=== block 1 ===
Block 1, cells coloured by class:
Fill, decap, tap and diode cells in grey.
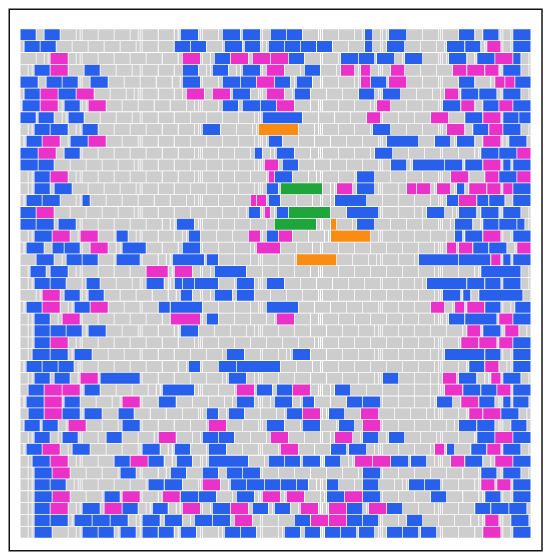

--- src/rtl/conv1d_sram_arbiter.sv ---
// conv1d_sram_arbiter
// Round-robin arbiter sharing one single-ported, fixed-latency SRAM between
// NUM_REQ OBI requesters. Requests pass through to the SRAM combinationally.
// A DELAY-deep {valid, id} pipeline routes each response back to the
// requester that was granted DELAY cycles earlier.
module conv1d_sram_arbiter #(
  parameter int NUM_REQ = 2,
  parameter int AW      = 32,
  parameter int DW      = 32,
  parameter int DELAY   = 1
) (
  input  logic                           clk_i,
  input  logic                           rst_i,
  input  logic [NUM_REQ-1:0]             req_i,
  input  logic [NUM_REQ-1:0]             we_i,
  input  logic [NUM_REQ-1:0][DW/8-1:0]   be_i,
  input  logic [NUM_REQ-1:0][AW-1:0]     addr_i,
  input  logic [NUM_REQ-1:0][DW-1:0]     wdata_i,
  output logic [NUM_REQ-1:0]             gnt_o,
  output logic [NUM_REQ-1:0]             rvalid_o,
  output logic [NUM_REQ-1:0][DW-1:0]     rdata_o,
  output logic                           sram_req_o,
  output logic                           sram_we_o,
  output logic [DW/8-1:0]                sram_be_o,
  output logic [AW-1:0]                  sram_addr_o,
  output logic [DW-1:0]                  sram_wdata_o,
  input  logic                           sram_gnt_i,
  input  logic [DW-1:0]                  sram_rdata_i,
  output logic                           busy_o
);

  localparam int PW = (NUM_REQ > 1) ? $clog2(NUM_REQ) : 1;

  logic [PW-1:0]             rr_ptr;
  logic [PW-1:0]             winner;
  logic                      any_req;
  logic                      acc;
  logic [DELAY-1:0]          pipe_v;
  logic [DELAY-1:0][PW-1:0]  pipe_id;

  // Pick the first requester at or after rr_ptr, wrapping modulo NUM_REQ.
  always_comb begin
    int  idx;
    logic found;
    idx    = 0;
    found  = 1'b0;
    winner = '0;
    for (int k = 0; k < NUM_REQ; k++) begin
      idx = int'(rr_ptr) + k;
      if (idx >= NUM_REQ) idx = idx - NUM_REQ;
      if (!found && req_i[idx]) begin
        winner = PW'(idx);
        found  = 1'b1;
      end
    end
  end

  assign any_req = |req_i;

  // Forward the winner's fields; idle bus is all zeros and reset blocks requests.
  always_comb begin
    sram_req_o   = any_req & ~rst_i;
    sram_we_o    = 1'b0;
    sram_be_o    = '0;
    sram_addr_o  = '0;
    sram_wdata_o = '0;
    if (any_req) begin
      sram_we_o    = we_i[winner];
      sram_be_o    = be_i[winner];
      sram_addr_o  = addr_i[winner];
      sram_wdata_o = wdata_i[winner];
    end
  end

  // Only the winner sees the SRAM grant.
  always_comb begin
    gnt_o = '0;
    if (any_req && !rst_i) gnt_o[winner] = sram_gnt_i;
  end

  assign acc = sram_req_o & sram_gnt_i;

  // Priority moves just past the accepted requester; a stalled SRAM holds it.
  always_ff @(posedge clk_i or posedge rst_i) begin
    if (rst_i) begin
      rr_ptr <= '0;
    end else if (acc) begin
      if (winner == PW'(NUM_REQ - 1)) rr_ptr <= '0;
      else                            rr_ptr <= winner + PW'(1);
    end
  end

  // Owner pipeline shifts every cycle so responses line up with SRAM latency.
  always_ff @(posedge clk_i or posedge rst_i) begin
    if (rst_i) begin
      pipe_v  <= '0;
      pipe_id <= '0;
    end else begin
      pipe_v[0]  <= acc;
      pipe_id[0] <= winner;
      for (int k = 1; k < DELAY; k++) begin
        pipe_v[k]  <= pipe_v[k-1];
        pipe_id[k] <= pipe_id[k-1];
      end
    end
  end

  // Route the returning response to its owner only; other lanes stay zero.
  always_comb begin
    rvalid_o = '0;
    rdata_o  = '0;
    if (pipe_v[DELAY-1]) begin
      rvalid_o[pipe_id[DELAY-1]] = 1'b1;
      rdata_o[pipe_id[DELAY-1]]  = sram_rdata_i;
    end
  end

  assign busy_o = |pipe_v;

endmodule

--- config.mk ---
export PLATFORM = sky130hd
export DESIGN_NAME = conv1d_sram_arbiter
export DESIGN_NICKNAME = d
export VERILOG_FILES = /design/src/rtl/conv1d_sram_arbiter.sv
export SDC_FILE = /design/constraint.sdc
export NUM_CORES = 1
export LEC_CHECK = 0
export CAP_MARGIN = 10
export CORE_AREA = 2 2 120 122
export CTS_CLUSTER_DIAMETER = 80
export DETAILED_ROUTE_END_ITERATION = 12
export DIE_AREA = 0 0 122 124
export MAX_ROUTING_LAYER = met4
export PLACE_DENSITY = 0.53
export SLEW_MARGIN = 15
export SYNTH_ARGS = -nofsm -noshare
export SYNTH_HDL_FRONTEND = slang
export SYNTH_SLANG_ARGS = --single-unit
--- constraint.sdc ---
create_clock -name clk_i -period 1.17 [get_ports clk_i]
set_input_delay 0.234 -clock clk_i [delete_from_list [all_inputs] [get_ports clk_i]]
set_output_delay 0.234 -clock clk_i [all_outputs]
set_load 0.01 [all_outputs]
=== block 2 ===
$ cat config.mk
export PLATFORM = sky130hd
export DESIGN_NAME = fifo_wr_arbiter
export DESIGN_NICKNAME = d
export VERILOG_FILES = /design/src/rtl/fifo_arb_pkg.sv /design/src/rtl/fifo_wr_arbiter_rr_pick.sv /design/src/rtl/fifo_wr_arbiter.sv
export SDC_FILE = /design/constraint.sdc
export NUM_CORES = 1
export LEC_CHECK = 0
export CORE_MARGIN = 8
export CORE_UTILIZATION = 44
export CTS_BUF_LIST = sky130_fd_sc_hd__clkbuf_2
export DETAILED_ROUTE_END_ITERATION = 10
export PLACE_DENSITY = 0.89
export REMOVE_ABC_BUFFERS = 1
export SYNTH_ARGS = -nofsm -noshare
export SYNTH_HDL_FRONTEND = slang
export SYNTH_SLANG_ARGS = --single-unit
$ cat constraint.sdc
create_clock -name clk -period 5.9 [get_ports clk]
set_clock_uncertainty 0.2 [all_clocks]
set_input_delay 0.885 -clock clk [delete_from_list [all_inputs] [get_ports clk]]
set_output_delay 0.885 -clock clk [all_outputs]
set_load 0.005 [all_outputs]
$ cat src/rtl/fifo_arb_pkg.sv
// Shared types and helpers for the FIFO write-port arbiter.
// Latency: n/a (types, constants and pure functions only).
// Backpressure: n/a.
package fifo_arb_pkg;

    typedef enum logic {IDLE, GRANT} arb_state_t;

    // Requester indices are carried at a fixed width that covers the largest
    // supported requester count, so helpers here need no module parameters.
    localparam int NREQ_MAX = 8;
    localparam int IDX_W    = 3;

    // beat_cnt width for the default burst length; instances with another
    // MAXBURST size their counter with beat_cnt_w().
    localparam int MAXBURST_DEF   = 4;
    localparam int BEAT_CNT_W_DEF = $clog2(MAXBURST_DEF + 1);

    function automatic int beat_cnt_w(input int maxburst);
        return $clog2(maxburst + 1);
    endfunction

    function automatic logic [NREQ_MAX-1:0] onehot(input logic [IDX_W-1:0] idx);
        logic [NREQ_MAX-1:0] v;
        v      = '0;
        v[idx] = 1'b1;
        return v;
    endfunction

    // Next index modulo n (n = number of requesters actually present).
    function automatic logic [IDX_W-1:0] wrap_inc(input logic [IDX_W-1:0] idx, input int n);
        if (int'(idx) >= n - 1) begin
            return '0;
        end
        return idx + IDX_W'(1);
    endfunction

endpackage

$ cat src/rtl/fifo_wr_arbiter_rr_pick.sv
// Round-robin picker: first set bit of (req & ~mask) searching upward from start, wrapping.
// Latency: purely combinational.
// Backpressure: none; pick_vld=0 when no candidate is present.
// Ports: req/mask (NREQ), start index -> pick_vld, pick_idx.
module rr_pick
    import fifo_arb_pkg::*;
#(
    parameter int NREQ = 4
) (
    input  logic [NREQ-1:0]  req,
    input  logic [NREQ-1:0]  mask,
    input  logic [IDX_W-1:0] start,
    output logic             pick_vld,
    output logic [IDX_W-1:0] pick_idx
);

    logic [NREQ_MAX-1:0] cand;
    logic [IDX_W:0]      pos;

    assign cand = NREQ_MAX'(req & ~mask);

    // Walk offsets from the far end back toward start so the candidate
    // closest to start is the last one written and therefore wins.
    always_comb begin
        pick_vld = 1'b0;
        pick_idx = '0;
        pos      = '0;
        for (int i = NREQ - 1; i >= 0; i--) begin
            pos = {1'b0, start} + (IDX_W + 1)'(i);
            if (pos >= (IDX_W + 1)'(NREQ)) begin
                pos = pos - (IDX_W + 1)'(NREQ);
            end
            if (cand[pos[IDX_W-1:0]]) begin
                pick_vld = 1'b1;
                pick_idx = pos[IDX_W-1:0];
            end
        end
    end

endmodule

$ cat src/rtl/fifo_wr_arbiter.sv
// Round-robin sharing of the async FIFO write port among NREQ requesters, bursts of up to MAXBURST beats.
// Latency: req to gnt 1 cycle; winc/wdata/ack are combinational from gnt, req and wfull.
// Backpressure: wfull stalls the owner's beat (no write, no ack); ownership is held through the stall.
// Ports: clk, rst (async, active-high); req/data per requester; ack, gnt one-hot;
//        wfull in, winc/wdata to the FIFO; busy while a requester owns the port.
module fifo_wr_arbiter
    import fifo_arb_pkg::*;
#(
    parameter int NREQ     = 4,
    parameter int dw       = 16,
    parameter int MAXBURST = 4
) (
    input  logic                clk,
    input  logic                rst,
    input  logic [NREQ-1:0]     req,
    input  logic [NREQ*dw-1:0]  data,
    output logic [NREQ-1:0]     ack,
    output logic [NREQ-1:0]     gnt,
    input  logic                wfull,
    output logic                winc,
    output logic [dw-1:0]       wdata,
    output logic                busy
);

    localparam int BCW = beat_cnt_w(MAXBURST);

    arb_state_t       state;
    logic [IDX_W-1:0] owner;
    logic [IDX_W-1:0] rr_ptr;
    logic [BCW-1:0]   beat_cnt;

    logic [NREQ_MAX-1:0] req_x;
    logic [NREQ-1:0]     owner_oh;
    logic                owner_req;
    logic                burst_end;
    logic                release_own;

    logic [NREQ-1:0]  pick_mask;
    logic [IDX_W-1:0] pick_start;
    logic             pick_vld;
    logic [IDX_W-1:0] pick_idx;

    assign req_x     = NREQ_MAX'(req);
    assign owner_req = req_x[owner];
    assign owner_oh  = NREQ'(onehot(owner));

    assign busy      = (state == GRANT);
    assign winc      = busy & owner_req & ~wfull;
    assign ack       = winc ? owner_oh : '0;

    // The burst limit only counts real writes; a stall on wfull never ends a
    // burst, only the owner dropping req does.
    assign burst_end   = winc & (beat_cnt == BCW'(MAXBURST - 1));
    assign release_own = busy & (burst_end | ~owner_req);

    // One picker serves both paths. In IDLE the search starts after the last
    // released owner; on release it starts after the current owner, and since
    // rr_ptr is loaded with that owner the two agree. When the owner hits the
    // burst limit with nobody else waiting, the wrapped search lands back on
    // the owner, which is exactly the regrant case.
    assign pick_start = busy ? wrap_inc(owner, NREQ) : wrap_inc(rr_ptr, NREQ);
    assign pick_mask  = (busy & ~owner_req) ? owner_oh : '0;

    rr_pick #(
        .NREQ (NREQ)
    ) u_rr_pick (
        .req      (req),
        .mask     (pick_mask),
        .start    (pick_start),
        .pick_vld (pick_vld),
        .pick_idx (pick_idx)
    );

    always_comb begin
        wdata = '0;
        for (int i = 0; i < NREQ; i++) begin
            if (winc && (owner == IDX_W'(i))) begin
                wdata = data[i*dw +: dw];
            end
        end
    end

    always_ff @(posedge clk or posedge rst) begin
        if (rst) begin
            state    <= IDLE;
            gnt      <= '0;
            owner    <= '0;
            beat_cnt <= '0;
            rr_ptr   <= IDX_W'(NREQ - 1);
        end else begin
            case (state)
                IDLE: begin
                    if (pick_vld) begin
                        state    <= GRANT;
                        owner    <= pick_idx;
                        gnt      <= NREQ'(onehot(pick_idx));
                        beat_cnt <= '0;
                    end
                end
                GRANT: begin
                    if (release_own) begin
                        rr_ptr   <= owner;
                        beat_cnt <= '0;
                        if (pick_vld) begin
                            // Zero-bubble handover (or regrant of the same owner).
                            owner <= pick_idx;
                            gnt   <= NREQ'(onehot(pick_idx));
                        end else begin
                            state <= IDLE;
                            gnt   <= '0;
                        end
                    end else if (winc) begin
                        beat_cnt <= beat_cnt + BCW'(1);
                    end
                end
                default: begin
                    state <= IDLE;
                    gnt   <= '0;
                end
            endcase
        end
    end

endmodule

=== block 3 ===
**src/rtl/tx_word_packer.sv**
```systemverilog
// Walks a completed transaction buffer, strips the opcode/length header and
// streams the payload as little-endian 32-bit words over valid/ready.
//
// state | meaning
// IDLE  | waiting for inStart; byteAddr parked at 0
// OP    | latching opcode from buffer byte 0
// LEN   | checking payload length against the byte count
// FILL  | packing one payload byte per cycle into outWord
// SEND  | outWord offered downstream, held until accepted
module tx_word_packer #(
   parameter int ADDR_W     = 8,
   parameter int WORD_BYTES = 4
) (
   input  logic                    inTCK,
   input  logic                    inRSTn,
   input  logic                    inStart,
   input  logic [ADDR_W:0]         inByteCount,
   output logic [ADDR_W-1:0]       byteAddr,
   input  logic [7:0]              inByte,
   output logic [7:0]              outOpcode,
   output logic [8*WORD_BYTES-1:0] outWord,
   output logic                    outValid,
   input  logic                    inReady,
   output logic                    outLast,
   output logic                    outDone,
   output logic                    outBusy,
   output logic                    outErr,
   output logic                    outOverrun
);

   localparam int                 LANE_W    = 2;
   localparam logic [LANE_W-1:0]  LAST_LANE = LANE_W'(WORD_BYTES - 1);
   localparam logic [ADDR_W-1:0]  ADDR_ONE  = ADDR_W'(1);

   typedef enum logic [2:0] {IDLE, OP, LEN, FILL, SEND} stateT;

   stateT                   state, stateNxt;
   logic [ADDR_W:0]         cnt, cntNxt;
   logic [7:0]              rem, remNxt;
   logic [LANE_W-1:0]       lane, laneNxt;
   logic [ADDR_W-1:0]       addrNxt;
   logic [7:0]              opNxt;
   logic [8*WORD_BYTES-1:0] wordNxt;
   logic                    lastNxt, doneNxt, errNxt, ovrNxt;
   logic [ADDR_W+1:0]       lenPlus2;

   assign outValid = (state == SEND);
   assign outBusy  = (state != IDLE);
   // One bit wider than cnt so a 255-byte length cannot wrap the compare.
   assign lenPlus2 = (ADDR_W+2)'(inByte) + (ADDR_W+2)'(2);

   always_ff @(posedge inTCK or negedge inRSTn) begin
      if (!inRSTn) begin
         state      <= IDLE;
         cnt        <= '0;
         rem        <= '0;
         lane       <= '0;
         byteAddr   <= '0;
         outOpcode  <= '0;
         outWord    <= '0;
         outLast    <= 1'b0;
         outDone    <= 1'b0;
         outErr     <= 1'b0;
         outOverrun <= 1'b0;
      end else begin
         state      <= stateNxt;
         cnt        <= cntNxt;
         rem        <= remNxt;
         lane       <= laneNxt;
         byteAddr   <= addrNxt;
         outOpcode  <= opNxt;
         outWord    <= wordNxt;
         outLast    <= lastNxt;
         outDone    <= doneNxt;
         outErr     <= errNxt;
         outOverrun <= ovrNxt;
      end
   end

   always_comb begin
      stateNxt = state;
      cntNxt   = cnt;
      remNxt   = rem;
      laneNxt  = lane;
      addrNxt  = byteAddr;
      opNxt    = outOpcode;
      wordNxt  = outWord;
      lastNxt  = outLast;
      doneNxt  = 1'b0;
      errNxt   = outErr;
      ovrNxt   = outOverrun | (inStart && (state != IDLE));
      case (state)
         IDLE: begin
            addrNxt = '0;
            if (inStart) begin
               errNxt = 1'b0;
               cntNxt = inByteCount;
               if (inByteCount < (ADDR_W+1)'(2)) errNxt = 1'b1;
               else                             stateNxt = OP;
            end
         end
         OP: begin
            opNxt    = inByte;
            addrNxt  = ADDR_ONE;
            stateNxt = LEN;
         end
         LEN: begin
            if (lenPlus2 > {1'b0, cnt}) begin
               errNxt   = 1'b1;
               addrNxt  = '0;
               stateNxt = IDLE;
            end else if (inByte == 8'd0) begin
               doneNxt  = 1'b1;
               addrNxt  = '0;
               stateNxt = IDLE;
            end else begin
               remNxt   = inByte;
               addrNxt  = ADDR_W'(2);
               laneNxt  = '0;
               wordNxt  = '0;
               stateNxt = FILL;
            end
         end
         FILL: begin
            wordNxt[{lane, 3'b000} +: 8] = inByte;
            remNxt  = rem - 8'd1;
            laneNxt = lane + 2'd1;
            // Hold the address on the final byte so a full buffer never wraps.
            if (rem != 8'd1) addrNxt = byteAddr + ADDR_ONE;
            if ((lane == LAST_LANE) || (rem == 8'd1)) begin
               lastNxt  = (rem == 8'd1);
               stateNxt = SEND;
            end
         end
         SEND: begin
            if (inReady) begin
               if (outLast) begin
                  lastNxt  = 1'b0;
                  doneNxt  = 1'b1;
                  addrNxt  = '0;
                  stateNxt = IDLE;
               end else begin
                  laneNxt  = '0;
                  wordNxt  = '0;
                  stateNxt = FILL;
               end
            end
         end
         default: stateNxt = IDLE;
      endcase
   end

endmodule

```
**config.mk**
```make
export PLATFORM = sky130hd
export DESIGN_NAME = tx_word_packer
export DESIGN_NICKNAME = d
export VERILOG_FILES = /design/src/rtl/tx_word_packer.sv
export SDC_FILE = /design/constraint.sdc
export NUM_CORES = 1
export LEC_CHECK = 0
export ABC_CLOCK_PERIOD_IN_PS = 2300
export CAP_MARGIN = 20
export CORE_MARGIN = 4
export CORE_UTILIZATION = 45
export DETAILED_ROUTE_END_ITERATION = 16
export GPL_ROUTABILITY_DRIVEN = 0
export PLACE_DENSITY = 0.74
export SLEW_MARGIN = 40
export SYNTH_ARGS = -nofsm -noshare
export SYNTH_HDL_FRONTEND = slang
export SYNTH_SLANG_ARGS = --single-unit
```
**constraint.sdc**
```tcl
create_clock -name inTCK -period 2.3 [get_ports inTCK]
set_clock_uncertainty 0.15 [all_clocks]
set_input_delay 0.46 -clock inTCK [delete_from_list [all_inputs] [get_ports inTCK]]
set_output_delay 0.46 -clock inTCK [all_outputs]
set_load 0.01 [all_outputs]
```
=== block 4 ===
## config.mk

```make
export PLATFORM = sky130hd
export DESIGN_NAME = reg_alu_seq
export DESIGN_NICKNAME = d
export VERILOG_FILES = /design/src/rtl/reg_alu_seq_pkg.sv /design/src/rtl/reg_alu_seq_decode.sv /design/src/rtl/reg_alu_seq.sv
export SDC_FILE = /design/constraint.sdc
export NUM_CORES = 1
export LEC_CHECK = 0
export CORE_ASPECT_RATIO = 0.9
export CORE_UTILIZATION = 46
export CTS_CLUSTER_DIAMETER = 40
export DETAILED_ROUTE_END_ITERATION = 8
export MAX_ROUTING_LAYER = met4
export PLACE_DENSITY = 0.87
export SETUP_SLACK_MARGIN = 0.05
export SYNTH_ARGS = -nofsm -noshare
export SYNTH_HDL_FRONTEND = slang
export SYNTH_SLANG_ARGS = --single-unit
export TNS_END_PERCENT = 10
```

## constraint.sdc

```tcl
create_clock -name clk -period 2.54 [get_ports clk]
set_clock_uncertainty 0.2 [all_clocks]
set_input_delay 0.635 -clock clk [delete_from_list [all_inputs] [get_ports clk]]
set_output_delay 0.635 -clock clk [all_outputs]
set_load 0.05 [all_outputs]
```

## src/rtl/reg_alu_seq_pkg.sv

```systemverilog
// Purpose: shared types and field positions for the reg_alu instruction sequencer.
// Latency: n/a (types and constants only).
// Backpressure: n/a.
// Contents: instruction class enum, sequencer state enum, instruction field LSB positions.
package reg_alu_seq_pkg;

  typedef enum logic [1:0] {
    CLS_ALU   = 2'b00,
    CLS_LOADI = 2'b01,
    CLS_NOP   = 2'b10,  // SKIPC when REG_ALU_SEQ_SKIPC_EN is defined
    CLS_HALT  = 2'b11
  } cls_e;

  typedef enum logic [2:0] {
    S_IDLE,
    S_RUN,
    S_IMM,
    S_HALT,
    S_SKIP,
    S_SKIP_IMM
  } state_e;

  // Instruction word layout: [15:14] class, [13:12] op, [11:9] rd_a,
  // [8:6] rd_b, [5:3] wd, [2:0] unused.
  localparam int CLS_LSB = 14;
  localparam int OP_LSB  = 12;
  localparam int RDA_LSB = 9;
  localparam int RDB_LSB = 6;
  localparam int WD_LSB  = 3;

endpackage

```

## src/rtl/reg_alu_seq_decode.sv

```systemverilog
// Purpose: splits an instruction word into class and operand fields.
// Latency: combinational, zero cycles.
// Backpressure: none; pure function of instr_i.
// Ports: instr_i (word in); cls_o, op_o, rd_a_o, rd_b_o, wd_o (decoded fields out).
module reg_alu_seq_decode
  import reg_alu_seq_pkg::*;
#(
  parameter int DW = 16,
  parameter int AW = 3
) (
  input  logic [DW-1:0] instr_i,
  output cls_e          cls_o,
  output logic [1:0]    op_o,
  output logic [AW-1:0] rd_a_o,
  output logic [AW-1:0] rd_b_o,
  output logic [AW-1:0] wd_o
);

  assign cls_o  = cls_e'(instr_i[CLS_LSB +: 2]);
  assign op_o   = instr_i[OP_LSB +: 2];
  assign rd_a_o = instr_i[RDA_LSB +: AW];
  assign rd_b_o = instr_i[RDB_LSB +: AW];
  assign wd_o   = instr_i[WD_LSB +: AW];

  // Low bits carry no meaning in any class.
  logic unused_lo;
  assign unused_lo = ^instr_i[2:0];

endmodule

```

## src/rtl/reg_alu_seq.sv

```systemverilog
// Purpose: decodes a valid/ready instruction stream into registered reg_alu control pins.
// Latency: one cycle; a word accepted at edge N drives the pins until edge N+1.
// Backpressure: instr_ready depends on state only; low in IDLE/HALT until start.
// Ports: clk, reset (sync, active-high), start, instr/instr_valid/instr_ready, cout (in);
//        sel, wr, op, rd_addr_a, rd_addr_b, wr_addr, d_in (reg_alu controls);
//        busy, halted, retired, carry_flag (status). Option macro: REG_ALU_SEQ_SKIPC_EN.
module reg_alu_seq
  import reg_alu_seq_pkg::*;
#(
  parameter int DW    = 16,
  parameter int AW    = 3,
  parameter int CNT_W = 16
) (
  input  logic             clk,
  input  logic             reset,
  input  logic             start,
  input  logic [DW-1:0]    instr,
  input  logic             instr_valid,
  output logic             instr_ready,
  input  logic             cout,
  output logic             sel,
  output logic             wr,
  output logic [1:0]       op,
  output logic [AW-1:0]    rd_addr_a,
  output logic [AW-1:0]    rd_addr_b,
  output logic [AW-1:0]    wr_addr,
  output logic [DW-1:0]    d_in,
  output logic             busy,
  output logic             halted,
  output logic [CNT_W-1:0] retired,
  output logic             carry_flag
);

  state_e            state_q, state_d;
  logic              sel_q, sel_d, wr_q, wr_d;
  logic [1:0]        op_q, op_d;
  logic [AW-1:0]     rda_q, rda_d, rdb_q, rdb_d, wa_q, wa_d, wd_lat_q, wd_lat_d;
  logic [DW-1:0]     din_q, din_d;
  logic [CNT_W-1:0]  ret_q, ret_d;
  logic              acc;
  logic              skip_taken;

  cls_e              cls;
  logic [1:0]        dec_op;
  logic [AW-1:0]     dec_a, dec_b, dec_wd;

  reg_alu_seq_decode #(.DW(DW), .AW(AW)) u_dec (
    .instr_i (instr),
    .cls_o   (cls),
    .op_o    (dec_op),
    .rd_a_o  (dec_a),
    .rd_b_o  (dec_b),
    .wd_o    (dec_wd)
  );

  always_comb begin
    instr_ready = 1'b0;
    case (state_q)
      S_RUN, S_IMM, S_SKIP, S_SKIP_IMM: instr_ready = 1'b1;
      default:                          instr_ready = 1'b0;
    endcase
  end

  assign acc = instr_valid & instr_ready;

`ifdef REG_ALU_SEQ_SKIPC_EN
  // While the registered ALU controls are active, reg_alu's cout belongs to
  // that operation; forwarding it lets a SKIPC right behind the ALU word see it.
  logic carry_q, carry_fwd;
  assign carry_fwd = (wr_q & sel_q) ? cout : carry_q;
  always_ff @(posedge clk) begin
    if (reset) carry_q <= 1'b0;
    else       carry_q <= carry_fwd;
  end
  assign carry_flag = carry_q;
  assign skip_taken = carry_fwd;
`else
  logic unused_cout;
  assign unused_cout = cout;
  assign carry_flag  = 1'b0;
  assign skip_taken  = 1'b0;
`endif

  // State register
  always_ff @(posedge clk) begin
    if (reset) state_q <= S_IDLE;
    else       state_q <= state_d;
  end

  // Next-state logic
  always_comb begin
    state_d = state_q;
    case (state_q)
      S_IDLE, S_HALT: if (start) state_d = S_RUN;
      S_RUN: begin
        if (acc) begin
          case (cls)
            CLS_LOADI: state_d = S_IMM;
            CLS_NOP:   if (skip_taken) state_d = S_SKIP;
            CLS_HALT:  state_d = S_HALT;
            default:   state_d = S_RUN;
          endcase
        end
      end
      S_IMM:      if (acc) state_d = S_RUN;
      // A skipped LOADI still owns the following immediate word.
      S_SKIP:     if (acc) state_d = (cls == CLS_LOADI) ? S_SKIP_IMM : S_RUN;
      S_SKIP_IMM: if (acc) state_d = S_RUN;
      default:    state_d = S_IDLE;
    endcase
  end

  // Output / datapath next-state logic
  always_comb begin
    sel_d    = 1'b0;
    wr_d     = 1'b0;
    op_d     = op_q;
    rda_d    = rda_q;
    rdb_d    = rdb_q;
    wa_d     = wa_q;
    din_d    = din_q;
    wd_lat_d = wd_lat_q;
    ret_d    = ret_q;
    if (acc) begin
      case (state_q)
        S_RUN: begin
          // LOADI retires with its data word, not here.
          if (cls != CLS_LOADI) ret_d = ret_q + CNT_W'(1);
          if (cls == CLS_ALU) begin
            sel_d = 1'b1;
            wr_d  = 1'b1;
            op_d  = dec_op;
            rda_d = dec_a;
            rdb_d = dec_b;
            wa_d  = dec_wd;
          end else if (cls == CLS_LOADI) begin
            wd_lat_d = dec_wd;
          end
        end
        S_IMM: begin
          wr_d  = 1'b1;
          wa_d  = wd_lat_q;
          din_d = instr;
          ret_d = ret_q + CNT_W'(1);
        end
        default: ;  // skipped words leave no trace
      endcase
    end
  end

  always_ff @(posedge clk) begin
    if (reset) begin
      sel_q    <= 1'b0;
      wr_q     <= 1'b0;
      op_q     <= '0;
      rda_q    <= '0;
      rdb_q    <= '0;
      wa_q     <= '0;
      din_q    <= '0;
      wd_lat_q <= '0;
      ret_q    <= '0;
    end else begin
      sel_q    <= sel_d;
      wr_q     <= wr_d;
      op_q     <= op_d;
      rda_q    <= rda_d;
      rdb_q    <= rdb_d;
      wa_q     <= wa_d;
      din_q    <= din_d;
      wd_lat_q <= wd_lat_d;
      ret_q    <= ret_d;
    end
  end

  assign sel       = sel_q;
  assign wr        = wr_q;
  assign op        = op_q;
  assign rd_addr_a = rda_q;
  assign rd_addr_b = rdb_q;
  assign wr_addr   = wa_q;
  assign d_in      = din_q;
  assign retired   = ret_q;
  assign busy      = (state_q == S_RUN) || (state_q == S_IMM);
  assign halted    = (state_q == S_HALT);

endmodule

```

Block 4, metal layers overlaid:
Two of the layers only.
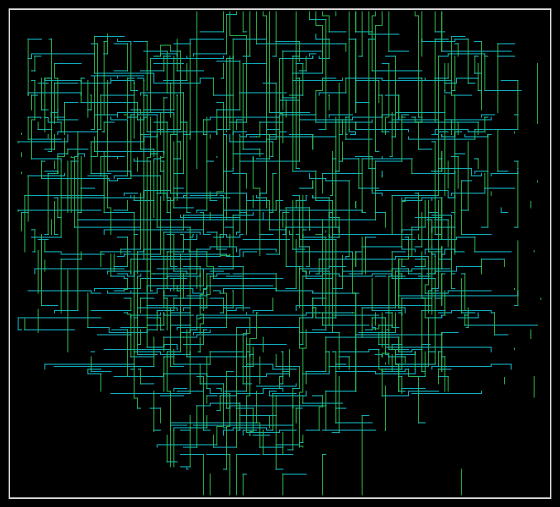
- met1: cyan (wire length 2,420 um)
- met2: green (wire length 2,710 um)
GRT Util Overall: 22.65%
WL per Instance: 13.89 um
total routed wirelength: 5487 um
total number of vias: 2,154

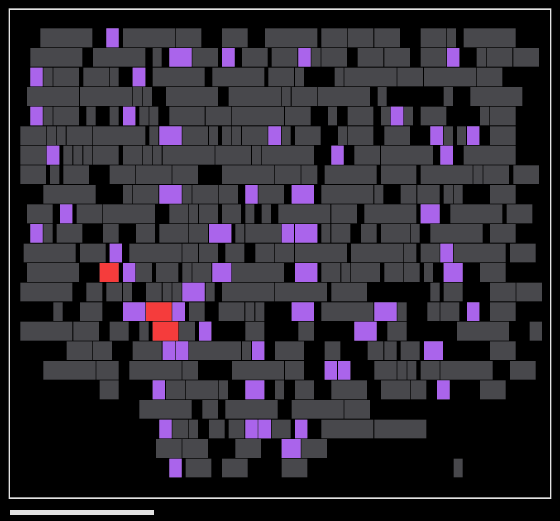
Block 4: gate-type map
Bar = 20 um.
- inverting AOI/OAI gates: purple (cells 55; where widely spread)
- AND-OR and OR-AND gates: red (cells 3)
tally of non-filler cells in the final layout: 395
Comb area share: 34.97%
most frequently placed logic cell in the final layout: sky130_fd_sc_hd__clkdlybuf4s50_1

==> impl_metrics.env, block 4 <==
# yosys + openroad results
export IMPL_powerComb_uw=424
export IMPL_syn_instance_count=261
export IMPL_crit_path_cell_trace="clkdlybuf4s50_1 > nand2b_2 > or4_1 > nor3b_1 > mux2_2"
export IMPL_reg2reg_setup_slack_ns=0.32
export IMPL_power_mw=1.780
export IMPL_diodes=0
export IMPL_finalHoldViolations=0
export IMPL_ys_area_um2=2212
export IMPL_place_gp_congestion=0.8072
export IMPL_powerSeq_uw=846
export IMPL_port_buffers=67
export IMPL_synth_avg_cell_area_um2=8.476
export IMPL_num_nonclk_buffers=84
export IMPL_numCtsBuffers=5
export IMPL_critical_path_n_buffers_inverters=1
export IMPL_placedInstanceArea_um2=3044
export IMPL_routed_wl_met3_um=315
export IMPL_run_status="complete, no violations"
export IMPL_worst_hold_slack_ns=0.2578
export IMPL_layout_sequential_cells=51
export IMPL_nNetsFinal=354
export IMPL_global_route_peak_usage_layer="met2"
export IMPL_cts_root_cell="sky130_fd_sc_hd__clkbuf_8"
==> block 4: Yosys cell counts (4+ instances only) <==
cell type / count / area share [%]
sky130_fd_sc_hd__o21ai_0: 9 / 2.0
sky130_fd_sc_hd__mux2i_1: 12 / 5.4
sky130_fd_sc_hd__a21oi_1: 28 / 6.3
sky130_fd_sc_hd__or4_1: 8 / 2.7
sky130_fd_sc_hd__dfxtp_1: 51 / 46
sky130_fd_sc_hd__o31ai_1: 6 / 2.0
sky130_fd_sc_hd__mux2_2: 4 / 2.0
sky130_fd_sc_hd__nor2b_1: 6 / 1.7
sky130_fd_sc_hd__or3_1: 4 / 1.1
sky130_fd_sc_hd__o41ai_1: 4 / 1.6
sky130_fd_sc_hd__nor2_1: 23 / 3.9
sky130_fd_sc_hd__nand2_1: 45 / 7.6
sky130_fd_sc_hd__clkbuf_1: 17 / 2.9
==> block 4: worst max-delay path by stage <==
stage,slack [ns],endpoint,start
after floorplan,0.07,retired[10],retired[0]
after global placement,-0.25,retired[13],instr_valid
after detailed placement,-0.30,retired[11],instr_valid
after CTS,0.08,retired[11],instr_valid
after global routing,0.03,retired[10],instr_valid
final,0.09,retired[10],instr_valid
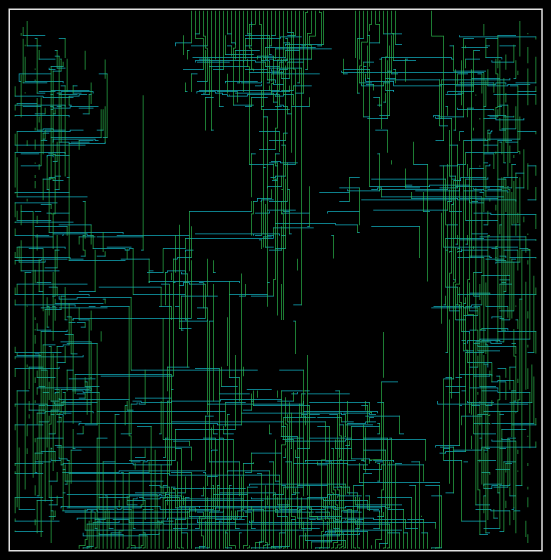
Block 1: metal layers overlaid
Two of the layers only.
- met1: cyan (wire length 4,770 um)
- met2: green (wire length 7,360 um)
WL per Instance: 19.08 um
GRT Util Overall: 16.07%
total number of vias: 3,237
total routed wirelength: 13,740 um

Notes on 'cells coloured by class' of block 1 above:
- all other logic: magenta (cells 147)
- other buffers and delay cells: blue (cells 385)
- flip-flops: green (cells 3)
- clock drivers and dummy loads: orange (cells 4)
area of the core: 13,720 um2
end-of-flow core utilization: 44.21%

==> impl_metrics.env, block 1 <==
# yosys + openroad results
export IMPL_groute_layer_met1_usage_pct=16.50
export IMPL_swShare_pct=32.41
export IMPL_vias_per_cell=4.496
export IMPL_power_mw=3.809
export IMPL_wl_met2_um=7360
export IMPL_place_gp_congestion=0.8686
export IMPL_violated_checks="setup timing"
export IMPL_number_of_logic_inverters_in_the_finished_layout=1
export IMPL_n_fill_cell=1311
export IMPL_largestClassByArea="buffers"
export IMPL_chip_area_um2=15130
export IMPL_r2r_end="pipe_id"
export IMPL_timing_final_setup_violations=140
export IMPL_antenna_violations_before_repair=1
export IMPL_worstPathArrival_ns=1.61
export IMPL_synth_avg_cell_area_um2=7.954
export IMPL_fp_nets=357
export IMPL_met3_capacity_usage_during_global_routing_pct=4.487
export IMPL_ys_area_um2=1448
export IMPL_run_status="complete, but fails checks"
export IMPL_post_route_worst_setup_slack_ns=-0.6755
export IMPL_reg2reg_setup_slack_ns=-0.09
-- block 1: cell usage in the layout (no fill, tap or decap), types with 3 or more instances in the layout --
| cell | instances |
|---|---|
| sky130_fd_sc_hd__clkbuf_2 | 11 |
| sky130_fd_sc_hd__clkdlybuf4s50_1 | 171 |
| sky130_fd_sc_hd__clkdlybuf4s15_2 | 13 |
| sky130_fd_sc_hd__buf_12 | 11 |
| sky130_fd_sc_hd__clkbuf_16 | 10 |
| sky130_fd_sc_hd__buf_2 | 3 |
| sky130_fd_sc_hd__buf_8 | 3 |
| sky130_fd_sc_hd__and3_1 | 11 |
| sky130_fd_sc_hd__buf_6 | 141 |
| sky130_fd_sc_hd__buf_4 | 21 |
| sky130_fd_sc_hd__and3_4 | 22 |
| sky130_fd_sc_hd__dfrtp_2 | 3 |
| sky130_fd_sc_hd__a32o_2 | 69 |
| sky130_fd_sc_hd__and2_4 | 34 |
-- block 1: kinds of logic after synthesis --
kind of cell    after synthesis  share of synthesized area, %
flops                         3                         5.186
simple gates                 75                         32.24
buf+inv                      33                         13.48
compound gates               71                         49.09
-- block 1: sequential cells by signal (all words and copies together) (netlist names) --
name	flops
busy_o	1
pipe_id	1
rr_ptr	1
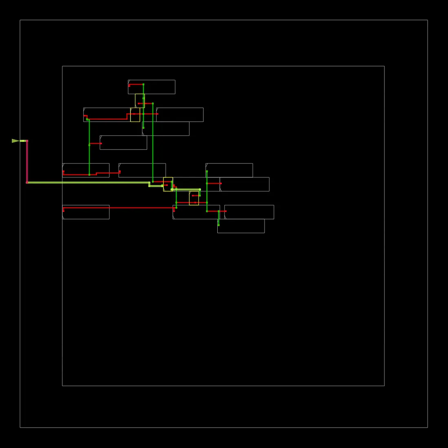
Block 2: clock routing
clk sinks: 14
insertion delay of the later-clocked pin in the worst-skew pair: 0.27 ns
cts bufs inserted: 3
# clk buffers: 4
clock group power: 47.8 uW

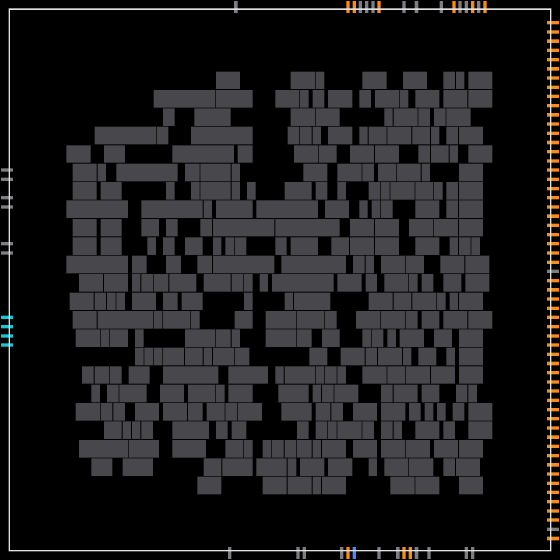
Block 2: I/O pins on the die edge
Pins as bars across the die edge, other pins in grey.
- `req`: cyan (pins 4; direction input; edge left)
- `winc`: blue (pins 1; direction output; edge bottom)
- `data`: orange (pins 64; direction input; edge 55 right, 6 top, 3 bottom)
- all pins by edge: 57 right, 16 top, 14 bottom, 10 left
die outline height: 79.75 um
x dimension of the die: 79.75 um

==> impl_metrics.env, block 2 <==
# yosys + openroad results
export IMPL_crit_path_start_kind="input pin"
export IMPL_h_tree_depth=1
export IMPL_synth_edff_count=0
export IMPL_n_fill_cell=340
export IMPL_whs_path_depth=1
export IMPL_power_mw=1.417
export IMPL_num_rows=23
export IMPL_synth_async_sr_flop_share_pct=100.0
export IMPL_cts_root_cell="sky130_fd_sc_hd__clkbuf_2"
export IMPL_power_internal_uw=733.4
export IMPL_warnings=29
export IMPL_drv_slew=0
export IMPL_clkPwrFrac_pct=3.4
export IMPL_fmax_mhz=193.8
export IMPL_path_class="input pin to output port"
export IMPL_timing_final_setup_violations=0
export IMPL_floorplanUtilization_pct=45.35
export IMPL_drive_gt1_share_pct=10.19
export IMPL_maximum_number_of_pins_on_one_net_before_global_route_repair=31
export IMPL_crit_path_cell_trace="clkdlybuf4s50_1 > mux4_2 > nand3b_1 > nor2_1 > a22oi_1 > nor2_1 > a21oi_1 > o21ai_0 > clkdlybuf4s50_1"
export IMPL_run_status="complete, no violations"
export IMPL_launch_point_of_the_worst_path="req[2]"
==> block 2: cell families (layout without fill, tap and decap cells) <==
group	count (synthesis)	in the layout	synth area share (%)
fa+ha+maj	11	11	7.698
mux	9	9	7.487
simple gates	87	87	25.19
flops	14	14	19.73
buf+inv	27	117	6.788
compound gates	86	86	33.10
==> block 2: stage by stage <==
step	hold WS (ns)	instances	setup WS (ns)
after floorplan	0.2794	223	2.023
after global placement	0.2793	370	0.8327
after detailed placement	0.2729	370	0.7402
after CTS	0.3134	374	0.7398
after global routing	0.3414	374	0.5507
final	0.3077	374	0.7410
==> block 2: worst max-delay path: cells and delay by family <==
| family | cells | cell delay, ns |
|---|---|---|
| AOI/OAI and AO/OA | 3 | 0.48 |
| buffers and inverters | 2 | 1.17 |
| muxes | 1 | 0.31 |
| and+or+nand+nor | 3 | 1.23 |
==> block 2: routing by layer <==
metal  share of wire, %  vias up  GRT usage, %
li1                   -     1048             -
met2                 47       99         36.02
met4               0.74        0         4.182
met1                 43      957         25.10
met5                  0        -             0
met3                8.9        6         5.068
==> block 2: state kept, by name, indices dropped and copies added, names as in the netlist <==
name	cells
gnt	4
beat_cnt	3
owner	3
busy	1
rr_ptr	3
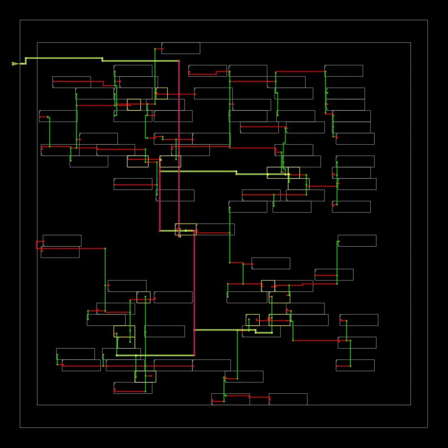
Block 3: clock routing
insertion delay of the later-clocked pin in the worst-skew pair: 0.35 ns
layout sequential cell count: 74

==> impl_metrics.env, block 3 <==
# yosys + openroad results
export IMPL_switchingPower_mw=2.329
export IMPL_die_h_um=97.89
export IMPL_worst_hold_slack_ns=0.3093
export IMPL_flop_pwr_share_pct=33.1
export IMPL_drv_max_cap_violation_count=0
export IMPL_routed_wl_met3_um=417
export IMPL_grt_pass1_wl_um=15890
export IMPL_setup_repair_after_global_routing_missed_its_margin="yes"
export IMPL_cts_root_cell="sky130_fd_sc_hd__clkbuf_8"
export IMPL_layout_area_comb_um2=1863
export IMPL_groute_layer_met1_usage_pct=28.50
export IMPL_antenna_violations_before_repair=0
export IMPL_top_power_group="combinational logic"
export IMPL_num_rows=32
export IMPL_synth_mux_area_fraction_pct=2.787
export IMPL_synth_compound_gate_area_share_pct=21.30
export IMPL_post_route_worst_setup_slack_ns=-0.2275
export IMPL_ys_area_um2=3636
export IMPL_timing_final_setup_violations=46
export IMPL_violated_checks="setup timing"
export IMPL_synth_warnings=0
export IMPL_path_class="input pin to flip-flop"
export IMPL_synth_yosys_seq_area_share_pct=50.93
export IMPL_final_min_period_over_clock_period_pct=109.9
export IMPL_run_status="complete, but fails checks"
export IMPL_layout_top_registers="outWord (32), cnt (9)"
-- block 3: cell usage in the layout (no fill, tap or decap), drive strengths merged, types with 3 or more instances in the layout --
| cell | instances |
|---|---|
| clkdlybuf4s50 | 64 |
| nand2b | 4 |
| o211ai | 5 |
| xnor2 | 3 |
| nor4 | 6 |
| nand3 | 10 |
| buf | 51 |
| clkbuf | 9 |
| a21o | 3 |
| dfrtp | 74 |
| and3 | 8 |
| o21ai | 28 |
| a21oi | 22 |
| and2 | 3 |
| ha | 17 |
| nand2 | 31 |
| inv | 20 |
| a22o | 34 |
| nor3 | 5 |
| nor2 | 19 |
| mux2 | 9 |
-- block 3: path summary, 6_finish.rpt --
kind	slack, ns	end	cells past startpoint	from
max	-0.23	outWord[16]	14	inByte[2]
min	0.31	outOverrun	1	outOverrun
max reg2reg	0.02	outWord[16]	10	cnt[8]
min reg2reg	0.31	outOverrun	1	outOverrun
max in group asynchronous	1.17	state[2]	3	inRSTn
min in group asynchronous	0.50	outOverrun	3	inRSTn
-- block 3: logic make-up after synthesis --
logic type      count (synthesis)
fa+ha+maj                      17
xor+xnor                        5
compound gates                109
simple gates                   96
flops                          74
mux                             9
buf+inv                        32

==> screenshots <==
Sequential cells coloured by netlist name.
Bar = 20 um. Other sequential cells in the stronger grey, the rest of the logic in the fainter grey.
picture 1
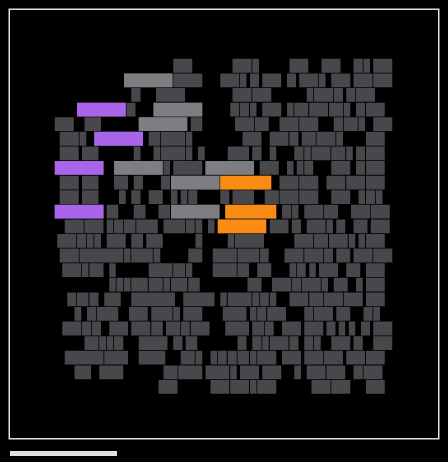
picture 2
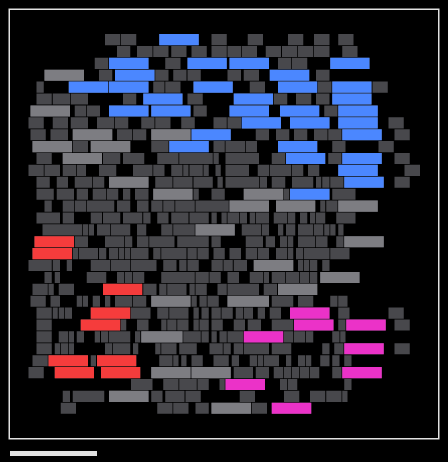
picture 3
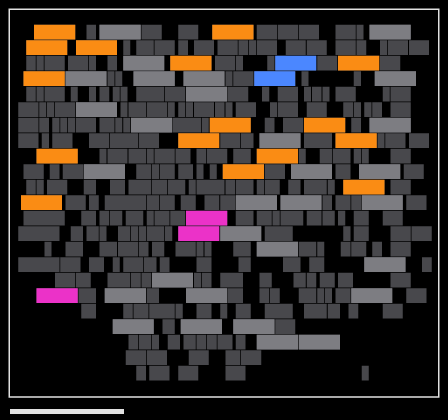
picture 3: block 4
picture 2: block 3
picture 1: block 2

Key to picture 2:
- `cnt`: red (flops 9)
- `byteAddr`: magenta (flops 8)
- `outWord`: blue (flops 32)


=== block 5 ===
Block 5, sequential cells coloured by netlist name:
Bar = 100 um. Other sequential cells in the stronger grey, the rest of the logic in the fainter grey.
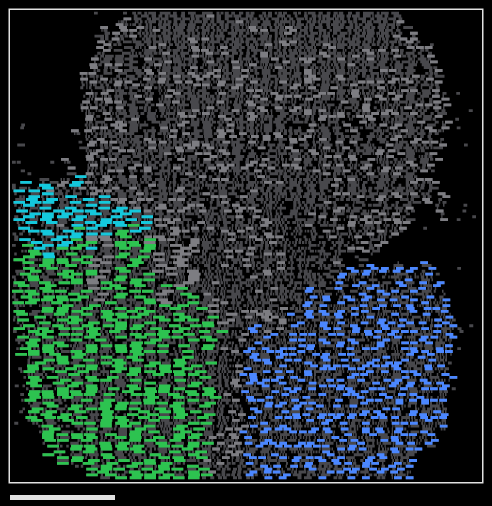

`config.mk`:
```
export PLATFORM = sky130hd
export DESIGN_NAME = reorder_buffer
export DESIGN_NICKNAME = d
export VERILOG_FILES = /design/src/rtl/reorder_buffer.sv
export SDC_FILE = /design/constraint.sdc
export NUM_CORES = 2
export LEC_CHECK = 0
export CAP_MARGIN = 20
export CELL_PAD_IN_SITES_DETAIL_PLACEMENT = 1
export CELL_PAD_IN_SITES_GLOBAL_PLACEMENT = 1
export CORE_UTILIZATION = 45
export DETAILED_ROUTE_END_ITERATION = 16
export PLACE_DENSITY = 0.78
export RECOVER_POWER = 25
export SLEW_MARGIN = 20
export SYNTH_ARGS = -nofsm -noshare
export SYNTH_HDL_FRONTEND = slang
export SYNTH_SLANG_ARGS = --single-unit
```
`constraint.sdc`:
```
create_clock -name clk -period 4.5 [get_ports clk]
set_clock_uncertainty 0.15 [all_clocks]
set_input_delay 1.125 -clock clk [delete_from_list [all_inputs] [get_ports clk]]
set_output_delay 1.125 -clock clk [all_outputs]
set_load 0.03 [all_outputs]
```
`src/rtl/reorder_buffer.sv`:
```
// 15-entry in-order reorder buffer: allocates tags 1..15, captures ALU/LSB results,
// retires one ready head entry per cycle and flushes on a mispredicted branch.
module reorder_buffer (
    input  logic        clk,
    input  logic        rst,
    input  logic        rdy,
    input  logic        in_fetcher_ce,
    input  logic [1:0]  in_decode_kind,
    input  logic [4:0]  in_decode_rd,
    input  logic        in_decode_pred_taken,
    input  logic [31:0] in_decode_pc,
    output logic [3:0]  out_decode_rob_tag,
    output logic        out_fetcher_isidle,
    input  logic [3:0]  in_decode_query_tag1,
    input  logic [3:0]  in_decode_query_tag2,
    output logic        out_query_ready1,
    output logic [31:0] out_query_value1,
    output logic        out_query_ready2,
    output logic [31:0] out_query_value2,
    input  logic [3:0]  in_alu_cdb_tag,
    input  logic [31:0] in_alu_cdb_value,
    input  logic        in_alu_cdb_taken,
    input  logic [31:0] in_alu_cdb_newpc,
    input  logic [3:0]  in_lsb_cdb_tag,
    input  logic [31:0] in_lsb_cdb_value,
    output logic [3:0]  out_reg_commit_tag,
    output logic [4:0]  out_reg_commit_rd,
    output logic [31:0] out_reg_commit_value,
    output logic [3:0]  out_lsb_commit_tag,
    output logic        out_rob_misbranch,
    output logic [31:0] out_newpc
);

    localparam logic [3:0] ZERO_TAG_ROB = 4'd0;
    localparam logic [3:0] FIRST_TAG    = 4'd1;
    localparam logic [3:0] LAST_TAG     = 4'd15;
    localparam logic [1:0] KIND_REG     = 2'd0;
    localparam logic [1:0] KIND_BR      = 2'd1;
    localparam logic [1:0] KIND_ST      = 2'd2;

    // Slot 0 exists only so 4-bit pointers index the arrays directly; it is never allocated.
    logic        busy_q  [0:15];
    logic        ready_q [0:15];
    logic [1:0]  kind_q  [0:15];
    logic [4:0]  rd_q    [0:15];
    logic        pred_q  [0:15];
    logic [31:0] pc_q    [0:15];
    logic [31:0] value_q [0:15];
    logic        taken_q [0:15];
    logic [31:0] newpc_q [0:15];

    logic [3:0] head_q, head_d;
    logic [3:0] tail_q, tail_d;
    logic [3:0] count_q, count_d;

    logic not_full;
    logic alloc;
    logic commit;
    logic head_mis;
    logic flush;

    function automatic logic [3:0] next_ptr(input logic [3:0] p);
        return (p == LAST_TAG) ? FIRST_TAG : p + 4'd1;
    endfunction

    assign not_full = (count_q != LAST_TAG);
    assign alloc    = in_fetcher_ce && not_full;
    assign commit   = (count_q != 4'd0) && ready_q[head_q];
    assign head_mis = (kind_q[head_q] == KIND_BR) && (taken_q[head_q] != pred_q[head_q]);
    assign flush    = commit && head_mis;

    assign out_decode_rob_tag = not_full ? tail_q : ZERO_TAG_ROB;
    assign out_fetcher_isidle = not_full;

    always_comb begin
        head_d  = head_q;
        tail_d  = tail_q;
        count_d = count_q;
        if (commit) begin
            head_d = next_ptr(head_q);
        end
        if (alloc) begin
            tail_d = next_ptr(tail_q);
        end
        if (alloc && !commit) begin
            count_d = count_q + 4'd1;
        end else if (!alloc && commit) begin
            count_d = count_q - 4'd1;
        end
    end

    // Operand lookup: stored result first, then same-cycle bus bypass with ALU ahead of LSB.
    function automatic logic [32:0] query(input logic [3:0] t);
        logic [32:0] r;
        r = 33'd0;
        if (t == ZERO_TAG_ROB) begin
            r = {1'b1, 32'd0};
        end else if (busy_q[t] && ready_q[t]) begin
            r = {1'b1, value_q[t]};
        end else if (in_alu_cdb_tag == t) begin
            r = {1'b1, in_alu_cdb_value};
        end else if (in_lsb_cdb_tag == t) begin
            r = {1'b1, in_lsb_cdb_value};
        end
        return r;
    endfunction

    always_comb begin
        {out_query_ready1, out_query_value1} = query(in_decode_query_tag1);
        {out_query_ready2, out_query_value2} = query(in_decode_query_tag2);
    end

    always_ff @(posedge clk) begin
        if (rst) begin
            head_q  <= FIRST_TAG;
            tail_q  <= FIRST_TAG;
            count_q <= 4'd0;
            for (int i = 0; i < 16; i++) begin
                busy_q[i]  <= 1'b0;
                ready_q[i] <= 1'b0;
                kind_q[i]  <= KIND_REG;
                rd_q[i]    <= 5'd0;
                pred_q[i]  <= 1'b0;
                pc_q[i]    <= 32'd0;
                value_q[i] <= 32'd0;
                taken_q[i] <= 1'b0;
                newpc_q[i] <= 32'd0;
            end
            out_reg_commit_tag   <= ZERO_TAG_ROB;
            out_reg_commit_rd    <= 5'd0;
            out_reg_commit_value <= 32'd0;
            out_lsb_commit_tag   <= ZERO_TAG_ROB;
            out_rob_misbranch    <= 1'b0;
            out_newpc            <= 32'd0;
        end else if (rdy) begin
            out_reg_commit_tag <= ZERO_TAG_ROB;
            out_lsb_commit_tag <= ZERO_TAG_ROB;
            out_rob_misbranch  <= 1'b0;

            if (commit) begin
                if (kind_q[head_q] == KIND_ST) begin
                    out_lsb_commit_tag <= head_q;
                end else begin
                    out_reg_commit_tag   <= head_q;
                    out_reg_commit_rd    <= rd_q[head_q];
                    out_reg_commit_value <= value_q[head_q];
                end
                if (head_mis) begin
                    out_rob_misbranch <= 1'b1;
                    out_newpc <= taken_q[head_q] ? newpc_q[head_q] : pc_q[head_q] + 32'd4;
                end
            end

            if (flush) begin
                for (int i = 0; i < 16; i++) begin
                    busy_q[i]  <= 1'b0;
                    ready_q[i] <= 1'b0;
                end
                head_q  <= FIRST_TAG;
                tail_q  <= FIRST_TAG;
                count_q <= 4'd0;
            end else begin
                // The retiring head is already ready and the tail slot is idle, so
                // neither can collide with a bus write below.
                for (int i = 1; i < 16; i++) begin
                    if (busy_q[i] && !ready_q[i]) begin
                        if (in_alu_cdb_tag == 4'(i)) begin
                            ready_q[i] <= 1'b1;
                            value_q[i] <= in_alu_cdb_value;
                            taken_q[i] <= in_alu_cdb_taken;
                            newpc_q[i] <= in_alu_cdb_newpc;
                        end else if (in_lsb_cdb_tag == 4'(i)) begin
                            ready_q[i] <= 1'b1;
                            value_q[i] <= in_lsb_cdb_value;
                        end
                    end
                end
                if (commit) begin
                    busy_q[head_q]  <= 1'b0;
                    ready_q[head_q] <= 1'b0;
                end
                if (alloc) begin
                    busy_q[tail_q]  <= 1'b1;
                    ready_q[tail_q] <= 1'b0;
                    kind_q[tail_q]  <= (in_decode_kind == 2'd3) ? KIND_REG : in_decode_kind;
                    rd_q[tail_q]    <= in_decode_rd;
                    pred_q[tail_q]  <= in_decode_pred_taken;
                    pc_q[tail_q]    <= in_decode_pc;
                    value_q[tail_q] <= 32'd0;
                    taken_q[tail_q] <= 1'b0;
                    newpc_q[tail_q] <= 32'd0;
                end
                head_q  <= head_d;
                tail_q  <= tail_d;
                count_q <= count_d;
            end
        end
    end

endmodule

```
=== block 6 ===
==> src/rtl/mmio_bridge.sv <==
`timescale 1ns/1ps
// -----------------------------------------------------------------------------
// mmio_bridge
//   Data-side stage of the single-cycle CPU. Decodes each data access to either
//   the data RAM or a memory-mapped I/O window at addr_in[31:28] == 4'hF.
//   Loads are combinational (the CPU never stalls); stores and all I/O state
//   update on the rising clock edge.
//
//   MMIO map (select = addr_in[4:2]):
//     0 LED        r/w  {16'h0, led}
//     1 SW         r    {16'h0, sw_sync} (two-flop synchronized switches)
//     2 UART_DATA  w    push a byte into the TX FIFO (reads 0)
//     3 UART_STAT  r    {16'h0, drop_cnt, 5'h0, fifo_empty, fifo_full, tx_busy}
//     4 CYCLE      r/w  free-running cycle counter, any write clears it
//     5..7         reads 0, writes ignored
//
//   Optional feature macro: MMIO_CYCLE_COUNTER_EN
//     defined   -> cycle counter present at select 4
//     undefined -> no counter flops; select 4 reads 0, writes ignored
//
//   Parameters:
//     CLK_DIV     clock cycles per UART bit (2..65535)
//     FIFO_DEPTH  UART TX FIFO entries (power of two, 2..16)
//
//   Ports:
//     clk        in   system clock, rising edge
//     rst        in   asynchronous active-low reset
//     addr_in    in   [31:0] CPU data address
//     wdata_in   in   [31:0] CPU store data
//     we_in      in   CPU store strobe
//     rdata_out  out  [31:0] load data to CPU (combinational)
//     ram_we     out  data RAM write enable (combinational)
//     ram_rdata  in   [31:0] data RAM read data, same cycle
//     sw_in      in   [15:0] board switches, asynchronous
//     led_out    out  [15:0] LED register
//     uart_tx    out  8N1 serial output, idle high
// -----------------------------------------------------------------------------
module mmio_bridge #(
    parameter int CLK_DIV    = 868,
    parameter int FIFO_DEPTH = 4
) (
    input  logic        clk,
    input  logic        rst,
    input  logic [31:0] addr_in,
    input  logic [31:0] wdata_in,
    input  logic        we_in,
    output logic [31:0] rdata_out,
    output logic        ram_we,
    input  logic [31:0] ram_rdata,
    input  logic [15:0] sw_in,
    output logic [15:0] led_out,
    output logic        uart_tx
);

    localparam int          AW         = $clog2(FIFO_DEPTH);
    localparam logic [15:0] DIV_RELOAD = 16'(CLK_DIV - 1);

    typedef enum logic [1:0] {
        S_IDLE  = 2'd0,
        S_START = 2'd1,
        S_DATA  = 2'd2,
        S_STOP  = 2'd3
    } state_t;

    // ------------------------------------------------------------------
    // Address decode
    // ------------------------------------------------------------------
    logic       w_mmio;
    logic [2:0] w_sel;
    logic       w_wr_mmio;

    assign w_mmio    = (addr_in[31:28] == 4'hF);
    assign w_sel     = addr_in[4:2];
    assign w_wr_mmio = we_in & w_mmio;
    assign ram_we    = we_in & ~w_mmio;

    // Address/data bits the map deliberately ignores.
    logic w_unused_bits;
    assign w_unused_bits = ^{addr_in[27:5], addr_in[1:0], wdata_in[31:16]};

    // ------------------------------------------------------------------
    // LED register
    // ------------------------------------------------------------------
    logic [15:0] r_led;

    always_ff @(posedge clk or negedge rst) begin
        if (!rst) begin
            r_led <= '0;
        end else if (w_wr_mmio && (w_sel == 3'd0)) begin
            r_led <= wdata_in[15:0];
        end
    end

    assign led_out = r_led;

    // ------------------------------------------------------------------
    // Switch synchronizer (two flops)
    // ------------------------------------------------------------------
    logic [15:0] r_sw_meta;
    logic [15:0] r_sw_sync;

    always_ff @(posedge clk or negedge rst) begin
        if (!rst) begin
            r_sw_meta <= '0;
            r_sw_sync <= '0;
        end else begin
            r_sw_meta <= sw_in;
            r_sw_sync <= r_sw_meta;
        end
    end

    // ------------------------------------------------------------------
    // UART TX FIFO
    // Pointers carry one extra wrap bit: equal pointers mean empty, equal
    // index with differing wrap bits means full.
    // ------------------------------------------------------------------
    logic [AW:0] r_wptr;
    logic [AW:0] r_rptr;
    logic [7:0]  r_mem [FIFO_DEPTH];
    logic        w_empty;
    logic        w_full;
    logic        w_pop;
    logic        w_wr_uart;
    logic        w_push;
    logic        w_drop;
    logic [7:0]  w_head;
    logic [7:0]  r_drop;

    assign w_empty   = (r_wptr == r_rptr);
    assign w_full    = (r_wptr[AW] != r_rptr[AW]) &&
                       (r_wptr[AW-1:0] == r_rptr[AW-1:0]);
    assign w_wr_uart = w_wr_mmio && (w_sel == 3'd2);
    // A pop in the same cycle frees a slot, so a push into a full FIFO
    // is still accepted when the transmitter is draining it.
    assign w_push    = w_wr_uart && (!w_full || w_pop);
    assign w_drop    = w_wr_uart && w_full && !w_pop;
    assign w_head    = r_mem[r_rptr[AW-1:0]];

    always_ff @(posedge clk or negedge rst) begin
        if (!rst) begin
            r_wptr <= '0;
            r_rptr <= '0;
        end else begin
            if (w_push) r_wptr <= r_wptr + 1'b1;
            if (w_pop)  r_rptr <= r_rptr + 1'b1;
        end
    end

    always_ff @(posedge clk) begin
        if (w_push) r_mem[r_wptr[AW-1:0]] <= wdata_in[7:0];
    end

    always_ff @(posedge clk or negedge rst) begin
        if (!rst) begin
            r_drop <= '0;
        end else if (w_drop && (r_drop != 8'hFF)) begin
            r_drop <= r_drop + 8'd1;
        end
    end

    // ------------------------------------------------------------------
    // Cycle counter (optional)
    // ------------------------------------------------------------------
    logic [31:0] w_cycle_rd;

`ifdef MMIO_CYCLE_COUNTER_EN
    logic [31:0] r_cycle;

    always_ff @(posedge clk or negedge rst) begin
        if (!rst) begin
            r_cycle <= '0;
        end else if (w_wr_mmio && (w_sel == 3'd4)) begin
            r_cycle <= '0;
        end else begin
            r_cycle <= r_cycle + 32'd1;
        end
    end

    assign w_cycle_rd = r_cycle;
`else
    assign w_cycle_rd = '0;
`endif

    // ------------------------------------------------------------------
    // UART transmitter FSM
    // uart_tx is registered from the next-state decode so the pin never
    // glitches; its async reset drives it high immediately.
    // ------------------------------------------------------------------
    state_t      r_state;
    state_t      w_state_nxt;
    logic [15:0] r_div;
    logic [15:0] w_div_nxt;
    logic [2:0]  r_bit;
    logic [2:0]  w_bit_nxt;
    logic [7:0]  r_shift;
    logic [7:0]  w_shift_nxt;
    logic        r_tx;
    logic        w_tx_nxt;
    logic        w_busy;

    always_comb begin
        w_state_nxt = r_state;
        w_div_nxt   = r_div;
        w_bit_nxt   = r_bit;
        w_shift_nxt = r_shift;
        w_pop       = 1'b0;
        w_tx_nxt    = 1'b1;

        case (r_state)
            S_IDLE: begin
                if (!w_empty) begin
                    w_pop       = 1'b1;
                    w_shift_nxt = w_head;
                    w_div_nxt   = DIV_RELOAD;
                    w_state_nxt = S_START;
                end
            end
            S_START: begin
                if (r_div == 16'd0) begin
                    w_div_nxt   = DIV_RELOAD;
                    w_bit_nxt   = 3'd0;
                    w_state_nxt = S_DATA;
                end else begin
                    w_div_nxt = r_div - 16'd1;
                end
            end
            S_DATA: begin
                if (r_div == 16'd0) begin
                    w_div_nxt   = DIV_RELOAD;
                    w_shift_nxt = {1'b0, r_shift[7:1]};
                    if (r_bit == 3'd7) begin
                        w_state_nxt = S_STOP;
                    end else begin
                        w_bit_nxt = r_bit + 3'd1;
                    end
                end else begin
                    w_div_nxt = r_div - 16'd1;
                end
            end
            S_STOP: begin
                if (r_div == 16'd0) begin
                    w_state_nxt = S_IDLE;
                end else begin
                    w_div_nxt = r_div - 16'd1;
                end
            end
            default: w_state_nxt = S_IDLE;
        endcase

        if (w_state_nxt == S_START) begin
            w_tx_nxt = 1'b0;
        end else if (w_state_nxt == S_DATA) begin
            w_tx_nxt = w_shift_nxt[0];
        end
    end

    always_ff @(posedge clk or negedge rst) begin
        if (!rst) begin
            r_state <= S_IDLE;
            r_div   <= '0;
            r_bit   <= '0;
            r_tx    <= 1'b1;
        end else begin
            r_state <= w_state_nxt;
            r_div   <= w_div_nxt;
            r_bit   <= w_bit_nxt;
            r_tx    <= w_tx_nxt;
        end
    end

    always_ff @(posedge clk) begin
        r_shift <= w_shift_nxt;
    end

    assign w_busy  = (r_state != S_IDLE);
    assign uart_tx = r_tx;

    // ------------------------------------------------------------------
    // Load data mux
    // ------------------------------------------------------------------
    always_comb begin
        rdata_out = ram_rdata;
        if (w_mmio) begin
            case (w_sel)
                3'd0:    rdata_out = {16'h0, r_led};
                3'd1:    rdata_out = {16'h0, r_sw_sync};
                3'd3:    rdata_out = {16'h0, r_drop, 5'h0, w_empty, w_full, w_busy};
                3'd4:    rdata_out = w_cycle_rd;
                default: rdata_out = 32'h0;
            endcase
        end
    end

endmodule
==> config.mk <==
export PLATFORM = sky130hd
export DESIGN_NAME = mmio_bridge
export DESIGN_NICKNAME = d
export VERILOG_FILES = /design/src/rtl/mmio_bridge.sv
export SDC_FILE = /design/constraint.sdc
export NUM_CORES = 1
export LEC_CHECK = 0
export ABC_CLOCK_PERIOD_IN_PS = 6150
export CAP_MARGIN = 25
export CORE_AREA = 4 4 94 132
export DETAILED_ROUTE_END_ITERATION = 16
export DIE_AREA = 0 0 98 136
export PLACE_DENSITY = 0.85
export SETUP_SLACK_MARGIN = 0.5
export SLEW_MARGIN = 20
export SYNTH_ARGS = -nofsm -noshare
export SYNTH_HDL_FRONTEND = slang
export SYNTH_SLANG_ARGS = --single-unit
==> constraint.sdc <==
create_clock -name clk -period 6.15 [get_ports clk]
set_input_delay 0.615 -clock clk [delete_from_list [all_inputs] [get_ports clk]]
set_output_delay 0.615 -clock clk [all_outputs]
set_load 0.05 [all_outputs]
=== block 7 ===
File: config.mk
export PLATFORM = sky130hd
export DESIGN_NAME = ifetch_unit
export DESIGN_NICKNAME = d
export VERILOG_FILES = /design/src/rtl/cpu_pkg.sv /design/src/rtl/ifetch_unit.sv
export SDC_FILE = /design/constraint.sdc
export NUM_CORES = 1
export LEC_CHECK = 0
export ABC_AREA = 1
export ABC_CLOCK_PERIOD_IN_PS = 3300
export CAP_MARGIN = 15
export CORE_MARGIN = 2
export CORE_UTILIZATION = 25
export DETAILED_ROUTE_END_ITERATION = 12
export GPL_ROUTABILITY_DRIVEN = 0
export PLACE_DENSITY_LB_ADDON = 0.05
export SLEW_MARGIN = 40
export SYNTH_ARGS = -nofsm -noshare
export SYNTH_HDL_FRONTEND = slang
export SYNTH_SLANG_ARGS = --single-unit
export TNS_END_PERCENT = 30
File: constraint.sdc
create_clock -name clk -period 3.3 [get_ports clk]
set_input_delay 0.33 -clock clk [delete_from_list [all_inputs] [get_ports clk]]
set_output_delay 0.33 -clock clk [all_outputs]
set_load 0.01 [all_outputs]
File: src/rtl/cpu_pkg.sv
// Shared CPU definitions: fetch FSM encoding and instruction geometry.
package cpu_pkg;

  localparam int PC_W        = 32;
  localparam int INSTR_W     = 32;
  localparam int INSTR_BYTES = 4;

  // Fetch sequencer states (2-bit encoding, 2'b11 unused).
  typedef enum logic [1:0] {
    IF_IDLE  = 2'b00,
    IF_FETCH = 2'b01,
    IF_HOLD  = 2'b10
  } if_state_e;

endpackage : cpu_pkg

File: src/rtl/ifetch_unit.sv
// Instruction-fetch sequencer: issues one imem read at a time from pc_in,
// buffers the returned word for decode and steers the PC register.
//
// Handshakes:
//   imem: imem_req stays high in FETCH until a single-cycle imem_ack.
//   decode: a transfer happens on a rising clk edge where if_valid and
//   if_ready are both high; if_instr/if_pc are stable while if_valid waits.
// The FSM state is held in state_q for hierarchical observation.
module ifetch_unit
  import cpu_pkg::*;
#(
  parameter int PC_W    = cpu_pkg::PC_W,
  parameter int INSTR_W = cpu_pkg::INSTR_W
) (
  input  logic               clk,
  input  logic               rst,
  input  logic [PC_W-1:0]    pc_in,
  output logic               pc_en,
  output logic [PC_W-1:0]    pc_next,
  input  logic               redirect_valid,
  input  logic [PC_W-1:0]    redirect_target,
  output logic               imem_req,
  output logic [PC_W-1:0]    imem_addr,
  input  logic               imem_ack,
  input  logic [INSTR_W-1:0] imem_rdata,
  output logic               if_valid,
  input  logic               if_ready,
  output logic [INSTR_W-1:0] if_instr,
  output logic [PC_W-1:0]    if_pc
);

  if_state_e          state_q, state_d;
  logic               squash_q, squash_d;
  logic [PC_W-1:0]    redir_buf_q, redir_buf_d;
  logic [INSTR_W-1:0] if_instr_q, if_instr_d;
  logic [PC_W-1:0]    if_pc_q, if_pc_d;
  logic [PC_W-1:0]    target_aligned;
  logic               pc_en_raw;
  logic [PC_W-1:0]    pc_next_raw;

  // Redirect targets are always word aligned; low two bits are cleared.
  assign target_aligned = redirect_target & ~PC_W'(3);

  // Next-state, buffer updates and Mealy PC-control decode.
  always_comb begin
    state_d     = state_q;
    squash_d    = squash_q;
    redir_buf_d = redir_buf_q;
    if_instr_d  = if_instr_q;
    if_pc_d     = if_pc_q;
    pc_en_raw   = 1'b0;
    pc_next_raw = '0;
    case (state_q)
      IF_IDLE: begin
        if (redirect_valid) begin
          pc_en_raw   = 1'b1;
          pc_next_raw = target_aligned;
        end else begin
          state_d = IF_FETCH;
        end
      end
      IF_FETCH: begin
        if (imem_ack) begin
          if (squash_q || redirect_valid) begin
            // Returned word belongs to a squashed path; a same-cycle redirect wins.
            pc_en_raw   = 1'b1;
            pc_next_raw = redirect_valid ? target_aligned : redir_buf_q;
            squash_d    = 1'b0;
            state_d     = IF_IDLE;
          end else begin
            if_instr_d = imem_rdata;
            if_pc_d    = pc_in;
            state_d    = IF_HOLD;
          end
        end else if (redirect_valid) begin
          // Cannot cancel the outstanding read; remember where to go after it.
          redir_buf_d = target_aligned;
          squash_d    = 1'b1;
        end
      end
      IF_HOLD: begin
        if (redirect_valid) begin
          pc_en_raw   = 1'b1;
          pc_next_raw = target_aligned;
          state_d     = IF_IDLE;
        end else if (if_ready) begin
          pc_en_raw   = 1'b1;
          pc_next_raw = if_pc_q + PC_W'(INSTR_BYTES);
          state_d     = IF_FETCH;
        end
      end
      default: state_d = IF_IDLE;
    endcase
  end

  // State and buffer registers with asynchronous active-high reset.
  always_ff @(posedge clk or posedge rst) begin
    if (rst) begin
      state_q     <= IF_IDLE;
      squash_q    <= 1'b0;
      redir_buf_q <= '0;
      if_instr_q  <= '0;
      if_pc_q     <= '0;
    end else begin
      state_q     <= state_d;
      squash_q    <= squash_d;
      redir_buf_q <= redir_buf_d;
      if_instr_q  <= if_instr_d;
      if_pc_q     <= if_pc_d;
    end
  end

  // All outputs, including the combinational ones, read zero while rst is high.
  assign imem_req  = ~rst & (state_q == IF_FETCH);
  assign imem_addr = rst ? '0 : pc_in;
  assign if_valid  = ~rst & (state_q == IF_HOLD) & ~redirect_valid;
  assign if_instr  = rst ? '0 : if_instr_q;
  assign if_pc     = rst ? '0 : if_pc_q;
  assign pc_en     = ~rst & pc_en_raw;
  assign pc_next   = rst ? '0 : pc_next_raw;

endmodule : ifetch_unit

=== block 8 ===
### config.mk
export PLATFORM = sky130hd
export DESIGN_NAME = sub_bytes_iter
export DESIGN_NICKNAME = d
export VERILOG_FILES = /design/src/rtl/sub_bytes_iter.sv
export SDC_FILE = /design/constraint.sdc
export NUM_CORES = 2
export LEC_CHECK = 0
export CORE_AREA = 2 2 354 356
export DETAILED_ROUTE_END_ITERATION = 6
export DIE_AREA = 0 0 356 358
export PLACE_DENSITY = 0.72
export SETUP_SLACK_MARGIN = 0.05
export SLEW_MARGIN = 30
export SYNTH_ARGS = -nofsm -noshare
export SYNTH_HDL_FRONTEND = slang
export SYNTH_SLANG_ARGS = --single-unit
### constraint.sdc
create_clock -name clk -period 25.2 [get_ports clk]
set_input_delay 5.04 -clock clk [delete_from_list [all_inputs] [get_ports clk]]
set_output_delay 5.04 -clock clk [all_outputs]
set_load 0.01 [all_outputs]
### src/rtl/sub_bytes_iter.sv
// Iterative AES SubBytes / InvSubBytes over a 128-bit state.
// LANES combined S-box lanes are shared across STEPS cycles, substituting in place.
module sub_bytes_iter #(
    parameter int unsigned BYTE     = 8,
    parameter int unsigned WORD     = 32,
    parameter int unsigned SENTENCE = 128,
    parameter int unsigned LANES    = 4
) (
    input  logic                clk,
    input  logic                rst_n,
    input  logic                in_valid,
    output logic                in_ready,
    input  logic                mode,
    input  logic [SENTENCE-1:0] in,
    output logic                out_valid,
    input  logic                out_ready,
    output logic [SENTENCE-1:0] out,
    output logic                busy
);

    localparam int unsigned STEPS  = (WORD / BYTE) * (SENTENCE / WORD) / LANES;
    localparam int unsigned STEP_W = $clog2(STEPS) + 1;

    typedef enum logic [1:0] {IDLE, RUN, DONE} state_t;

    state_t              st;
    logic [STEP_W-1:0]   step;
    logic [SENTENCE-1:0] state_q;
    logic [SENTENCE-1:0] state_nxt;
    logic                mode_q;

    function automatic logic [7:0] gmul(input logic [7:0] a, input logic [7:0] b);
        logic [7:0] p;
        logic [7:0] x;
        p = '0;
        x = a;
        for (int unsigned i = 0; i < 8; i++) begin
            if (b[i]) p = p ^ x;
            x = {x[6:0], 1'b0} ^ (x[7] ? 8'h1b : 8'h00);
        end
        return p;
    endfunction

    // Multiplicative inverse as x^254 (maps 0 to 0, as the S-box requires).
    function automatic logic [7:0] ginv(input logic [7:0] x);
        logic [7:0] r;
        logic [7:0] sq;
        r  = 8'h01;
        sq = x;
        for (int unsigned i = 1; i < 8; i++) begin
            sq = gmul(sq, sq);
            r  = gmul(r, sq);
        end
        return r;
    endfunction

    function automatic logic [7:0] affine(input logic [7:0] b);
        logic [7:0] s;
        for (int unsigned i = 0; i < 8; i++) begin
            s[i] = b[i] ^ b[(i + 4) % 8] ^ b[(i + 5) % 8] ^ b[(i + 6) % 8] ^ b[(i + 7) % 8];
        end
        return s ^ 8'h63;
    endfunction

    function automatic logic [7:0] inv_affine(input logic [7:0] s);
        logic [7:0] b;
        for (int unsigned i = 0; i < 8; i++) begin
            b[i] = s[(i + 2) % 8] ^ s[(i + 5) % 8] ^ s[(i + 7) % 8];
        end
        return b ^ 8'h05;
    endfunction

    // One field inversion per lane serves both directions; the affine step moves sides.
    function automatic logic [7:0] sbox_lane(input logic [7:0] x, input logic inv);
        logic [7:0] g;
        g = ginv(inv ? inv_affine(x) : x);
        return inv ? g : affine(g);
    endfunction

    always_comb begin
        state_nxt = state_q;
        for (int unsigned l = 0; l < LANES; l++) begin
            state_nxt[(32'(step) * LANES + l) * BYTE +: BYTE] =
                sbox_lane(state_q[(32'(step) * LANES + l) * BYTE +: BYTE], mode_q);
        end
    end

    always_ff @(posedge clk) begin
        if (!rst_n) begin
            st        <= IDLE;
            step      <= '0;
            state_q   <= '0;
            mode_q    <= 1'b0;
            in_ready  <= 1'b1;
            busy      <= 1'b0;
            out_valid <= 1'b0;
        end else begin
            case (st)
                IDLE: begin
                    if (in_valid) begin
                        st       <= RUN;
                        state_q  <= in;
                        mode_q   <= mode;
                        step     <= '0;
                        in_ready <= 1'b0;
                        busy     <= 1'b1;
                    end
                end
                RUN: begin
                    state_q <= state_nxt;
                    if (step == STEP_W'(STEPS - 1)) begin
                        st        <= DONE;
                        step      <= '0;
                        busy      <= 1'b0;
                        out_valid <= 1'b1;
                    end else begin
                        step <= step + 1'b1;
                    end
                end
                DONE: begin
                    if (out_ready) begin
                        st        <= IDLE;
                        out_valid <= 1'b0;
                        in_ready  <= 1'b1;
                    end
                end
                default: begin
                    st        <= IDLE;
                    step      <= '0;
                    in_ready  <= 1'b1;
                    busy      <= 1'b0;
                    out_valid <= 1'b0;
                end
            endcase
        end
    end

    assign out = state_q;

endmodule

Block 6, metal layers overlaid:
Two of the layers only.
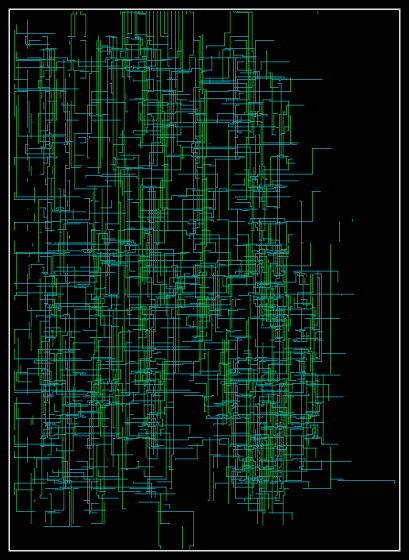
- met2: green (wire length 6,810 um)
- met1: cyan (wire length 4,750 um)
total routed wirelength: 12,790 um
total number of vias: 3,974
WL per Instance: 17.89 um
GRT Util Overall: 20.20%

==> impl_metrics.env, block 6 <==
# yosys + openroad results
export IMPL_worst_hold_slack_ns=0.2288
export IMPL_cts_num_sinks=124
export IMPL_final_layout_top_logic_cell="sky130_fd_sc_hd__clkdlybuf4s50_1"
export IMPL_setup_tns_ns=0
export IMPL_first_iter_violations=159
export IMPL_io_pins=165
export IMPL_synth_compound_gate_area_share_pct=8.265
export IMPL_synth_adder_area_share_pct=3.110
export IMPL_clkLatencyLatePin_ns=0.41
export IMPL_synth_edff_count=39
export IMPL_n_fill_cell=736
export IMPL_finalHoldViolations=0
export IMPL_numCtsBuffers=17
export IMPL_synth_top_cells_by_count="83 x sky130_fd_sc_hd__dfrtp_1, 39 x sky130_fd_sc_hd__edfxtp_1, 32 x sky130_fd_sc_hd__nand2_1"
export IMPL_syn_instance_count=435
export IMPL_floorplanUtilization_pct=50.18
export IMPL_warnings=74
export IMPL_timing_final_setup_violations=0
export IMPL_drtAntennaViolNets=0
export IMPL_crit_path_cell_trace="clkdlybuf4s50_1 > nand4_2 > or3_1 > o21ai_0 > clkdlybuf4s50_1"
export IMPL_synth_top_flop_cell="sky130_fd_sc_hd__dfrtp_1"
export IMPL_mostFrequentLayoutCells="122 x sky130_fd_sc_hd__clkdlybuf4s50_1, 83 x sky130_fd_sc_hd__dfrtp_1, 39 x sky130_fd_sc_hd__edfxtp_1, 32 x sky130_fd_sc_hd__nand2_1, 30 x sky130_fd_sc_hd__mux2_2"
export IMPL_critical_path_peak_fanout=35
export IMPL_run_status="complete, no violations"
export IMPL_antenna_violations_before_repair=0
export IMPL_period_minus_slack_ns=3.991
export IMPL_die_h_um=136
block 6: final cells by class:
class                   instances  share of cell area [%]
inverters                       9                  0.4499
well taps                     144                   2.399
clock inverters                12                   1.483
multi-input cells             282                   29.06
flip-flops and latches        124                   43.87
clock buffers                  20                   6.231
repair buffers                124                   16.51
block 6: layer usage:
metal | global-route usage [%] | part of all wire, %
met3 | 7.136 | 7.0
met5 | 0 | 0
met4 | 8.930 | 2.6
met2 | 36.86 | 53
met1 | 20.66 | 37
block 6: worst paths after layout:
path	slack (ns)	end	from	cells past startpoint
min in group clk	0.34	r_sw_sync[8]	r_sw_meta[8]	0
hold / removal	0.23	r_div[11]	rst	1
hold reg to reg	0.34	r_sw_sync[8]	r_sw_meta[8]	0
setup / recovery	2.16	rdata_out[3]	addr_in[28]	5
setup reg to reg	3.29	r_mem[3][4]	r_state[1]	5
max in group asynchronous	5.41	r_sw_sync[6]	rst	1
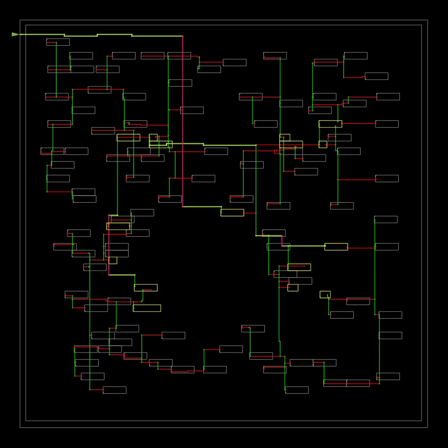
Block 7: clock routing
# clk buffers: 9
insertion delay of the later-clocked pin in the worst-skew pair: 0.36 ns

==> impl_metrics.env, block 7 <==
# yosys + openroad results
export IMPL_run_status="complete, no violations"
export IMPL_layout_area_comb_um2=3040
export IMPL_synth_warnings=0
export IMPL_cts_root_cell="sky130_fd_sc_hd__clkbuf_16"
export IMPL_launch_point_of_the_worst_path="if_pc_q[2]"
export IMPL_synth_edff_count=0
export IMPL_die_h_um=162.5
export IMPL_numCtsBuffers=9
export IMPL_synth_stat_cells=956
export IMPL_drv_slew=0
export IMPL_setup_tns_ns=0
export IMPL_setup_repair_after_global_routing_missed_its_margin="no"
export IMPL_worst_r2r_startpoint="state_q[0]"
export IMPL_dp_hpwl_um=16950
export IMPL_xor_area_share_pct=0.6974
export IMPL_diodes=0
export IMPL_worst_r2r_cell_count=6
export IMPL_drc=0
export IMPL_drtAntennaViolNets=0
export IMPL_synth_top_cell_by_area="sky130_fd_sc_hd__dfrtp_1"
export IMPL_netlist_cell_type_count=32
export IMPL_antenna_violations_before_repair=0
export IMPL_max_slew_worst_pin_slew_ns=0.6837
export IMPL_h_tree_depth=3
export IMPL_io_pins=232
export IMPL_post_cts_buffers=0
export IMPL_cts_num_sinks=99
export IMPL_layout_sequential_cells=99
export IMPL_number_of_logic_inverters_in_the_finished_layout=150
export IMPL_cts_repair_resized=0
[block 7: flip-flops by register name (all words and copies together) (netlist names)]
| register | count |
|---|---|
| state_q | 2 |
| if_instr_q | 32 |
| redir_buf_q | 32 |
| if_pc_q | 32 |
| squash_q | 1 |
[block 7: layer usage]
metal / wire length [um] / GRT usage (%) / vias to the layer above
met4: 484 / 5.632 / 0
met2: 10490 / 29.03 / 174
met5: 0 / 0 / -
li1: - / - / 3373
met1: 10840 / 23.86 / 2982
met3: 1443 / 5.169 / 21
[block 7: per-stage QoR]
step / hold slack (ns) / setup WS, ns / cells / util, % / area [um2]
2_1_floorplan: 0.4476 / 0.3082 / 956 / - / 6284
3_3_place_gp: 0.3056 / 0.5043 / 1482 / 35.86 / 8925
3_5_place_dp: 0.3097 / 0.4950 / 1482 / 35.87 / 8929
4_1_cts: 0.4584 / 0.1787 / 1499 / 37.18 / 9254
5_1_grt: 0.4995 / 0.01187 / 1499 / 37.18 / 9254
6_report: 0.4750 / 0.2825 / 1499 / 37.18 / 9254
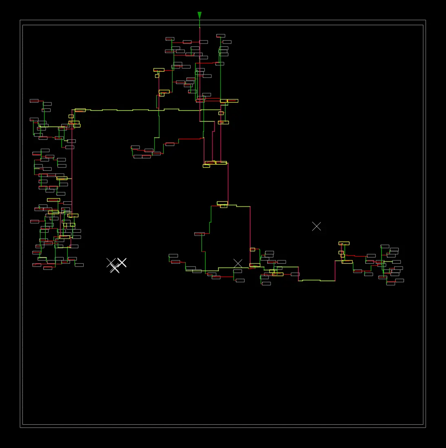
Block 8: clock routing
cts bufs inserted: 17
insertion delay of the later-clocked pin in the worst-skew pair: 0.50 ns

==> impl_metrics.env, block 8 <==
# yosys + openroad results
export IMPL_mostFrequentLayoutCells="1,593 x sky130_fd_sc_hd__xnor2_1, 1,291 x sky130_fd_sc_hd__nor2_1, 895 x sky130_fd_sc_hd__nand2_1, 541 x sky130_fd_sc_hd__a21oi_1, 434 x sky130_fd_sc_hd__xor2_1"
export IMPL_place_gp_congestion=1.081
export IMPL_drv_slew=0
export IMPL_pre_cts_slack_ns=3.526
export IMPL_die_h_um=358
export IMPL_violated_checks="DRC"
export IMPL_reg2reg_setup_slack_ns=3.28
export IMPL_post_cts_buffers=0
export IMPL_skew_ns=0.01511
export IMPL_run_status="complete, but fails checks"
export IMPL_path_category_of_the_worst_min_delay_check="flip-flop to flip-flop"
export IMPL_synth_area_um2=66430
export IMPL_port_buffers=263
export IMPL_synth_flop_count=137
export IMPL_worst_slew_margin_rel_pct=28.56
export IMPL_drc=16
export IMPL_synthMostInstantiatedCell="sky130_fd_sc_hd__xnor2_1"
export IMPL_final_instance_count_excl_fill=10550
block 8: registers in the layout, summed over array words and instances (netlist names):
name       count
st             2
step           3
mode_q         1
out_valid      1
in_ready       1
out          128
busy           1
block 8: area by class of cell:
class	instances	area share, %
inverters	107	0.5648
flip-flops and latches	137	3.847
well taps	1637	2.862
multi-input cells	8112	85.44
clock inverters	15	0.2780
repair buffers	522	6.396
diodes	5	0.01748
clock buffers	17	0.5945
block 8: cells by family (layout without fill, tap and decap cells):
| kind of cell | after synthesis | in the layout | share of synthesized area (%) |
|---|---|---|---|
| AOI/OAI and AO/OA | 2047 | 2047 | 20.54 |
| adders and majority gates | 28 | 28 | 0.5123 |
| buffers and inverters | 729 | 661 | 4.718 |
| other | 0 | 5 | 0 |
| xor gates and xnor gates | 2601 | 2601 | 44.03 |
| and+or+nand+nor | 3113 | 3113 | 20.45 |
| DFF | 137 | 137 | 4.129 |
| muxes | 323 | 323 | 5.611 |
block 8: worst max-delay path, delay by kind of cell (launching register included):
family          cells  cell delay (ns)
xor+xnor           32            13.13
buf+inv             4             1.39
flops               1             0.85
simple gates        8             1.30
mux                 2             1.07
fa+ha+maj           2             1.38
compound gates     10             2.58
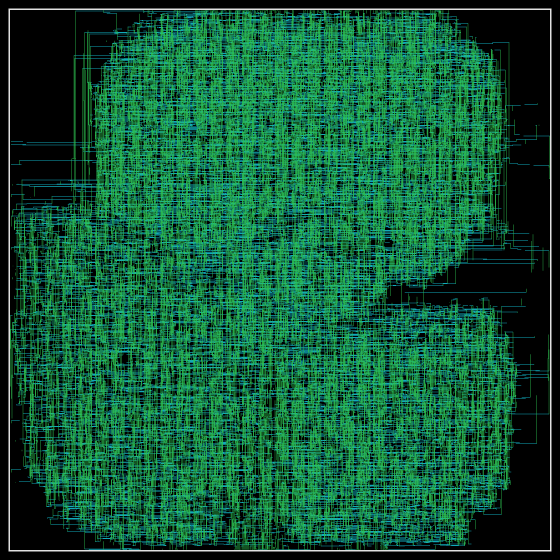
Block 5: metal layers overlaid
Two of the layers only.
- met2: green (wire length 182 mm)
- met1: cyan (wire length 141 mm)
WL per Instance: 37.31 um
total number of vias: 78.73k
GRT Util Overall: 39.92%
total routed wirelength: 409,100 um

## Picture notes: 'sequential cells coloured by netlist name' of block 5
- `pc_q`: green (flops 512)
- `rd_q`: cyan (flops 80; where middle left)
- `newpc_q`: blue (flops 480)
sequential portion of the cell area: 38.28%
end-of-flow core utilization: 54.61%
Sequential Area: 41,260 um2

==> impl_metrics.env, block 5 <==
# yosys + openroad results
export IMPL_number_of_logic_inverters_in_the_finished_layout=73
export IMPL_synth_warnings=0
export IMPL_critical_path_peak_fanout=9
export IMPL_largestClassByArea="combinational gates"
export IMPL_max_slew_worst_pin_slew_ns=1.273
export IMPL_dp_hpwl_um=237300
export IMPL_synthMostInstantiatedCell="sky130_fd_sc_hd__dfxtp_1"
export IMPL_n_fill_cell=20100
export IMPL_reg2reg_setup_slack_ns=-0.13
export IMPL_drv_slew=0
export IMPL_finalHoldViolations=0
export IMPL_launch_point_of_the_worst_path="in_decode_query_tag1[2]"
export IMPL_met3_capacity_usage_during_global_routing_pct=13.11
export IMPL_run_status="complete, but fails checks"
export IMPL_timing_final_setup_violations=280
export IMPL_crit_path_cell_trace="buf_6 > buf_12 > xnor2_4 > nand4_1 > buf_4 > nor2_4 > buf_6 > buf_12 > buf_12 > a22oi_2 > a221oi_4 > buf_12"
export IMPL_area_share_clock_buf_inv_pct=5.699
export IMPL_violated_checks="setup timing"
export IMPL_chip_area_um2=200400
export IMPL_synth_top_cell_by_area="sky130_fd_sc_hd__dfxtp_1"
export IMPL_post_cts_buffers=35
export IMPL_grt_use_met2_pct=60.12
export IMPL_crit_path_start_kind="input pin"
export IMPL_num_nonclk_buffers=904
export IMPL_worst_path_most_repeated_cell="sky130_fd_sc_hd__buf_12"
export IMPL_wl_met2_um=181800
export IMPL_place_gp_congestion=0.9384
export IMPL_tap_cell_count=2640
export IMPL_setup_repair_after_global_routing_missed_its_margin="yes"
export IMPL_post_route_worst_setup_slack_ns=-0.5977
export IMPL_synth_async_sr_flop_share_pct=0
## block 5: stage by stage
| stage | cells | utilization [%] | hold WS, ns | setup slack, ns | area [um2] |
|---|---|---|---|---|---|
| 6_report | 10970 | 54.61 | 0.3021 | -0.5977 | 107800 |
| 5_1_grt | 10960 | 54.60 | 0.3165 | -0.5101 | 107800 |
| 4_1_cts | 10920 | 54.42 | 0.3037 | -0.1925 | 107400 |
| 3_5_place_dp | 10530 | 50.60 | 0.2953 | -0.4537 | 99890 |
| 3_3_place_gp | 10530 | 50.60 | 0.2844 | -0.4548 | 99890 |
| 2_1_floorplan | 7968 | - | 0.2787 | -0.01078 | 90350 |
## block 5: sequential cells by signal, indices dropped and copies added (netlist names), named ones only
name	count
out_reg_commit_rd	5
out_rob_misbranch	1
out_reg_commit_value	32
rd_q	80
count_q	4
value_q	480
busy_q	15
out_newpc	32
out_reg_commit_tag	4
tail_q	4
taken_q	15
head_q	4
kind_q	32
pc_q	512
pred_q	16
newpc_q	480
out_lsb_commit_tag	4
ready_q	15

## Gallery

Gate-type map.
panel A
Bar = 20 um.
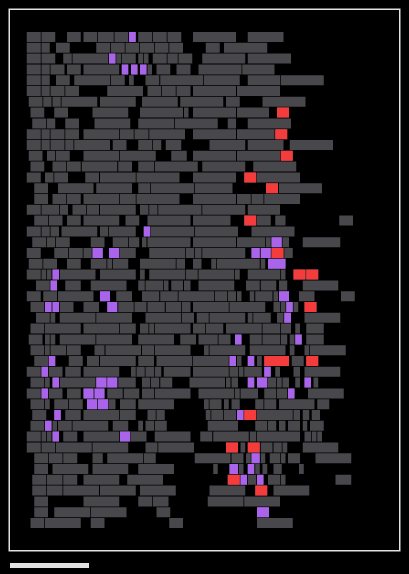
panel B
Bar = 50 um.
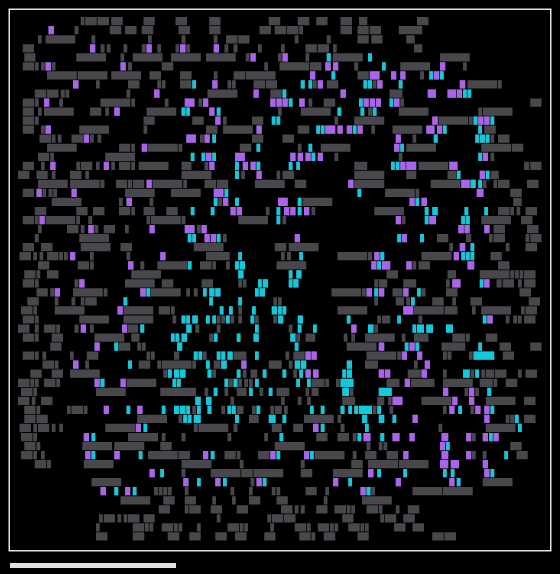
panel C
Bar = 100 um.
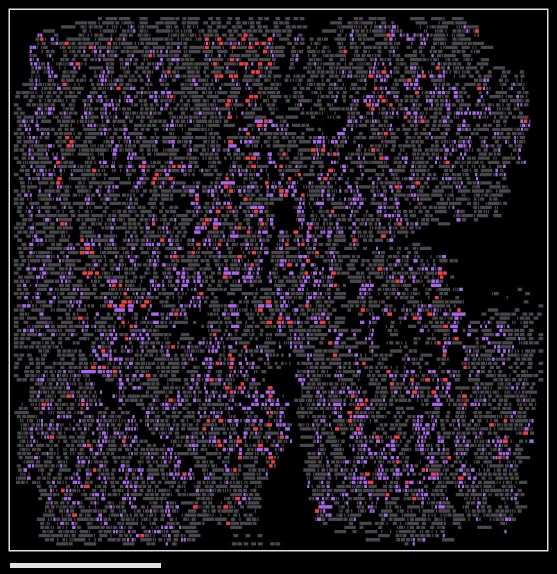
Panel C is block 8.
Panel A is block 6.
Panel B is block 7.
- smallest die: panel A

Key to panel C:
- AND-OR and OR-AND gates: red (cells 274; where widely spread)
- inverting AOI/OAI gates: purple (cells 1,773; where widely spread)



==> gallery <==
Sequential cells coloured by netlist name.
(a)
Bar = 50 um. Other sequential cells in the stronger grey, the rest of the logic in the fainter grey.
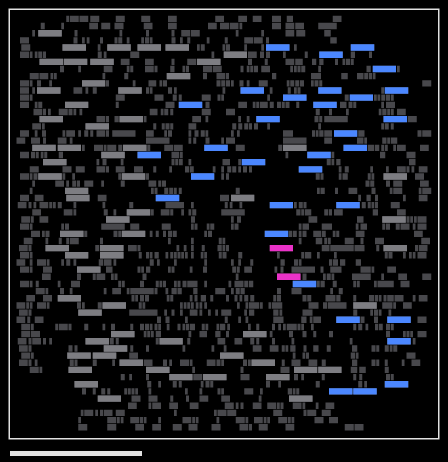
(b)
Bar = 20 um. Other sequential cells in the stronger grey, the rest of the logic in the fainter grey.
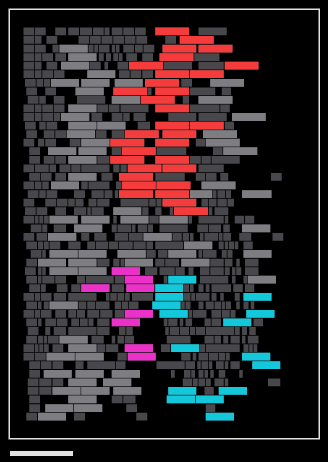
(c)
Bar = 100 um. Other sequential cells in the stronger grey, the rest of the logic in the fainter grey.
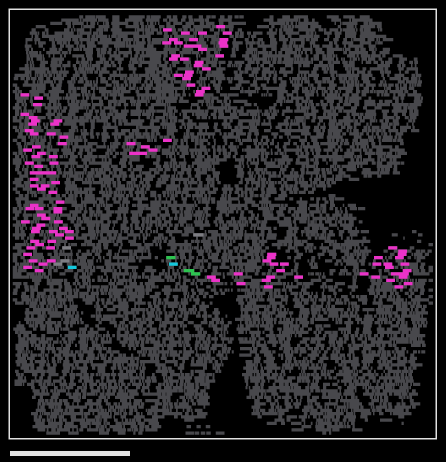
Of these, fewest sequential cells: (a)
- block 6 = (b)
- block 8 = (c)
- block 7 = (a)

Key to (a):
- `state_q`: magenta (flops 2)
- `redir_buf_q`: blue (flops 32)


==> screenshots <==
Metal layers overlaid.
Two of the layers only.
shot_01.png
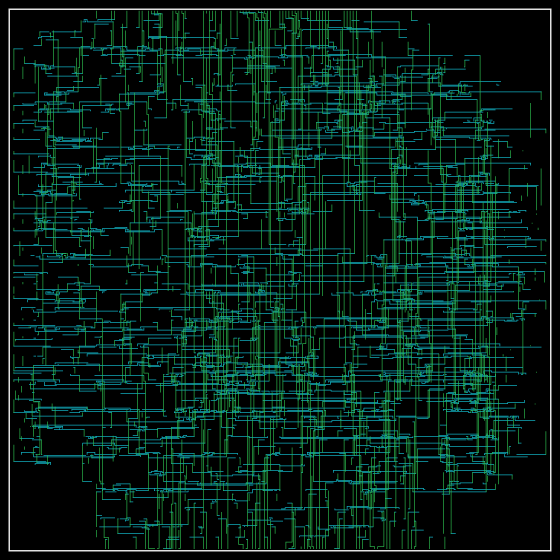
shot_02.png
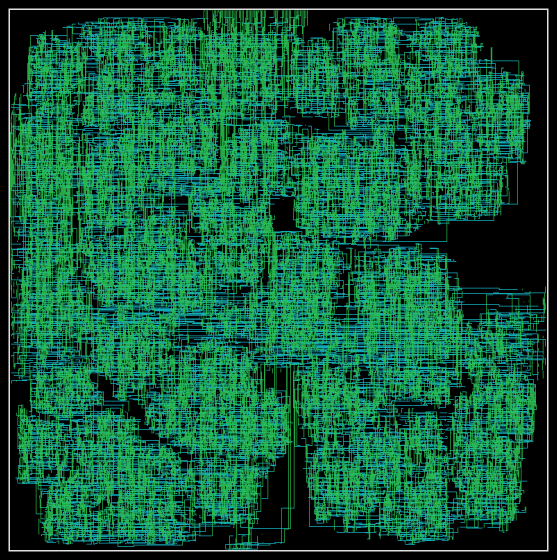
shot_03.png
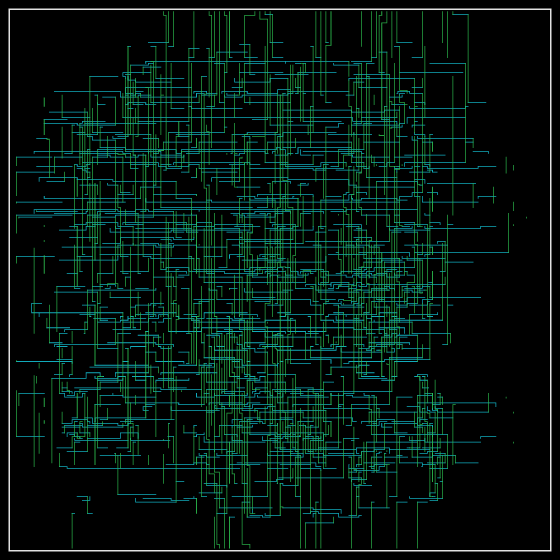
shot_04.png
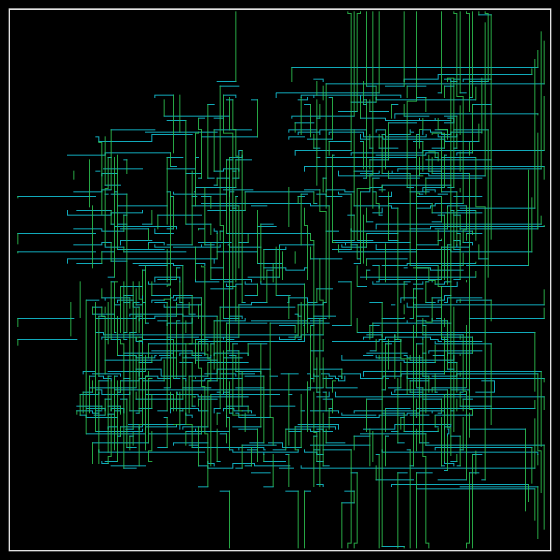
Of these, least wire: shot_04.png
block 2: shot_04.png
block 8: shot_02.png
block 7: shot_01.png
block 3: shot_03.png

Key to shot_02.png:
- met1: cyan (wire length 94.7 mm)
- met2: green (wire length 101 mm)

No activity file was given, so power comes from the tool's default toggle rates.
